# ---- design 1 ----
### Clock nets, design 1

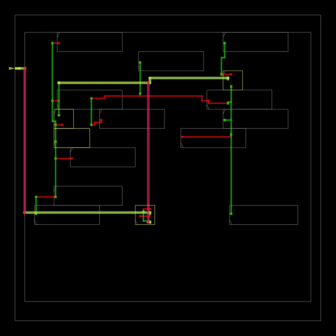

File: config.mk
export PLATFORM = sky130hd
export DESIGN_NAME = ack_req_client
export DESIGN_NICKNAME = d
export VERILOG_FILES = /design/src/rtl/ack_bus_pkg.sv /design/src/rtl/sat_updown_cnt.sv /design/src/rtl/ack_req_client.sv
export SDC_FILE = /design/constraint.sdc
export NUM_CORES = 1
export LEC_CHECK = 0
export CORE_UTILIZATION = 43
export DETAILED_ROUTE_END_ITERATION = 10
export GPL_TIMING_DRIVEN = 0
export HOLD_SLACK_MARGIN = 0.06
export PLACE_DENSITY = 0.78
export SLEW_MARGIN = 20
export SYNTH_ARGS = -nofsm -noshare
export SYNTH_HDL_FRONTEND = slang
export SYNTH_SLANG_ARGS = --single-unit
File: constraint.sdc
create_clock -name clk -period 1.4 [get_ports clk]
set_input_delay 0.28 -clock clk [delete_from_list [all_inputs] [get_ports clk]]
set_output_delay 0.28 -clock clk [all_outputs]
set_load 0.005 [all_outputs]
File: src/rtl/ack_bus_pkg.sv
// Shared definitions for the ACK bus: source IDs, requester FSM states and
// default sizing for the per-source requester.
package ack_bus_pkg;

  localparam logic [1:0] ID_MEM  = 2'b00;
  localparam logic [1:0] ID_SHA  = 2'b01;
  localparam logic [1:0] ID_AES  = 2'b10;
  localparam logic [1:0] ID_CTRL = 2'b11;

  typedef enum logic [1:0] {
    IDLE = 2'b00,
    REQ  = 2'b01,
    GAP  = 2'b10
  } ack_state_e;

  localparam int PEND_W_DEF     = 3;
  localparam int STARVE_MAX_DEF = 16;

endpackage

File: src/rtl/sat_updown_cnt.sv
// Saturating up/down counter. Simultaneous inc and dec cancel out. An
// increment at full scale or a decrement at zero is dropped and reported
// through ovf/unf in the same cycle so the parent can record it.
module sat_updown_cnt #(
  parameter int W = 3
) (
  input  logic         clk,
  input  logic         rst,
  input  logic         inc,
  input  logic         dec,
  output logic [W-1:0] count,
  output logic [W-1:0] count_next,
  output logic         ovf,
  output logic         unf
);

  localparam logic [W-1:0] CNT_MAX = '1;

  // Next-count computation with saturation at both ends
  always_comb begin
    count_next = count;
    ovf        = 1'b0;
    unf        = 1'b0;
    if (inc && !dec) begin
      if (count == CNT_MAX) ovf = 1'b1;
      else                  count_next = count + 1'b1;
    end else if (dec && !inc) begin
      if (count == '0) unf = 1'b1;
      else             count_next = count - 1'b1;
    end
  end

  // Count register
  always_ff @(posedge clk or posedge rst) begin
    if (rst) count <= '0;
    else     count <= count_next;
  end

endmodule

File: src/rtl/ack_req_client.sv
// Per-source ACK requester. Counts host completions, requests the arbiter,
// retires one pending ACK per accepted grant and inserts a one-cycle release
// gap after every grant so lower-priority sources get a chance to win.
// Also reports starvation, counter overflow and arbiter protocol errors.
module ack_req_client
  import ack_bus_pkg::*;
#(
  parameter logic [1:0] SRC_ID     = ID_MEM,
  parameter int         PEND_W     = PEND_W_DEF,
  parameter int         STARVE_MAX = STARVE_MAX_DEF
) (
  input  logic              clk,
  input  logic              rst,
  input  logic              done_i,
  output logic              req_o,
  input  logic              ack_ready_i,
  input  logic              ack_event_i,
  input  logic [1:0]        winner_id_i,
  output logic [PEND_W-1:0] pending_o,
  output logic              busy_o,
  output logic              starve_o,
  output logic              ovf_o,
  output logic              perr_o,
  input  logic              clr_err_i
);

  localparam int            SW         = $clog2(STARVE_MAX + 1);
  localparam logic [SW-1:0] STARVE_LIM = SW'(STARVE_MAX);

  ack_state_e        state;
  ack_state_e        state_next;
  logic [SW-1:0]     starve_cnt;
  logic [PEND_W-1:0] pending_next;
  logic              grant;
  logic              pend_ovf;
  logic              pend_unf;
  logic              perr_set;

  // req_o decodes the state register directly, so an async reset drops it
  // at once without waiting for an edge.
  assign req_o  = (state == REQ);
  assign grant  = req_o & ack_ready_i & ack_event_i & (winner_id_i == SRC_ID);
  assign busy_o = (pending_o != '0);

  sat_updown_cnt #(.W(PEND_W)) u_pend (
    .clk       (clk),
    .rst       (rst),
    .inc       (done_i),
    .dec       (grant),
    .count     (pending_o),
    .count_next(pending_next),
    .ovf       (pend_ovf),
    .unf       (pend_unf)
  );

  // A grant with nothing pending cannot happen with a well-behaved arbiter;
  // the done_i term covers the case where inc and dec cancel at zero.
  assign perr_set = (ack_ready_i & ~req_o)
                  | (ack_ready_i & (winner_id_i != SRC_ID))
                  | (ack_ready_i & ~ack_event_i)
                  | pend_unf
                  | (grant & done_i & ~busy_o);

  // Next-state logic: IDLE -> REQ -> GAP -> (REQ | IDLE)
  always_comb begin
    state_next = state;
    case (state)
      IDLE:    if (busy_o || done_i) state_next = REQ;
      REQ:     if (grant) state_next = GAP;
      GAP:     state_next = (pending_next != '0) ? REQ : IDLE;
      default: state_next = IDLE;
    endcase
  end

  // State register
  always_ff @(posedge clk or posedge rst) begin
    if (rst) state <= IDLE;
    else     state <= state_next;
  end

  // Starvation counter: counts ungranted REQ cycles, saturating at the limit
  always_ff @(posedge clk or posedge rst) begin
    if (rst) begin
      starve_cnt <= '0;
    end else if ((state != REQ) || grant) begin
      starve_cnt <= '0;
    end else if (starve_cnt != STARVE_LIM) begin
      starve_cnt <= starve_cnt + 1'b1;
    end
  end

  assign starve_o = (starve_cnt >= STARVE_LIM);

  // Sticky error flags; a new error on the clearing edge takes precedence
  always_ff @(posedge clk or posedge rst) begin
    if (rst) begin
      ovf_o  <= 1'b0;
      perr_o <= 1'b0;
    end else begin
      if (pend_ovf)       ovf_o <= 1'b1;
      else if (clr_err_i) ovf_o <= 1'b0;
      if (perr_set)       perr_o <= 1'b1;
      else if (clr_err_i) perr_o <= 1'b0;
    end
  end

endmodule

# ---- design 2 ----
--- config.mk ---
export PLATFORM = sky130hd
export DESIGN_NAME = seven_seg_scan
export DESIGN_NICKNAME = d
export VERILOG_FILES = /design/src/rtl/seven_seg_scan.sv
export SDC_FILE = /design/constraint.sdc
export NUM_CORES = 1
export LEC_CHECK = 0
export CAP_MARGIN = 30
export CELL_PAD_IN_SITES_DETAIL_PLACEMENT = 0
export CELL_PAD_IN_SITES_GLOBAL_PLACEMENT = 2
export CORE_ASPECT_RATIO = 1.25
export CORE_MARGIN = 2
export CORE_UTILIZATION = 35
export DETAILED_ROUTE_END_ITERATION = 8
export PLACE_DENSITY = 0.8
export SYNTH_ARGS = -nofsm -noshare
export SYNTH_HDL_FRONTEND = slang
export SYNTH_SLANG_ARGS = --single-unit
export TNS_END_PERCENT = 50
--- constraint.sdc ---
create_clock -name clk -period 2.9 [get_ports clk]
set_input_delay 0.58 -clock clk [delete_from_list [all_inputs] [get_ports clk]]
set_output_delay 0.58 -clock clk [all_outputs]
set_load 0.01 [all_outputs]
--- src/rtl/seven_seg_scan.sv ---
// seven_seg_scan: time-multiplexed common-anode seven-segment driver with load handshake
module seven_seg_scan #(
    parameter int N_DIGITS     = 4,
    parameter int SCAN_DIV     = 50000,
    parameter int BLINK_FRAMES = 64
) (
    input  logic                  clk,
    input  logic                  rst_n,
    input  logic                  i_load,
    input  logic [4*N_DIGITS-1:0] i_value,
    input  logic                  i_hex_mode,
    input  logic                  i_blank_lz,
    input  logic                  i_blink_en,
    output logic [6:0]            o_seg,
    output logic [N_DIGITS-1:0]   o_an,
    output logic                  o_ack
);
    localparam int W  = 4 * N_DIGITS;
    localparam int IW = $clog2(N_DIGITS);
    localparam int CW = $clog2(SCAN_DIV);
    localparam int FW = BLINK_FRAMES > 1 ? $clog2(BLINK_FRAMES) : 1;
    localparam logic [111:0] GLYPHS = {
        7'b0001110, 7'b0000110, 7'b0100001, 7'b1000110,
        7'b0000011, 7'b0001000, 7'b0010000, 7'b0000000,
        7'b1011000, 7'b0000010, 7'b0010010, 7'b0011001,
        7'b0110000, 7'b0100100, 7'b1111001, 7'b1000000
    };
    logic [CW-1:0]       cnt;
    logic [IW-1:0]       idx, nidx;
    logic [FW-1:0]       fc;
    logic [W-1:0]        pend, disp, src;
    logic                pflag, phase, nphase;
    logic                tick, boundary, apply, run;
    logic [3:0]          nib;
    logic [N_DIGITS-1:0] lz, an_n;
    logic [6:0]          seg_n;
    assign tick     = cnt == CW'(SCAN_DIV - 1);
    assign nidx     = idx == IW'(N_DIGITS - 1) ? '0 : idx + 1'b1;
    assign boundary = tick && nidx == '0;
    assign apply    = boundary && pflag;
    assign src      = apply ? pend : disp;
    assign nib      = src[{nidx, 2'b00} +: 4];
    assign nphase   = boundary && fc == FW'(BLINK_FRAMES - 1) ? ~phase : phase;
    // lz[k] is set when nibbles k..top of the value being shown are all zero
    always_comb begin
        lz  = '0;
        run = 1'b1;
        for (int k = N_DIGITS - 1; k >= 0; k--) begin
            run   = run && src[4*k +: 4] == 4'd0;
            lz[k] = run;
        end
    end
    // next pin values for the digit selected by the upcoming tick
    always_comb begin
        an_n  = i_blink_en && nphase ? '1 : ~(N_DIGITS'(1) << nidx);
        seg_n = (i_blink_en && nphase) || (i_blank_lz && nidx != '0 && lz[nidx]) ||
                (nib > 4'd9 && !i_hex_mode) ? 7'h7F : GLYPHS[7*nib +: 7];
    end
    // prescaler and digit scan index
    always_ff @(posedge clk or negedge rst_n) begin
        if (!rst_n) begin
            cnt <= '0;
            idx <= IW'(N_DIGITS - 1);
        end else begin
            cnt <= tick ? '0 : cnt + 1'b1;
            if (tick) idx <= nidx;
        end
    end
    // free-running frame counter and blink phase (1 = hidden)
    always_ff @(posedge clk or negedge rst_n) begin
        if (!rst_n) begin
            fc    <= '0;
            phase <= 1'b0;
        end else if (boundary) begin
            fc    <= fc == FW'(BLINK_FRAMES - 1) ? '0 : fc + 1'b1;
            phase <= nphase;
        end
    end
    // load capture and frame-aligned apply; a load on a boundary waits a frame
    always_ff @(posedge clk or negedge rst_n) begin
        if (!rst_n) begin
            pend  <= '0;
            disp  <= '0;
            pflag <= 1'b0;
        end else begin
            if (apply) disp <= pend;
            if (i_load) pend <= i_value;
            pflag <= i_load || (pflag && !apply);
        end
    end
    // registered pin drive, updated only on scan ticks
    always_ff @(posedge clk or negedge rst_n) begin
        if (!rst_n) begin
            o_seg <= 7'h7F;
            o_an  <= '1;
            o_ack <= 1'b0;
        end else begin
            o_ack <= apply;
            if (tick) begin
                o_seg <= seg_n;
                o_an  <= an_n;
            end
        end
    end
endmodule

# ---- design 3 ----
--- config.mk ---
export PLATFORM = sky130hd
export DESIGN_NAME = motion_frame_sequencer
export DESIGN_NICKNAME = d
export VERILOG_FILES = /design/src/rtl/motion_pkg.sv /design/src/rtl/motion_pixel_counter.sv /design/src/rtl/motion_frame_sequencer.sv
export SDC_FILE = /design/constraint.sdc
export NUM_CORES = 1
export LEC_CHECK = 0
export ABC_AREA = 1
export CAP_MARGIN = 15
export CORE_MARGIN = 2
export CORE_UTILIZATION = 47
export DETAILED_ROUTE_END_ITERATION = 7
export GPL_TIMING_DRIVEN = 0
export PLACE_DENSITY = 0.75
export SETUP_SLACK_MARGIN = 0.5
export SLEW_MARGIN = 20
export SYNTH_ARGS = -nofsm -noshare
export SYNTH_HDL_FRONTEND = slang
export SYNTH_SLANG_ARGS = --single-unit
export TNS_END_PERCENT = 5
--- constraint.sdc ---
create_clock -name clock -period 2.71 [get_ports clock]
set_clock_uncertainty 0.05 [all_clocks]
set_input_delay 0.4065 -clock clock [delete_from_list [all_inputs] [get_ports clock]]
set_output_delay 0.4065 -clock clock [all_outputs]
set_load 0.005 [all_outputs]
--- src/rtl/motion_pkg.sv ---
`default_nettype none
// ============================================================================
// Package     : motion_pkg
// Description : Shared types and constants for the motion frame sequencer.
//               Holds the sequencer state encoding and the binary pixel
//               values produced by the background-subtract stage.
// Revision    : 1.0 - initial release
// ============================================================================
package motion_pkg;

    typedef enum logic [2:0] {
        IDLE  = 3'd0,
        RUN   = 3'd1,
        DRAIN = 3'd2,
        DONE  = 3'd3,
        ABORT = 3'd4
    } seq_state_t;

    localparam logic [23:0] PIXEL_ON  = 24'hffffff;
    localparam logic [23:0] PIXEL_OFF = 24'h000000;

    // A subtract-stage pixel counts as motion only when it is fully on.
    function automatic logic is_pixel_on(input logic [23:0] pix);
        return (pix == PIXEL_ON);
    endfunction

endpackage
`default_nettype wire

--- src/rtl/motion_pixel_counter.sv ---
`default_nettype none
// ============================================================================
// Module      : motion_pixel_counter
// Description : Read, write and motion-pixel counters for one frame, plus
//               the write-side compares used by the sequencer FSM.
// Ports       : clk, rst        - clock, async active-high reset
//               i_clear         - zero all counters (frame start)
//               i_rd_inc        - count one pixel pair read
//               i_wr_inc        - count one pixel written
//               i_mot_inc       - count one motion pixel written
//               o_rd_cnt/o_wr_cnt/o_mot_cnt - current counts
//               o_wr_eq_n_nxt   - write count, including this cycle's write,
//                                 equals the frame size
//               o_wr_eq_rd      - registered write count equals read count
// Revision    : 1.0 - initial release
// ============================================================================
module motion_pixel_counter #(
    parameter int CNT_W = 4,
    parameter int N_PIX = 8
) (
    input  logic             clk,
    input  logic             rst,
    input  logic             i_clear,
    input  logic             i_rd_inc,
    input  logic             i_wr_inc,
    input  logic             i_mot_inc,
    output logic [CNT_W-1:0] o_rd_cnt,
    output logic [CNT_W-1:0] o_wr_cnt,
    output logic [CNT_W-1:0] o_mot_cnt,
    output logic             o_wr_eq_n_nxt,
    output logic             o_wr_eq_rd
);

    localparam logic [CNT_W-1:0] C_N = N_PIX[CNT_W-1:0];

    logic [CNT_W-1:0] r_rd_cnt;
    logic [CNT_W-1:0] r_wr_cnt;
    logic [CNT_W-1:0] r_mot_cnt;
    logic [CNT_W-1:0] w_wr_nxt;

    assign w_wr_nxt = r_wr_cnt + {{(CNT_W-1){1'b0}}, i_wr_inc};

    always_ff @(posedge clk or posedge rst) begin
        if (rst) begin
            r_rd_cnt  <= '0;
            r_wr_cnt  <= '0;
            r_mot_cnt <= '0;
        end else if (i_clear) begin
            r_rd_cnt  <= '0;
            r_wr_cnt  <= '0;
            r_mot_cnt <= '0;
        end else begin
            if (i_rd_inc) begin
                r_rd_cnt <= r_rd_cnt + 1'b1;
            end
            if (i_wr_inc) begin
                r_wr_cnt <= w_wr_nxt;
            end
            if (i_wr_inc && i_mot_inc) begin
                r_mot_cnt <= r_mot_cnt + 1'b1;
            end
        end
    end

    assign o_rd_cnt      = r_rd_cnt;
    assign o_wr_cnt      = r_wr_cnt;
    assign o_mot_cnt     = r_mot_cnt;
    // Looking at the post-write value lets DONE follow the last write by
    // a single cycle.
    assign o_wr_eq_n_nxt = (w_wr_nxt == C_N);
    assign o_wr_eq_rd    = (r_wr_cnt == r_rd_cnt);

endmodule
`default_nettype wire

--- src/rtl/motion_frame_sequencer.sv ---
`default_nettype none
// ============================================================================
// Module      : motion_frame_sequencer
// Description : Frame-level controller around the background-subtract stage.
//               Admits exactly one frame of pixels per start, counts motion
//               pixels, reports completion and supports abort.
// Ports       : clock, reset               - clock, async active-high reset
//               start, abort               - frame commands
//               busy, done, aborted        - status (done/aborted pulse)
//               motion_count, frame_id     - results of last completed frame
//               seq_err                    - sticky protocol error flag
//               bg/fr_empty_in/_out        - FIFO empties, gated to subtract
//               bg/fr_rd_en_in/_out        - read enables, gated to FIFOs
//               sub_wr_en, sub_din         - write path from subtract
//               out_full_in/_out           - output FIFO full, pass-through
//               out_wr_en, out_din         - write path to output FIFO
// Revision    : 1.0 - initial release
// ============================================================================
module motion_frame_sequencer
    import motion_pkg::*;
#(
    parameter int IMG_WIDTH  = 720,
    parameter int IMG_HEIGHT = 540,
    parameter int CNT_W      = $clog2(IMG_WIDTH*IMG_HEIGHT+1),
    parameter int FID_W      = 16
) (
    input  logic             clock,
    input  logic             reset,
    input  logic             start,
    input  logic             abort,
    output logic             busy,
    output logic             done,
    output logic             aborted,
    output logic [CNT_W-1:0] motion_count,
    output logic [FID_W-1:0] frame_id,
    output logic             seq_err,
    input  logic             bg_empty_in,
    input  logic             fr_empty_in,
    output logic             bg_empty_out,
    output logic             fr_empty_out,
    input  logic             bg_rd_en_in,
    input  logic             fr_rd_en_in,
    output logic             bg_rd_en_out,
    output logic             fr_rd_en_out,
    input  logic             sub_wr_en,
    input  logic [23:0]      sub_din,
    input  logic             out_full_in,
    output logic             out_full_out,
    output logic             out_wr_en,
    output logic [23:0]      out_din
);

    localparam int               C_N_PIX = IMG_WIDTH * IMG_HEIGHT;
    localparam logic [CNT_W-1:0] C_N     = C_N_PIX[CNT_W-1:0];

    seq_state_t       r_state;
    seq_state_t       w_state_nxt;
    logic             w_clear;
    logic             w_run;
    logic             w_gate_open;
    logic             w_rd_fire;
    logic             w_mot_pix;
    logic [CNT_W-1:0] w_rd_cnt;
    logic [CNT_W-1:0] w_wr_cnt;
    logic [CNT_W-1:0] w_mot_cnt;
    logic [CNT_W-1:0] w_rd_nxt;
    logic             w_wr_eq_n_nxt;
    logic             w_wr_eq_rd;
    logic             r_seq_err;
    logic [CNT_W-1:0] r_motion_count;
    logic [FID_W-1:0] r_frame_id;

    // ------------------------------------------------------------------
    // Read-side gating: the subtract stage only sees data while a frame
    // is running and fewer than N pixel pairs have been consumed.
    // ------------------------------------------------------------------
    assign w_run        = (r_state == RUN);
    assign w_gate_open  = w_run && (w_rd_cnt < C_N);
    assign bg_empty_out = w_gate_open ? bg_empty_in : 1'b1;
    assign fr_empty_out = w_gate_open ? fr_empty_in : 1'b1;
    assign bg_rd_en_out = bg_rd_en_in & w_run;
    assign fr_rd_en_out = fr_rd_en_in & w_run;
    assign w_rd_fire    = bg_rd_en_in & fr_rd_en_in & w_run;
    assign w_rd_nxt     = w_rd_cnt + {{(CNT_W-1){1'b0}}, w_rd_fire};

    // Write path is never gated so an in-flight pixel can always drain.
    assign out_full_out = out_full_in;
    assign out_wr_en    = sub_wr_en;
    assign out_din      = sub_din;
    assign w_mot_pix    = is_pixel_on(sub_din);

    motion_pixel_counter #(
        .CNT_W (CNT_W),
        .N_PIX (C_N_PIX)
    ) u_counter (
        .clk           (clock),
        .rst           (reset),
        .i_clear       (w_clear),
        .i_rd_inc      (w_rd_fire),
        .i_wr_inc      (sub_wr_en),
        .i_mot_inc     (w_mot_pix),
        .o_rd_cnt      (w_rd_cnt),
        .o_wr_cnt      (w_wr_cnt),
        .o_mot_cnt     (w_mot_cnt),
        .o_wr_eq_n_nxt (w_wr_eq_n_nxt),
        .o_wr_eq_rd    (w_wr_eq_rd)
    );

    // ------------------------------------------------------------------
    // Sequencer FSM
    // ------------------------------------------------------------------
    always_ff @(posedge clock or posedge reset) begin
        if (reset) begin
            r_state <= IDLE;
        end else begin
            r_state <= w_state_nxt;
        end
    end

    always_comb begin
        w_state_nxt = r_state;
        w_clear     = 1'b0;
        busy        = 1'b0;
        done        = 1'b0;
        aborted     = 1'b0;
        case (r_state)
            IDLE: begin
                // Abort has priority over a coincident start.
                if (start && !abort) begin
                    w_state_nxt = RUN;
                    w_clear     = 1'b1;
                end
            end
            RUN: begin
                busy = 1'b1;
                if (abort) begin
                    w_state_nxt = ABORT;
                end else if (w_rd_nxt == C_N) begin
                    w_state_nxt = DRAIN;
                end
            end
            DRAIN: begin
                busy = 1'b1;
                if (abort) begin
                    w_state_nxt = ABORT;
                end else if (w_wr_eq_n_nxt) begin
                    w_state_nxt = DONE;
                end
            end
            DONE: begin
                done        = 1'b1;
                w_state_nxt = IDLE;
            end
            ABORT: begin
                busy = 1'b1;
                // Every admitted pixel has been written back out.
                if (w_wr_eq_rd) begin
                    aborted     = 1'b1;
                    w_state_nxt = IDLE;
                end
            end
            default: begin
                w_state_nxt = IDLE;
            end
        endcase
    end

    // ------------------------------------------------------------------
    // Results and sticky error
    // ------------------------------------------------------------------
    always_ff @(posedge clock or posedge reset) begin
        if (reset) begin
            r_motion_count <= '0;
            r_frame_id     <= '0;
            r_seq_err      <= 1'b0;
        end else begin
            if (r_state == DONE) begin
                r_motion_count <= w_mot_cnt;
                r_frame_id     <= r_frame_id + 1'b1;
            end
            // Mismatched read enables, or a write with nothing outstanding.
            if ((bg_rd_en_in ^ fr_rd_en_in) || (sub_wr_en && w_wr_eq_rd)) begin
                r_seq_err <= 1'b1;
            end
        end
    end

    assign motion_count = r_motion_count;
    assign frame_id     = r_frame_id;
    assign seq_err      = r_seq_err;

endmodule
`default_nettype wire

==> notes/layouts.md <==
Pictures saved along the way, in no particular order.

Routed metal, one color a layer.
picture 1
The bar under the picture is 20 um long.
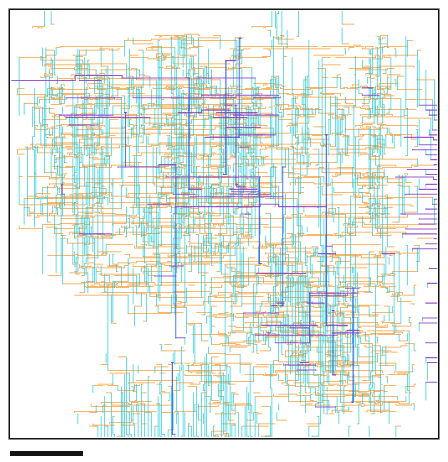
picture 2
The bar under the picture is 20 um long.
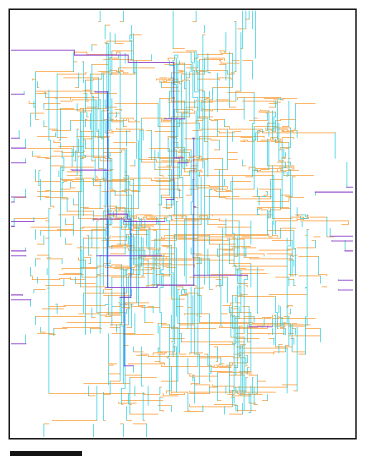
picture 3
The bar under the picture is 10 um long.
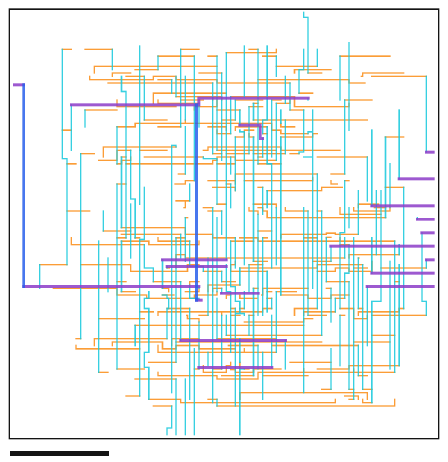
- design 3 = picture 1
- design 1 = picture 3
- design 2 = picture 2

Key to picture 2:
layer	color	wire length
metal 3	purple	251 um
metal 2	cyan	3920 um
metal 1	orange	3550 um
metal 4	blue	177 um

### Register map, names as in the netlist, design 1

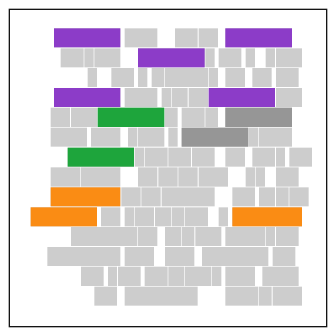
signal	color	sequential cells
state	green	2
starve_cnt	purple	5
u_pend.count	orange	3
not colored	2
Final Core Density: 74.6%
seq pwr: 0.571 mW

### Pin placement, design 1

Pins as bars across the die edge, other pins in gray.
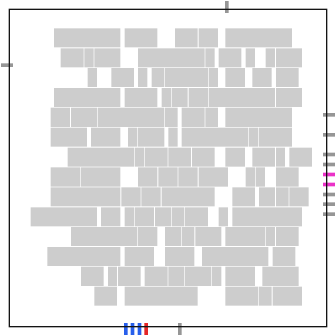
port	color	pins	direction	edge
winner_id_i	magenta	2	input	east
busy_o	red	1	output	south
pending_o	blue	3	output	south
all pins by edge	9 east, 5 south, 1 west, 1 north
Horiz. Die Dim: 43.3 um
Die H: 43.3 um
I/O Buffers: 15

## Picture notes: 'Clock nets' of design 1
Clock Sinks: 12
clock buffer count: 4
Inserted Clock Buffers: 3
final sequential cell count: 12
Clock Skew: 13.1 ps

==> GITHUB_STEP_SUMMARY, design 1 <==
## PnR job results

| Metric | Value |
|---|---|
| Status | `complete, but fails checks` |
| Failing checks | `negative setup slack` |
| DRT Pass-1 Iters | `4` |
| Biggest regs | `starve_cnt (5), u_pend.count (3), state (2)` |
| Vias in the first global route | `about 660` |
| Commonest cells in the netlist | `12 x dfrtp_1, 10 x inv_1, 6 x nand2_1, 6 x nor2_1, 5 x ha_1` |
| M3 GR Usage | `8.09%` |
| Yosys warnings | `0` |
| Mapped cell area | `around 730 um2` |
| Register area | `303 um2` |
| Adder-cell share of the synthesized area | `about 8.5%` |
| Top area cell types | `dfrtp_1 41%, ha_1 8.5%, inv_1 5.1%` |
| Reg clk slew, reported paths | `~80 ps` |
| Hold WS | `298 ps` |
| Fin crit share | `109%` |
| Final setup viols | `4` |
| Xor/xnor share | `approximately 6%` |
| Core area | `1540 um2` |
| Sequential Power Share | `29.4%` |
| RSZ-0062 raised after global routing | `yes` |
| Worst Slack Setup Final | `-130 ps` |
| Detailed-route wire length | `2090 um` |
| CTS tree | `done` |
| Area Growth Syn to Fin | `57.1%` |
design 1: repair_timing:
action	4_1_cts	5_1_grt
hold buffers	0	0
buffers inserted	7	6
hold endpoints to repair	0	0
setup endpoints to repair	11	7
pin swaps	4	8
resized	32	10
design 1: final cells by class:
| cell class | instances | share of cell area (%) |
|---|---|---|
| multi-input cells | 50 | 42.7 |
| well taps | 16 | 1.74 |
| plain buffers | 2 | 1.31 |
| flip-flops and latches | 12 | 26.3 |
| repair buffers | 28 | 20.8 |
| clock buffers | 4 | 3.16 |
| inverters | 11 | 4.03 |
### Clock distribution, design 2

The bar under the picture is 20 um long.
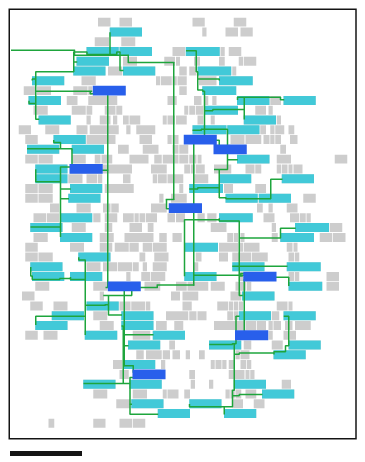
[clock wires] green | length: 944 um
[clock drivers] blue | count: 9
[flip-flops] cyan | count: 70
flops lie	spread over the die
power in the clock group: 1.03 mW
clk ins delay skew pair: 330 ps
Clk pwr share: 47.6%
Clock Skew: 5.28 ps

==> GITHUB_STEP_SUMMARY, design 2 <==
## PnR job results

| Metric | Value |
|---|---|
| Status | `finished clean` |
| Inverters | `9` |
| N_taps | `132` |
| Startpoint Class | `flip-flop` |
| Tool warnings | `35` |
| M3 GR Usage | `2.85%` |
| Final sequential cell count | `70` |
| Cell taking the most area after synthesis | `dfrtp_1` |
| Top cell by count, worst path | `ha_1` |
| Multi-In Gates | `234` |
| Root buffer cell | `clkbuf_16` |
| Initial antenna violation count | `0` |
| Crit-path slowest cell | `dfstp_2` |
| H-Tree Depth | `3` |
| Inserted Clock Buffers | `9` |
| Largest net degree at the start of global routing | `41` |
| Max IR drop VDD | `0.272 mV` |
| Crit path to | `o_seg[4]$_DFFE_PN1N_` |
| Sequential share of cell area | `38.6%` |
| Most frequent logic cells in the routed design | `57 x dfrtp_1, 37 x mux2_2, 33 x nor2_1` |
| Core Rows | `between 40 and 50` |
| GR Layer Usage met1 | `between 15 and 20%` |
| Antenna Cells | `0` |
| Total I/O pin count | `34` |
| Commonest Layout Cell | `dfrtp_1` |
| Horiz. Die Dim | `96.0 um` |
| DR WL/cell | `15.4 um` |
| Xor/xnor share | `5.44%` |
| Syn Nets | `approximately 360` |
| Yosys warnings | `0` |
design 2: power breakdown:
part	switching [mW]	internal, mW
combinational	0.0396	0.0635
clock	0.377	0.650
sequential	0.0270	1.00
total	0.444	1.71
design 2: through the flow:
stage / power, mW / hold slack [ps]
after floorplan: 1.08 / 284
after global placement: 1.15 / 376
after detailed placement: 1.15 / 380
after CTS: 2.19 / 26.3
after global routing: 2.24 / 29.9
final: 2.16 / 35.2
design 2: state kept, by name, indices dropped and copies added (netlist names):
signal / count
o_seg: 7
phase: 1
idx: 2
fc: 6
pend: 16
disp: 16
o_ack: 1
o_an: 4
cnt: 16
pflag: 1
### Pin placement, design 3

Pins as bars across the die edge, other pins in gray.
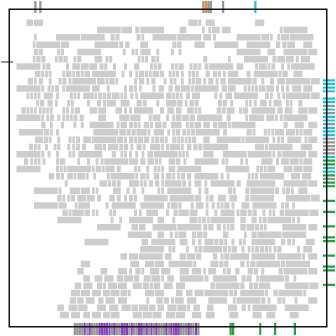
port	color	pins	direction	edge
sub_din	purple	24	input	south
frame_id	cyan	16	output	15 east, 1 north
motion_count	green	19	output	14 east, 5 south
fr_empty_in	orange	1	input	north
all pins by edge	56 south, 38 east, 8 north, 1 west
Die H: 118 um
I/O Buffers: 101
Horiz. Die Dim: 118 um

### Clock nets, design 3

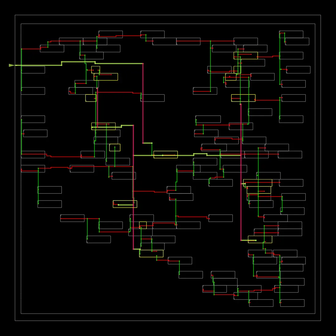
Clock Sinks: 96
power in the clock group: 1.35 mW
clock buffer count: 9

==> GITHUB_STEP_SUMMARY, design 3 <==
## PnR job results

| Metric | Value |
|---|---|
| Share of flip-flops with an asynchronous set or reset | `100%` |
| Placed cell areas | `about 7400 um2` |
| Fin crit share | `89.2%` |
| Area fraction in compound gates | `10.0%` |
| Cts repair resizes | `34` |
| Non-clock buffer count | `164` |
| Total I/O pin count | `around 100` |
| Slew at the pin closest to its max-slew limit | `626 ps` |
| Yosys top cell area share | `39.6%` |
| Logic share of the area | `around two fifths` |
| Mapped cell area | `6070 um2` |
| Buf+Inv Stages, Crit Path | `3` |
| Post-route met1 wirelength | `approximately 7000 um` |
| Xor/xnor share | `6.35%` |
| Cell taking the most area after synthesis | `dfrtp_1` |
| Multi-In Gates | `just under 600` |
| Non-filler cells, final | `1133` |
| Count leader, synth | `nand2_1` |
| M3 GR Usage | `under 10%` |
| DR WL/cell | `about 14 um` |
| Clock-cell share | `3.95%` |
| Status | `finished clean` |
design 3: sequential cells by signal, indices dropped and copies added (netlist names):
signal               flops
u_counter.o_mot_cnt     19
r_state                  3
motion_count            19
u_counter.o_rd_cnt      19
u_counter.o_wr_cnt      19
seq_err                  1
frame_id                16
design 3: tightest hold or removal path, cell delays in order:
cell and delay (ps):
clkdlybuf4s50_1 440, clkinvlp_4 100, buf_12 210
design 3: power by group:
group / internal [mW] / switching (mW) / leakage, nW
clock: 0.737 / 0.614 / 0.148
combinational: 0.705 / 0.819 / 1.99
sequential: 1.68 / 0.236 / 1.30
total: 3.12 / 1.67 / 3.44

# ---- design 4 ----
`config.mk`:
```
export PLATFORM = sky130hd
export DESIGN_NAME = sar_finder
export DESIGN_NICKNAME = d
export VERILOG_FILES = /design/src/rtl/sar_finder_pkg.sv /design/src/rtl/sar_finder.sv
export SDC_FILE = /design/constraint.sdc
export NUM_CORES = 1
export LEC_CHECK = 0
export ABC_AREA = 1
export CORE_MARGIN = 3
export CORE_UTILIZATION = 50
export CTS_BUF_LIST = sky130_fd_sc_hd__clkbuf_8 sky130_fd_sc_hd__clkbuf_16
export CTS_CLUSTER_SIZE = 8
export DETAILED_ROUTE_END_ITERATION = 8
export PLACE_DENSITY_LB_ADDON = 0.1
export SLEW_MARGIN = 10
export SYNTH_ARGS = -nofsm -noshare
export SYNTH_HDL_FRONTEND = slang
export SYNTH_SLANG_ARGS = --single-unit
```
`constraint.sdc`:
```
create_clock -name clk -period 1.8 [get_ports clk]
set_input_delay 0.36 -clock clk [delete_from_list [all_inputs] [get_ports clk]]
set_output_delay 0.36 -clock clk [all_outputs]
set_load 0.005 [all_outputs]
```
`src/rtl/sar_finder_pkg.sv`:
```
// rtl/sar_finder_pkg.sv - shared state encoding and sizing for the SAR search controller
package sar_finder_pkg;

    typedef enum logic [1:0] {
        IDLE   = 2'd0,
        SEARCH = 2'd1,
        VERIFY = 2'd2,
        DONE   = 2'd3
    } sarState;

    localparam int DefaultWidth = 4;
    localparam int WorstLatency = DefaultWidth + 2;

endpackage

```
`src/rtl/sar_finder.sv`:
```
// rtl/sar_finder.sv - successive-approximation search driving an external magnitude comparator
// Optional flag consistency checking enabled by defining SAR_FINDER_ERR_EN.
module sar_finder
    import sar_finder_pkg::*;
#(
    parameter int WIDTH = DefaultWidth
) (
    input  logic             clk,
    input  logic             rst_n,
    input  logic             start,
    output logic [WIDTH-1:0] guess,
    input  logic             cmp_gt,
    input  logic             cmp_lt,
    input  logic             cmp_eq,
    output logic             busy,
    output logic             done,
    output logic [WIDTH-1:0] result,
    output logic             found,
    output logic             err
);

    localparam int IdxW = (WIDTH > 1) ? $clog2(WIDTH) : 1;
    localparam logic [IdxW-1:0] TopIdx = IdxW'(WIDTH - 1);

    sarState          state, stateNext;
    logic [WIDTH-1:0] cand, candNext;
    logic [IdxW-1:0]  idx, idxNext;
    logic [WIDTH-1:0] resultNext;
    logic             foundNext, errNext;
    logic [WIDTH-1:0] trialBit;
    logic             flagViolation;

    assign trialBit = WIDTH'(1) << idx;

`ifdef SAR_FINDER_ERR_EN
    assign flagViolation = ({cmp_gt, cmp_lt, cmp_eq} != 3'b100) &&
                           ({cmp_gt, cmp_lt, cmp_eq} != 3'b010) &&
                           ({cmp_gt, cmp_lt, cmp_eq} != 3'b001);
`else
    assign flagViolation = 1'b0;
`endif

    always_ff @(posedge clk or negedge rst_n) begin
        if (!rst_n) begin
            state  <= IDLE;
            cand   <= '0;
            idx    <= TopIdx;
            result <= '0;
            found  <= 1'b0;
            err    <= 1'b0;
        end else begin
            state  <= stateNext;
            cand   <= candNext;
            idx    <= idxNext;
            result <= resultNext;
            found  <= foundNext;
            err    <= errNext;
        end
    end

    always_comb begin
        stateNext  = state;
        candNext   = cand;
        idxNext    = idx;
        resultNext = result;
        foundNext  = found;
        errNext    = err;
        guess      = '0;
        case (state)
            IDLE: begin
                if (start) begin
                    stateNext  = SEARCH;
                    candNext   = '0;
                    idxNext    = TopIdx;
                    resultNext = '0;
                    foundNext  = 1'b0;
                    errNext    = 1'b0;
                end
            end
            SEARCH: begin
                guess = cand | trialBit;
                if (flagViolation) begin
                    errNext    = 1'b1;
                    foundNext  = 1'b0;
                    resultNext = guess;
                    stateNext  = DONE;
                end else if (cmp_eq) begin
                    resultNext = guess;
                    foundNext  = 1'b1;
                    stateNext  = DONE;
                end else begin
                    // gt leaves the trial bit clear; only a clean lt keeps it
                    if (!cmp_gt && cmp_lt) begin
                        candNext = guess;
                    end
                    if (idx == '0) begin
                        stateNext = VERIFY;
                    end else begin
                        idxNext = idx - 1'b1;
                    end
                end
            end
            VERIFY: begin
                // target 0 is never hit by a trial bit, so confirm the final candidate here
                guess     = cand;
                stateNext = DONE;
                if (flagViolation) begin
                    errNext    = 1'b1;
                    foundNext  = 1'b0;
                    resultNext = guess;
                end else begin
                    resultNext = cand;
                    foundNext  = cmp_eq;
                end
            end
            DONE: begin
                stateNext = IDLE;
            end
            default: begin
                stateNext = IDLE;
            end
        endcase
    end

    assign busy = (state == SEARCH) || (state == VERIFY);
    assign done = (state == DONE);

endmodule

```
# ---- design 5 ----
### src/rtl/irq_priority_encoder.sv
// Registered, parametrised priority encoder for interrupt/event requests.
// Requests are captured into a sticky pending vector (level or rising-edge
// capture), masked, and the highest-index eligible bit is presented on
// idx with a valid flag. An ack while valid clears the presented bit.
//
// Ports:
//   clk      - system clock, rising edge
//   rst_n    - asynchronous active-low reset
//   req      - request lines, sampled on clk
//   mask     - per-bit enable (1 = eligible for encoding)
//   ack      - consumer accepts the presented idx (ignored when valid=0)
//   idx      - registered index of highest eligible pending bit
//   valid    - registered; idx refers to an eligible pending request
//   pending  - registered sticky pending vector, unmasked
module irq_priority_encoder #(
    parameter int unsigned WIDTH     = 8,
    parameter bit          EDGE_MODE = 1'b0,
    parameter int unsigned IDX_W     = $clog2(WIDTH)
) (
    input  logic             clk,
    input  logic             rst_n,
    input  logic [WIDTH-1:0] req,
    input  logic [WIDTH-1:0] mask,
    input  logic             ack,
    output logic [IDX_W-1:0] idx,
    output logic             valid,
    output logic [WIDTH-1:0] pending
);

    logic [WIDTH-1:0] req_q;
    logic [WIDTH-1:0] pending_q;
    logic [WIDTH-1:0] pending_d;
    logic [IDX_W-1:0] idx_q;
    logic [IDX_W-1:0] idx_d;
    logic             valid_q;
    logic             valid_d;

    logic [WIDTH-1:0] set_v;
    logic [WIDTH-1:0] clr_v;
    logic [WIDTH-1:0] elig;

    // Capture, clear, and encode from the next pending state so that a request
    // seen at edge t is presented right after edge t.
    always_comb begin
        set_v     = req;
        clr_v     = '0;
        pending_d = '0;
        elig      = '0;
        valid_d   = 1'b0;
        idx_d     = '0;

        if (EDGE_MODE) begin
            set_v = req & ~req_q;
        end

        for (int unsigned i = 0; i < WIDTH; i++) begin
            clr_v[i] = ack & valid_q & (idx_q == IDX_W'(i));
        end

        // Set is applied after clear so a re-captured bit stays pending.
        pending_d = (pending_q & ~clr_v) | set_v;
        elig      = pending_d & mask;
        valid_d   = |elig;

        // Ascending scan: the last hit is the highest index.
        for (int unsigned i = 0; i < WIDTH; i++) begin
            if (elig[i]) begin
                idx_d = IDX_W'(i);
            end
        end
    end

    // State registers.
    always_ff @(posedge clk or negedge rst_n) begin
        if (!rst_n) begin
            req_q     <= '0;
            pending_q <= '0;
            idx_q     <= '0;
            valid_q   <= 1'b0;
        end else begin
            req_q     <= req;
            pending_q <= pending_d;
            idx_q     <= idx_d;
            valid_q   <= valid_d;
        end
    end

    assign idx     = idx_q;
    assign valid   = valid_q;
    assign pending = pending_q;

endmodule

### config.mk
export PLATFORM = sky130hd
export DESIGN_NAME = irq_priority_encoder
export DESIGN_NICKNAME = d
export VERILOG_FILES = /design/src/rtl/irq_priority_encoder.sv
export SDC_FILE = /design/constraint.sdc
export NUM_CORES = 1
export LEC_CHECK = 0
export ABC_AREA = 0
export CAP_MARGIN = 30
export CORE_AREA = 2 2 43 45
export DETAILED_ROUTE_END_ITERATION = 12
export DIE_AREA = 0 0 45 47
export GPL_ROUTABILITY_DRIVEN = 0
export HOLD_SLACK_MARGIN = 0.05
export PLACE_DENSITY = 0.79
export SYNTH_ARGS = -nofsm -noshare
export SYNTH_HDL_FRONTEND = slang
export SYNTH_SLANG_ARGS = --single-unit
### constraint.sdc
create_clock -name clk -period 3.7 [get_ports clk]
set_input_delay 0.555 -clock clk [delete_from_list [all_inputs] [get_ports clk]]
set_output_delay 0.555 -clock clk [all_outputs]
set_load 0.01 [all_outputs]
# ---- design 6 ----
### config.mk
export PLATFORM = sky130hd
export DESIGN_NAME = rob_issue_queue_buffer_flat
export DESIGN_NICKNAME = d
export VERILOG_FILES = /design/src/rtl/rob_issue_queue_buffer_pkg.sv /design/src/rtl/rob_issue_queue_buffer_if.sv /design/src/rtl/rob_issue_queue_buffer_age_cmp.sv /design/src/rtl/rob_issue_queue_buffer.sv /design/src/flat_wrapper.sv
export SDC_FILE = /design/constraint.sdc
export NUM_CORES = 1
export LEC_CHECK = 0
export CORE_MARGIN = 2
export CORE_UTILIZATION = 55
export CTS_BUF_LIST = sky130_fd_sc_hd__clkbuf_4
export DETAILED_ROUTE_END_ITERATION = 8
export HOLD_SLACK_MARGIN = 0.08
export PLACE_DENSITY = 0.86
export SLEW_MARGIN = 20
export SYNTH_ARGS = -nofsm -noshare
export SYNTH_HDL_FRONTEND = slang
export SYNTH_SLANG_ARGS = --single-unit
### constraint.sdc
create_clock -name clk -period 17.1 [get_ports clk]
set_clock_uncertainty 0.2 [all_clocks]
set_input_delay 3.42 -clock clk [delete_from_list [all_inputs] [get_ports clk]]
set_output_delay 3.42 -clock clk [all_outputs]
set_load 0.005 [all_outputs]
### src/rtl/rob_issue_queue_buffer_pkg.sv
// Shared parameters and types for the ROB-to-issue in-order buffer.
// Imported by the interface, the age comparator and the buffer itself.
package rob_issue_queue_buffer_pkg;

  localparam int DEF_DATA_WIDTH     = 128;
  localparam int DEF_ROB_ADDR_WIDTH = 4;
  localparam int DEF_DEPTH          = 4;

  // A flush outranks a kill, which outranks the ordinary push/pop update.
  typedef enum logic [1:0] {
    UPD_NORMAL,
    UPD_KILL,
    UPD_FLUSH
  } upd_mode_e;

  function automatic int cntWidth(input int depth);
    return $clog2(depth) + 1;
  endfunction

endpackage

### src/rtl/rob_issue_queue_buffer_if.sv
// Handshake and control bundle between the allocate stage, the buffer and
// the issue stage. The buffer takes the slave side.
interface rob_issue_queue_buffer_if
  import rob_issue_queue_buffer_pkg::*;
#(
  parameter int DATA_WIDTH     = DEF_DATA_WIDTH,
  parameter int ROB_ADDR_WIDTH = DEF_ROB_ADDR_WIDTH,
  parameter int DEPTH          = DEF_DEPTH,
  parameter int CNT_WIDTH      = cntWidth(DEPTH)
) ();

  logic                      flush;
  logic                      kill_valid;
  logic [ROB_ADDR_WIDTH-1:0] kill_rob_addr;
  logic [ROB_ADDR_WIDTH-1:0] rob_head;
  logic                      in_valid;
  logic                      in_ready;
  logic [ROB_ADDR_WIDTH-1:0] in_rob_addr;
  logic [DATA_WIDTH-1:0]     in_data;
  logic                      out_valid;
  logic                      out_ready;
  logic [ROB_ADDR_WIDTH-1:0] out_rob_addr;
  logic [DATA_WIDTH-1:0]     out_data;
  logic [CNT_WIDTH-1:0]      count;

  modport master (
    output flush, kill_valid, kill_rob_addr, rob_head,
    output in_valid, in_rob_addr, in_data, out_ready,
    input  in_ready, out_valid, out_rob_addr, out_data, count
  );

  modport slave (
    input  flush, kill_valid, kill_rob_addr, rob_head,
    input  in_valid, in_rob_addr, in_data, out_ready,
    output in_ready, out_valid, out_rob_addr, out_data, count
  );

endinterface

### src/rtl/rob_issue_queue_buffer_age_cmp.sv
// Decides whether a ROB tag survives a branch kill: it survives when its age
// relative to the commit pointer does not exceed the branch's age.
module rob_age_cmp
  import rob_issue_queue_buffer_pkg::*;
#(
  parameter int ROB_ADDR_WIDTH = DEF_ROB_ADDR_WIDTH
) (
  input  logic [ROB_ADDR_WIDTH-1:0] tag_i,
  input  logic [ROB_ADDR_WIDTH-1:0] rob_head_i,
  input  logic [ROB_ADDR_WIDTH-1:0] kill_rob_addr_i,
  output logic                      survive_o
);

  logic [ROB_ADDR_WIDTH-1:0] tagAge;
  logic [ROB_ADDR_WIDTH-1:0] killAge;

  // Modular subtraction makes ROB-tag wrap-around transparent.
  assign tagAge    = tag_i - rob_head_i;
  assign killAge   = kill_rob_addr_i - rob_head_i;
  assign survive_o = (tagAge <= killAge);

endmodule

### src/rtl/rob_issue_queue_buffer.sv
// DEPTH-entry in-order buffer between ROB allocate and issue, with full flush
// and selective squash of entries younger than a mispredicted branch.
module rob_issue_queue_buffer
  import rob_issue_queue_buffer_pkg::*;
#(
  parameter int DATA_WIDTH     = DEF_DATA_WIDTH,
  parameter int ROB_ADDR_WIDTH = DEF_ROB_ADDR_WIDTH,
  parameter int DEPTH          = DEF_DEPTH,
  parameter int CNT_WIDTH      = cntWidth(DEPTH)
) (
  input logic                     clk,
  input logic                     rst,
  rob_issue_queue_buffer_if.slave bus
);

  localparam int                   PTR_W    = $clog2(DEPTH);
  localparam logic [CNT_WIDTH-1:0] FULL_CNT = CNT_WIDTH'(DEPTH);

  logic [PTR_W-1:0]          headPtr_q, headPtr_d;
  logic [PTR_W-1:0]          tailPtr_q, tailPtr_d;
  logic [CNT_WIDTH-1:0]      count_q, count_d;
  logic [DATA_WIDTH-1:0]     dataMem_q [DEPTH];
  logic [ROB_ADDR_WIDTH-1:0] tagMem_q  [DEPTH];

  logic                      outValid, inReady, push, pop, popEff;
  logic                      wrEn;
  logic [PTR_W-1:0]          wrIdx, scanIdx;
  logic [DEPTH-1:0]          entrySurvive;
  logic                      inSurvive, alive;
  logic [CNT_WIDTH-1:0]      survCnt, remain;
  upd_mode_e                 mode;

  // in_ready looks only at registered occupancy, so a full buffer cannot
  // accept a push even when the head is leaving in the same cycle.
  assign outValid = (count_q != '0);
  assign inReady  = (count_q != FULL_CNT);
  assign push     = bus.in_valid & inReady;
  assign pop      = outValid & bus.out_ready;

  assign bus.in_ready     = inReady;
  assign bus.out_valid    = outValid;
  assign bus.out_rob_addr = outValid ? tagMem_q[headPtr_q]  : '0;
  assign bus.out_data     = outValid ? dataMem_q[headPtr_q] : '0;
  assign bus.count        = count_q;

  for (genvar i = 0; i < DEPTH; i++) begin : g_entryCmp
    rob_age_cmp #(.ROB_ADDR_WIDTH(ROB_ADDR_WIDTH)) u_cmp (
      .tag_i           (tagMem_q[i]),
      .rob_head_i      (bus.rob_head),
      .kill_rob_addr_i (bus.kill_rob_addr),
      .survive_o       (entrySurvive[i])
    );
  end

  rob_age_cmp #(.ROB_ADDR_WIDTH(ROB_ADDR_WIDTH)) u_inCmp (
    .tag_i           (bus.in_rob_addr),
    .rob_head_i      (bus.rob_head),
    .kill_rob_addr_i (bus.kill_rob_addr),
    .survive_o       (inSurvive)
  );

  // Survivors form a prefix from head; count them until the first casualty.
  always_comb begin
    survCnt = '0;
    alive   = 1'b1;
    scanIdx = headPtr_q;
    for (int k = 0; k < DEPTH; k++) begin
      scanIdx = headPtr_q + PTR_W'(k);
      if (alive && (CNT_WIDTH'(k) < count_q) && entrySurvive[scanIdx]) begin
        survCnt = survCnt + CNT_WIDTH'(1);
      end else begin
        alive = 1'b0;
      end
    end
  end

  always_comb begin
    headPtr_d = headPtr_q;
    tailPtr_d = tailPtr_q;
    count_d   = count_q;
    wrIdx     = tailPtr_q;
    wrEn      = 1'b0;
    popEff    = pop;
    remain    = survCnt;
    if (bus.flush) begin
      mode = UPD_FLUSH;
    end else if (bus.kill_valid) begin
      mode = UPD_KILL;
    end else begin
      mode = UPD_NORMAL;
    end
    case (mode)
      UPD_FLUSH: begin
        headPtr_d = '0;
        tailPtr_d = '0;
        count_d   = '0;
      end
      UPD_KILL: begin
        // The tail collapses onto the end of the surviving prefix.
        popEff    = pop && (survCnt != '0);
        remain    = survCnt - CNT_WIDTH'(popEff);
        wrEn      = push && inSurvive;
        wrIdx     = headPtr_q + survCnt[PTR_W-1:0];
        headPtr_d = headPtr_q + PTR_W'(popEff);
        tailPtr_d = wrIdx + PTR_W'(wrEn);
        count_d   = remain + CNT_WIDTH'(wrEn);
      end
      default: begin
        wrEn      = push;
        headPtr_d = headPtr_q + PTR_W'(pop);
        tailPtr_d = tailPtr_q + PTR_W'(push);
        count_d   = count_q + CNT_WIDTH'(push) - CNT_WIDTH'(pop);
      end
    endcase
  end

  always_ff @(posedge clk or posedge rst) begin
    if (rst) begin
      headPtr_q <= '0;
      tailPtr_q <= '0;
      count_q   <= '0;
    end else begin
      headPtr_q <= headPtr_d;
      tailPtr_q <= tailPtr_d;
      count_q   <= count_d;
    end
  end

  // Storage is left unreset; the output mux hides stale contents when empty.
  always_ff @(posedge clk) begin
    if (wrEn) begin
      dataMem_q[wrIdx] <= bus.in_data;
      tagMem_q[wrIdx]  <= bus.in_rob_addr;
    end
  end

endmodule

### src/flat_wrapper.sv
// flat-port wrapper written by rule: the top's interface ports become plain ports
module rob_issue_queue_buffer_flat import rob_issue_queue_buffer_pkg::*;
#(
  parameter int DATA_WIDTH     = DEF_DATA_WIDTH,
  parameter int ROB_ADDR_WIDTH = DEF_ROB_ADDR_WIDTH,
  parameter int DEPTH          = DEF_DEPTH,
  parameter int CNT_WIDTH      = cntWidth(DEPTH)
)
  (clk, rst, bus_flush, bus_kill_valid, bus_kill_rob_addr, bus_rob_head, bus_in_valid, bus_in_rob_addr, bus_in_data, bus_out_ready, bus_in_ready, bus_out_valid, bus_out_rob_addr, bus_out_data, bus_count);
  rob_issue_queue_buffer_if #(.DATA_WIDTH(DATA_WIDTH), .ROB_ADDR_WIDTH(ROB_ADDR_WIDTH), .DEPTH(DEPTH), .CNT_WIDTH(CNT_WIDTH)) bus_i ();
  input logic clk;
  input logic rst;
  input wire logic [$bits(bus_i.flush)-1:0] bus_flush;
  input wire logic [$bits(bus_i.kill_valid)-1:0] bus_kill_valid;
  input wire logic [$bits(bus_i.kill_rob_addr)-1:0] bus_kill_rob_addr;
  input wire logic [$bits(bus_i.rob_head)-1:0] bus_rob_head;
  input wire logic [$bits(bus_i.in_valid)-1:0] bus_in_valid;
  input wire logic [$bits(bus_i.in_rob_addr)-1:0] bus_in_rob_addr;
  input wire logic [$bits(bus_i.in_data)-1:0] bus_in_data;
  input wire logic [$bits(bus_i.out_ready)-1:0] bus_out_ready;
  output wire logic [$bits(bus_i.in_ready)-1:0] bus_in_ready;
  output wire logic [$bits(bus_i.out_valid)-1:0] bus_out_valid;
  output wire logic [$bits(bus_i.out_rob_addr)-1:0] bus_out_rob_addr;
  output wire logic [$bits(bus_i.out_data)-1:0] bus_out_data;
  output wire logic [$bits(bus_i.count)-1:0] bus_count;
  assign bus_i.flush = bus_flush;
  assign bus_i.kill_valid = bus_kill_valid;
  assign bus_i.kill_rob_addr = bus_kill_rob_addr;
  assign bus_i.rob_head = bus_rob_head;
  assign bus_i.in_valid = bus_in_valid;
  assign bus_i.in_rob_addr = bus_in_rob_addr;
  assign bus_i.in_data = bus_in_data;
  assign bus_i.out_ready = bus_out_ready;
  assign bus_in_ready = bus_i.in_ready;
  assign bus_out_valid = bus_i.out_valid;
  assign bus_out_rob_addr = bus_i.out_rob_addr;
  assign bus_out_data = bus_i.out_data;
  assign bus_count = bus_i.count;
  rob_issue_queue_buffer #(.DATA_WIDTH(DATA_WIDTH), .ROB_ADDR_WIDTH(ROB_ADDR_WIDTH), .DEPTH(DEPTH), .CNT_WIDTH(CNT_WIDTH)) u_core (.clk(clk), .rst(rst), .bus(bus_i));
endmodule
# ---- design 7 ----
## config.mk

```make
export PLATFORM = sky130hd
export DESIGN_NAME = euler1_ctrl
export DESIGN_NICKNAME = d
export VERILOG_FILES = /design/src/rtl/euler1_pkg.sv /design/src/rtl/euler1_ctrl_wdog.sv /design/src/rtl/euler1_ctrl.sv
export SDC_FILE = /design/constraint.sdc
export NUM_CORES = 1
export LEC_CHECK = 0
export CORE_MARGIN = 2
export CORE_UTILIZATION = 45
export DETAILED_ROUTE_END_ITERATION = 8
export GPL_ROUTABILITY_DRIVEN = 0
export GPL_TIMING_DRIVEN = 0
export PLACE_DENSITY = 0.86
export SLEW_MARGIN = 20
export SYNTH_ARGS = -nofsm -noshare
export SYNTH_HDL_FRONTEND = slang
export SYNTH_SLANG_ARGS = --single-unit
```

## constraint.sdc

```tcl
create_clock -name clk -period 3.9 [get_ports clk]
set_clock_uncertainty 0.15 [all_clocks]
set_input_delay 1.17 -clock clk [delete_from_list [all_inputs] [get_ports clk]]
set_output_delay 1.17 -clock clk [all_outputs]
set_load 0.05 [all_outputs]
```

## src/rtl/euler1_pkg.sv

```systemverilog
// Shared definitions for the euler1 job sequencer: FSM state encoding,
// default bus widths and the solver reset hold time.
package euler1_pkg;

    localparam int MAX_W_DEF = 16;   // job bound width
    localparam int RES_W_DEF = 24;   // solver sum width
    localparam int RST_CYC   = 2;    // cycles the solver is held in reset per job
    localparam int TO_W      = 17;   // watchdog counter width

    typedef enum logic [1:0] {
        ST_IDLE = 2'd0,
        ST_RST  = 2'd1,
        ST_RUN  = 2'd2,
        ST_RESP = 2'd3
    } state_e;

endpackage

```

## src/rtl/euler1_ctrl_wdog.sv

```systemverilog
// RUN-state watchdog for the euler1 sequencer. The counter sits at zero
// outside RUN, so it is cleared on every RUN entry, and counts each RUN
// cycle. expired_o flags the cycle on which the limit is reached.
module euler1_ctrl_wdog
    import euler1_pkg::*;
#(
    parameter int unsigned TIMEOUT_CYC = 70000
) (
    input  logic clk,
    input  logic reset_n,
    input  logic run_i,
    output logic expired_o
);

    logic [TO_W-1:0] cnt_q, cnt_d;

    // Next count: increment while running, hold at zero otherwise.
    always_comb begin
        cnt_d = run_i ? cnt_q + 1'b1 : '0;
    end

    // Counter register.
    always_ff @(posedge clk or negedge reset_n) begin
        if (!reset_n) cnt_q <= '0;
        else          cnt_q <= cnt_d;
    end

    // Leaving RUN on this edge puts the RESP entry exactly TIMEOUT_CYC edges after RUN entry.
    assign expired_o = run_i && (cnt_q == TO_W'(TIMEOUT_CYC - 1));

endmodule

```

## src/rtl/euler1_ctrl.sv

```systemverilog
// euler1_ctrl: host-side job sequencer for the euler1 solver.
// Accepts one job on the req port, holds the solver in reset for RST_CYC
// cycles, runs it until results_valid, and returns the sum on the rsp port.
// Optional watchdog: define EULER1_CTRL_TIMEOUT_EN to abort RUN after
// TIMEOUT_CYC cycles with rsp_timeout=1 and a zero result.
module euler1_ctrl
    import euler1_pkg::*;
#(
    parameter int          MAX_W       = MAX_W_DEF,
    parameter int          RES_W       = RES_W_DEF,
    parameter int unsigned TIMEOUT_CYC = 70000
) (
    input  logic             clk,
    input  logic             reset_n,
    input  logic             req_valid,
    output logic             req_ready,
    input  logic [MAX_W-1:0] req_max,
    output logic             rsp_valid,
    input  logic             rsp_ready,
    output logic [RES_W-1:0] rsp_result,
    output logic [MAX_W-1:0] rsp_max,
    output logic             rsp_timeout,
    output logic [7:0]       done_cnt,
    output logic             slv_reset,
    output logic             slv_enable,
    output logic [MAX_W-1:0] slv_max_value,
    input  logic             slv_results_valid,
    input  logic [RES_W-1:0] slv_results
);

    state_e           state_q, state_d;
    logic [1:0]       rst_cnt_q, rst_cnt_d;
    logic             ready_en_q;
    logic [MAX_W-1:0] slv_max_q, slv_max_d;
    logic [MAX_W-1:0] rsp_max_q, rsp_max_d;
    logic [RES_W-1:0] result_q, result_d;
    logic             timeout_q, timeout_d;
    logic [7:0]       done_q, done_d;
    logic             wdog_expired;

`ifdef EULER1_CTRL_TIMEOUT_EN
    euler1_ctrl_wdog #(
        .TIMEOUT_CYC (TIMEOUT_CYC)
    ) u_wdog (
        .clk       (clk),
        .reset_n   (reset_n),
        .run_i     (state_q == ST_RUN),
        .expired_o (wdog_expired)
    );
`else
    assign wdog_expired = 1'b0;
`endif

    // Next-state and output decode for the IDLE -> RST -> RUN -> RESP loop.
    always_comb begin
        // NOTE: every signal gets a default first so no path leaves it unassigned (no latches).
        state_d    = state_q;
        rst_cnt_d  = rst_cnt_q;
        slv_max_d  = slv_max_q;
        rsp_max_d  = rsp_max_q;
        result_d   = result_q;
        timeout_d  = timeout_q;
        done_d     = done_q;
        req_ready  = 1'b0;
        rsp_valid  = 1'b0;
        slv_reset  = 1'b1;
        slv_enable = 1'b0;

        unique case (state_q)
            ST_IDLE: begin
                // ready_en_q keeps req_ready low until the first edge after reset release.
                req_ready = ready_en_q;
                if (req_valid && ready_en_q) begin
                    slv_max_d = req_max;
                    rsp_max_d = req_max;
                    rst_cnt_d = '0;
                    if (req_max == '0) begin
                        // The solver never terminates for a zero bound; answer directly.
                        result_d = '0;
                        state_d  = ST_RESP;
                    end else begin
                        state_d  = ST_RST;
                    end
                end
            end
            ST_RST: begin
                rst_cnt_d = rst_cnt_q + 2'd1;
                if (rst_cnt_q == 2'(RST_CYC - 1)) state_d = ST_RUN;
            end
            ST_RUN: begin
                slv_reset  = 1'b0;
                slv_enable = 1'b1;
                // Solver registers result and valid together, so capture on the same sample.
                if (slv_results_valid) begin
                    result_d = slv_results;
                    state_d  = ST_RESP;
                end else if (wdog_expired) begin
                    result_d  = '0;
                    timeout_d = 1'b1;
                    state_d   = ST_RESP;
                end
            end
            ST_RESP: begin
                rsp_valid = 1'b1;
                if (rsp_ready) begin
                    done_d    = done_q + 8'd1;
                    timeout_d = 1'b0;
                    state_d   = ST_IDLE;
                end
            end
            default: state_d = ST_IDLE;
        endcase
    end

    // State and datapath registers; async reset drops any job in flight.
    always_ff @(posedge clk or negedge reset_n) begin
        // NOTE: sequential state uses non-blocking assignments so all flops update together.
        if (!reset_n) begin
            state_q    <= ST_IDLE;
            rst_cnt_q  <= '0;
            ready_en_q <= 1'b0;
            slv_max_q  <= '0;
            rsp_max_q  <= '0;
            result_q   <= '0;
            timeout_q  <= 1'b0;
            done_q     <= '0;
        end else begin
            state_q    <= state_d;
            rst_cnt_q  <= rst_cnt_d;
            ready_en_q <= 1'b1;
            slv_max_q  <= slv_max_d;
            rsp_max_q  <= rsp_max_d;
            result_q   <= result_d;
            timeout_q  <= timeout_d;
            done_q     <= done_d;
        end
    end

    assign slv_max_value = slv_max_q;
    assign rsp_max       = rsp_max_q;
    assign rsp_result    = result_q;
    assign rsp_timeout   = timeout_q;
    assign done_cnt      = done_q;

endmodule
```

### Pin placement, design 7

Pins as bars across the die edge, other pins in gray.
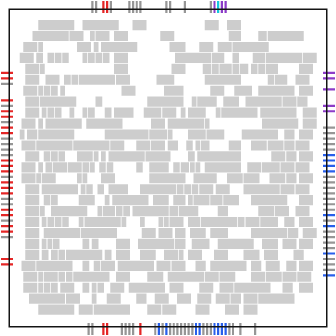
port	color	pins	direction	edge
rsp_ready	cyan	1	input	north
req_max	blue	16	input	8 south, 8 east
done_cnt	purple	8	output	5 east, 3 north
slv_results	red	24	input	19 west, 3 south, 2 north
all pins by edge	33 east, 33 south, 31 west, 17 north
Die H: 78.6 um
I/O Buffers: 112
Horiz. Die Dim: 78.6 um

==> GITHUB_STEP_SUMMARY, design 7 <==
## PnR job results

| Metric | Value |
|---|---|
| Switching power | `1.69 mW` |
| Worst Reg-to-Reg Cells | `6` |
| CP endpoint kind | `primary output` |
| Crit-path slowest cell | `clkdlybuf4s50_1` |
| Clock Sinks | `53` |
| Root buffer cell | `clkbuf_8` |
| CTS tree | `done` |
| Register area | `approximately 1300 um2` |
| Area Growth Syn to Fin | `53.8%` |
| Crit-path max FO | `10` |
| Top cell by count, worst path | `inv_1` |
| Critical Path AT | `roughly 2300 ps` |
| Slew at the pin closest to its max-slew limit | `660 ps` |
| RSZ-0062 raised after global routing | `no` |
| DRC errors left | `0` |
| DRT Pass-1 Iters | `4` |
| Status | `finished clean` |
| Max IR drop VDD | `about 0.57 mV` |
| Multi-In Gates | `143` |
| Core area | `approximately 5400 um2` |
| Syn Inst Count | `~230` |
| CP max stage delay | `around 700 ps` |
| Int Pwr | `between 1.5 and 2 mW` |
| Mux share | `8.85%` |
| Xor/xnor share | `2.80%` |
| Detailed-route via count | `2083` |
| First DRT Iteration DRCs | `32` |
| Reg clk slew, reported paths | `about 90 ps` |
| Non-filler cells, final | `422` |
| Final sequential cell count | `53` |
| Combinational power share | `between 60% and 70%` |
| Count leader, synth | `dfrtp_1` |
| GR Layer Usage met1 | `between 20 and 25%` |
| Clock Tree Buf Depth | `2` |
| Critical path's top delay family | `buffers and inverters` |
| Buffer share of cell area | `approximately 34%` |
| Core Rows | `27` |
| Clock-cell share | `3.58%` |
| Met2 Use GR | `between 30 and 40%` |
| Fmax | `277 MHz` |
| Lkg Pwr | `around 1.6 nW` |
| Layout cells sized above 1 | `15.7%` |
| Min-delay src | `done_cnt[7]$_DFFE_PN0P_` |
design 7: per-stage QoR:
step	utilization, %	worst slack, ps	area (um2)	setup TNS (ps)
finish	70.7	291	3850	0
global route	70.7	116	3850	0
CTS	70.7	260	3850	0
detailed placement	68.2	605	3710	0
global placement	68.3	-104	3710	-5380
floorplan	-	866	2500	0
design 7: flip-flops by register name (all words and copies together) (netlist names):
register,flops
rsp_result,24
ready_en_q,1
rst_cnt_q,2
state_q,2
rsp_max,16
done_cnt,8
design 7: layer usage:
layer,wire (um),part of all wire [%]
met5,0,0
met4,57,0.98
met3,373,6.4
met2,3070,53
met1,2290,39
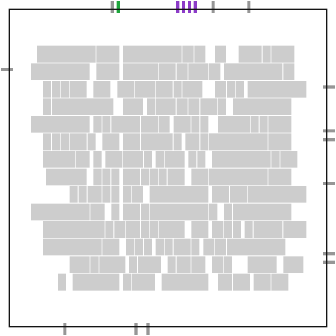
*Pin placement, design 4*
Pins as bars across the die edge, other pins in gray.
port	color	pins	direction	edge
guess	purple	4	output	north
cmp_gt	green	1	input	north
all pins by edge	8 north, 6 east, 3 south, 1 west
Horiz. Die Dim: 49.0 um
Die H: 49.0 um
I/O Buffers: 16

==> GITHUB_STEP_SUMMARY, design 4 <==
## PnR job results

| Metric | Value |
|---|---|
| Status | `finished clean` |
| Clk pwr share | `8.9%` |
| Main logic family | `simple AND/OR/NAND/NOR gates` |
| YS chip area | `between 900 and 1000 um2` |
| Antenna Cells | `0` |
| Fin. max-slew vios | `0` |
| Core area | `1630 um2` |
| Post-Syn Area per Cell | `7.84 um2` |
| CP endpoint kind | `primary output` |
| Final critical-path required period | `1770 ps` |
| GR Layer Usage met1 | `25.4%` |
| Pwr/cell area | `2000 nW/um2` |
| GRT Util Overall | `21.7%` |
| CTS tree | `done` |
| Final Core Density | `approximately 86%` |
| Seq pwr | `0.535 mW` |
| DRT Pass-1 Iters | `4` |
| Setup tns final | `0 ps` |
| Placed cells | `171` |
| DR WL/cell | `15.0 um` |
| Simple share | `a little under two fifths` |
| R2r endpoint | `result[1]$_DFFE_PN0P_` |
design 4: flip-flops by register name, summed over array words and instances, names as in the netlist:
register,cells
found,1
result,4
cand,4
state,2
idx,2
design 4: layout make-up:
| cell class | instances | area, um2 |
|---|---|---|
| multi-input cells | 91 | 647 |
| flip-flops and latches | 13 | 328 |
| repair buffers | 39 | 307 |
| fillers | 83 | 221 |
| inverters | 13 | 51.3 |
| clock buffers | 3 | 41.3 |
| well taps | 24 | 30.0 |
| clock inverters | 1 | 3.75 |
### Routed metal, one color a layer, design 6

The bar under the picture is 50 um long.
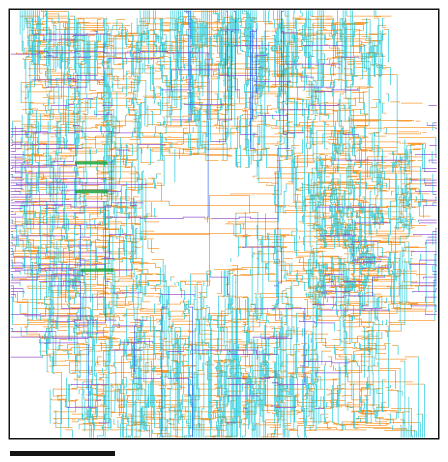
layer	color	wire length
metal 1	orange	18200 um
metal 4	blue	1090 um
metal 5	green	41.4 um
metal 2	cyan	23.6 mm
metal 3	purple	2970 um
detailed-route wire length: 45900 um
detailed-route via count: 11639
GRT Util Overall: 22.7%

==> GITHUB_STEP_SUMMARY, design 6 <==
## PnR job results

| Metric | Value |
|---|---|
| Status | `finished clean` |
| # fillers | `2483` |
| Hpwl dp | `27700 um` |
| First-pass GRT wire length | `70300 um` |
| Fmax | `90.9 MHz` |
| Hold Vio Cnt, Final | `0` |
| Commonest cells in the netlist | `528 x edfxtp_1, 133 x mux4_2, 132 x and2_1` |
| Register area | `16000 um2` |
| Syn Inst Count | `1080` |
| Most frequent logic cells in the routed design | `528 x edfxtp_1, 282 x clkdlybuf4s50_1, 179 x clkbuf_4` |
| H-Tree Depth | `4` |
| Share of flip-flops with an asynchronous set or reset | `roughly 1.3%` |
| Pre-Place Util | `55.4%` |
| Crit-path max FO | `67` |
| Power in the clock group | `1.03 mW` |
| Critical path's top delay family | `buffers and inverters` |
| Commonest Layout Cell | `edfxtp_1` |
| Placed cell areas | `25400 um2` |
| Crit path depth | `27` |
| Final setup viols | `0` |
| Lkg Pwr | `8.95 nW` |
| CTS tree | `done` |
| Mapped cell area | `21900 um2` |
| Max-slew headroom at the worst pin | `between 20% and 30%` |
| Cells in synth_stat.txt | `1080` |
| Core Rows | `73` |
| Min-delay src | `u_core.tailPtr_q[1]$_DFF_PP0_` |
| Worst Hold End | `u_core.tailPtr_q[1]$_DFF_PP0_` |
| Clock-cell share | `about 6.0%` |
==> design 6: metrics by stage <==
step / worst slack [ps] / std cells / power, mW
2_1_floorplan: 1960 / 1080 / 2.32
3_3_place_gp: 5650 / 1852 / 2.85
3_5_place_dp: 5320 / 1852 / 2.87
4_1_cts: 6160 / 2070 / 3.92
5_1_grt: 5360 / 2076 / 4.07
6_report: 6100 / 2077 / 3.87
==> design 6: kinds of logic after synthesis <==
kind of cell	count (synthesis)
multiplexers	137
AND/OR/NAND/NOR	189
flip-flops	535
buffers and inverters	83
XOR/XNOR	31
adder cells (fa/ha/maj)	54
AND-OR/OR-AND	51
### Clock nets, design 5

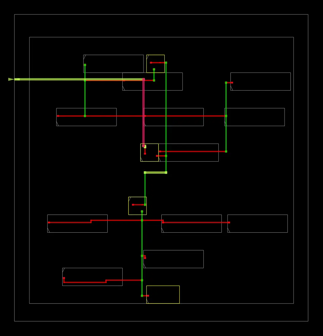
Clock Skew: 3.36 ps
clk ins delay skew pair: 270 ps
clock buffer count: 4
power in the clock group: 0.105 mW

==> GITHUB_STEP_SUMMARY, design 5 <==
## PnR job results

| Metric | Value |
|---|---|
| Final Core Density | `61.8%` |
| CP max stage delay | `580 ps` |
| Vias in the first global route | `580` |
| DR top layer | `met4` |
| DRT Pass-1 Iters | `4` |
| Yosys warnings | `0` |
| Total I/O pin count | `31` |
| CTS tree | `done` |
| First-pass GRT wire length | `between 2000 and 3000 um` |
| Pwr Total | `0.338 mW` |
| Routed wire length on met3 | `130 um` |
| Cell Chain, Critical Path | `clkdlybuf4s50_1` |
| M3 GR Usage | `4.62%` |
| R2r endpoint | `valid$_DFF_PN0_` |
| Reg2Reg Launch Point | `idx[0]$_DFF_PN0_` |
| #FFs+latches synth | `12` |
| Top area cell types | `dfrtp_1 45%, nand2b_1 8.5%, o21a_1 6.8%` |
| RSZ-0062 raised after global routing | `no` |
| Cell taking the most area after synthesis | `dfrtp_1` |
| Hold WS | `between 500 and 600 ps` |
| CP endpoint kind | `primary output` |
| Post-route met1 wirelength | `735 um` |
| Worst Hold End | `pending[2]$_DFF_PN0_` |
| DRC errors left | `0` |
| Max-slew headroom at the worst pin | `62.7%` |
| Status | `finished clean` |
| Seq share, synth | `a little under half` |
design 5: cells by family (layout without fill, tap and decap cells):
group / count (synthesis) / in the layout / synth area share [%]
buf+inv: 0 / 34 / 0
compound gates: 28 / 28 / 33.0
simple gates: 20 / 20 / 21.7
flops: 12 / 12 / 45.3
design 5: layout make-up:
| type | count | area share, % |
|---|---|---|
| timing repair buffer | 30 | 29.4 |
| multi-input combinational | 48 | 35.5 |
| tap | 17 | 2.08 |
| sequential | 12 | 29.4 |
| clock buffer | 4 | 3.55 |

==> layout pictures side by side <==
Clock distribution.
panel A
The bar under the picture is 50 um long.
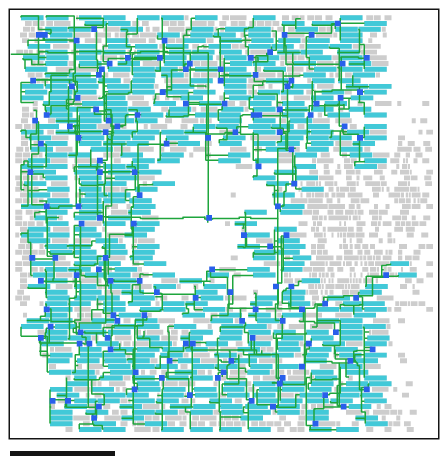
panel B
The bar under the picture is 20 um long.
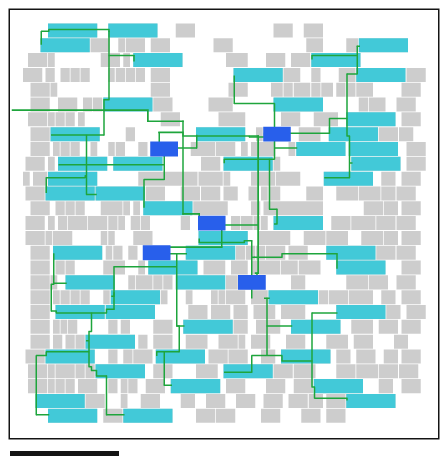
panel C
The bar under the picture is 10 um long.
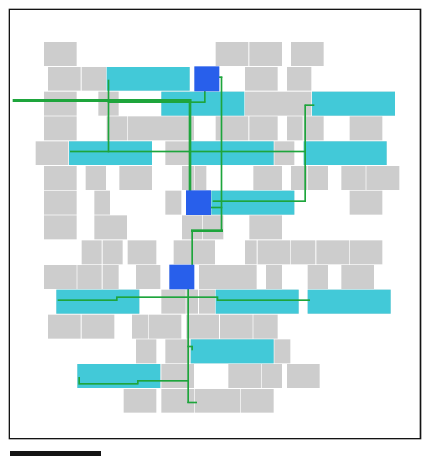
panel D
The bar under the picture is 10 um long.
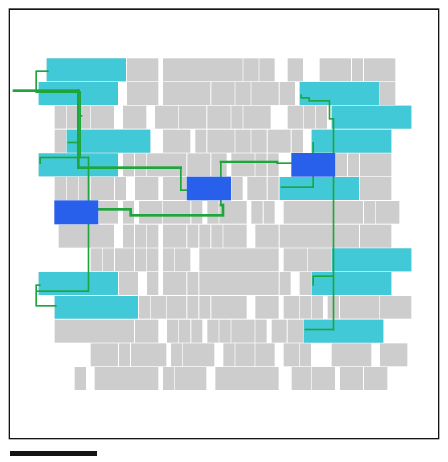
For design 7, see panel B.
For design 4, see panel D.
For design 6, see panel A.
For design 5, see panel C.
Of these, most sequential cells: panel A
Of these, largest die: panel A



==> screenshots <==
Pin placement.
Pins as bars across the die edge, other pins in gray.
Plate I
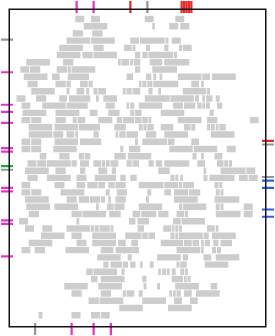
Plate II
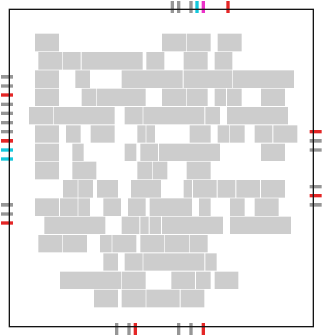
Plate III
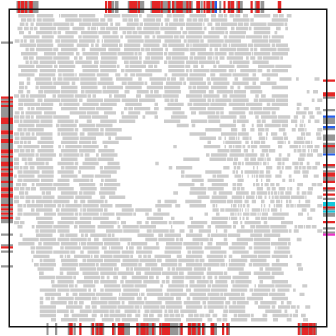
- most pins: Plate III
- design 6 = Plate III
- design 5 = Plate II
- design 2 = Plate I

Key to Plate III:
port	color	pins	direction	edge
bus_count	cyan	3	output	east
bus_in_rob_addr	blue	4	input	3 east, 1 north
bus_flush	magenta	1	input	east
bus_out_data	red	128	output	45 north, 43 south, 28 west, 12 east
all pins by edge	90 north, 84 south, 66 west, 43 east


## Gallery

Clock nets.
(a)
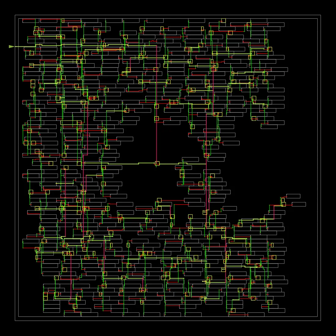
(b)
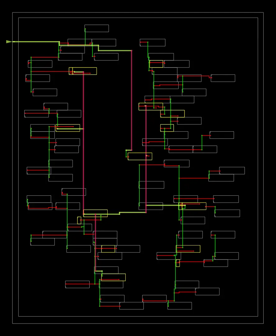
(c)
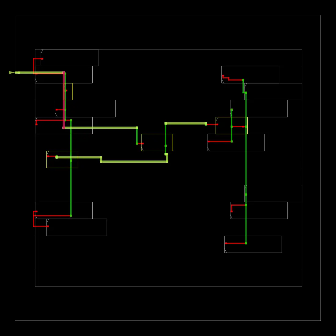
(d)
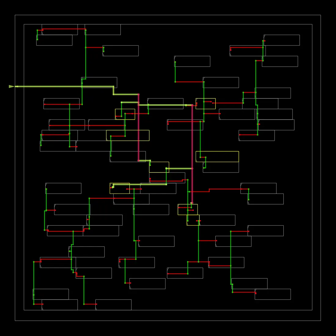
For design 4, see (c).
For design 6, see (a).
For design 7, see (d).
For design 2, see (b).
The one with the most clock buffers is (a).

Power figures rest on the tool's default switching activity, not on a simulated workload.
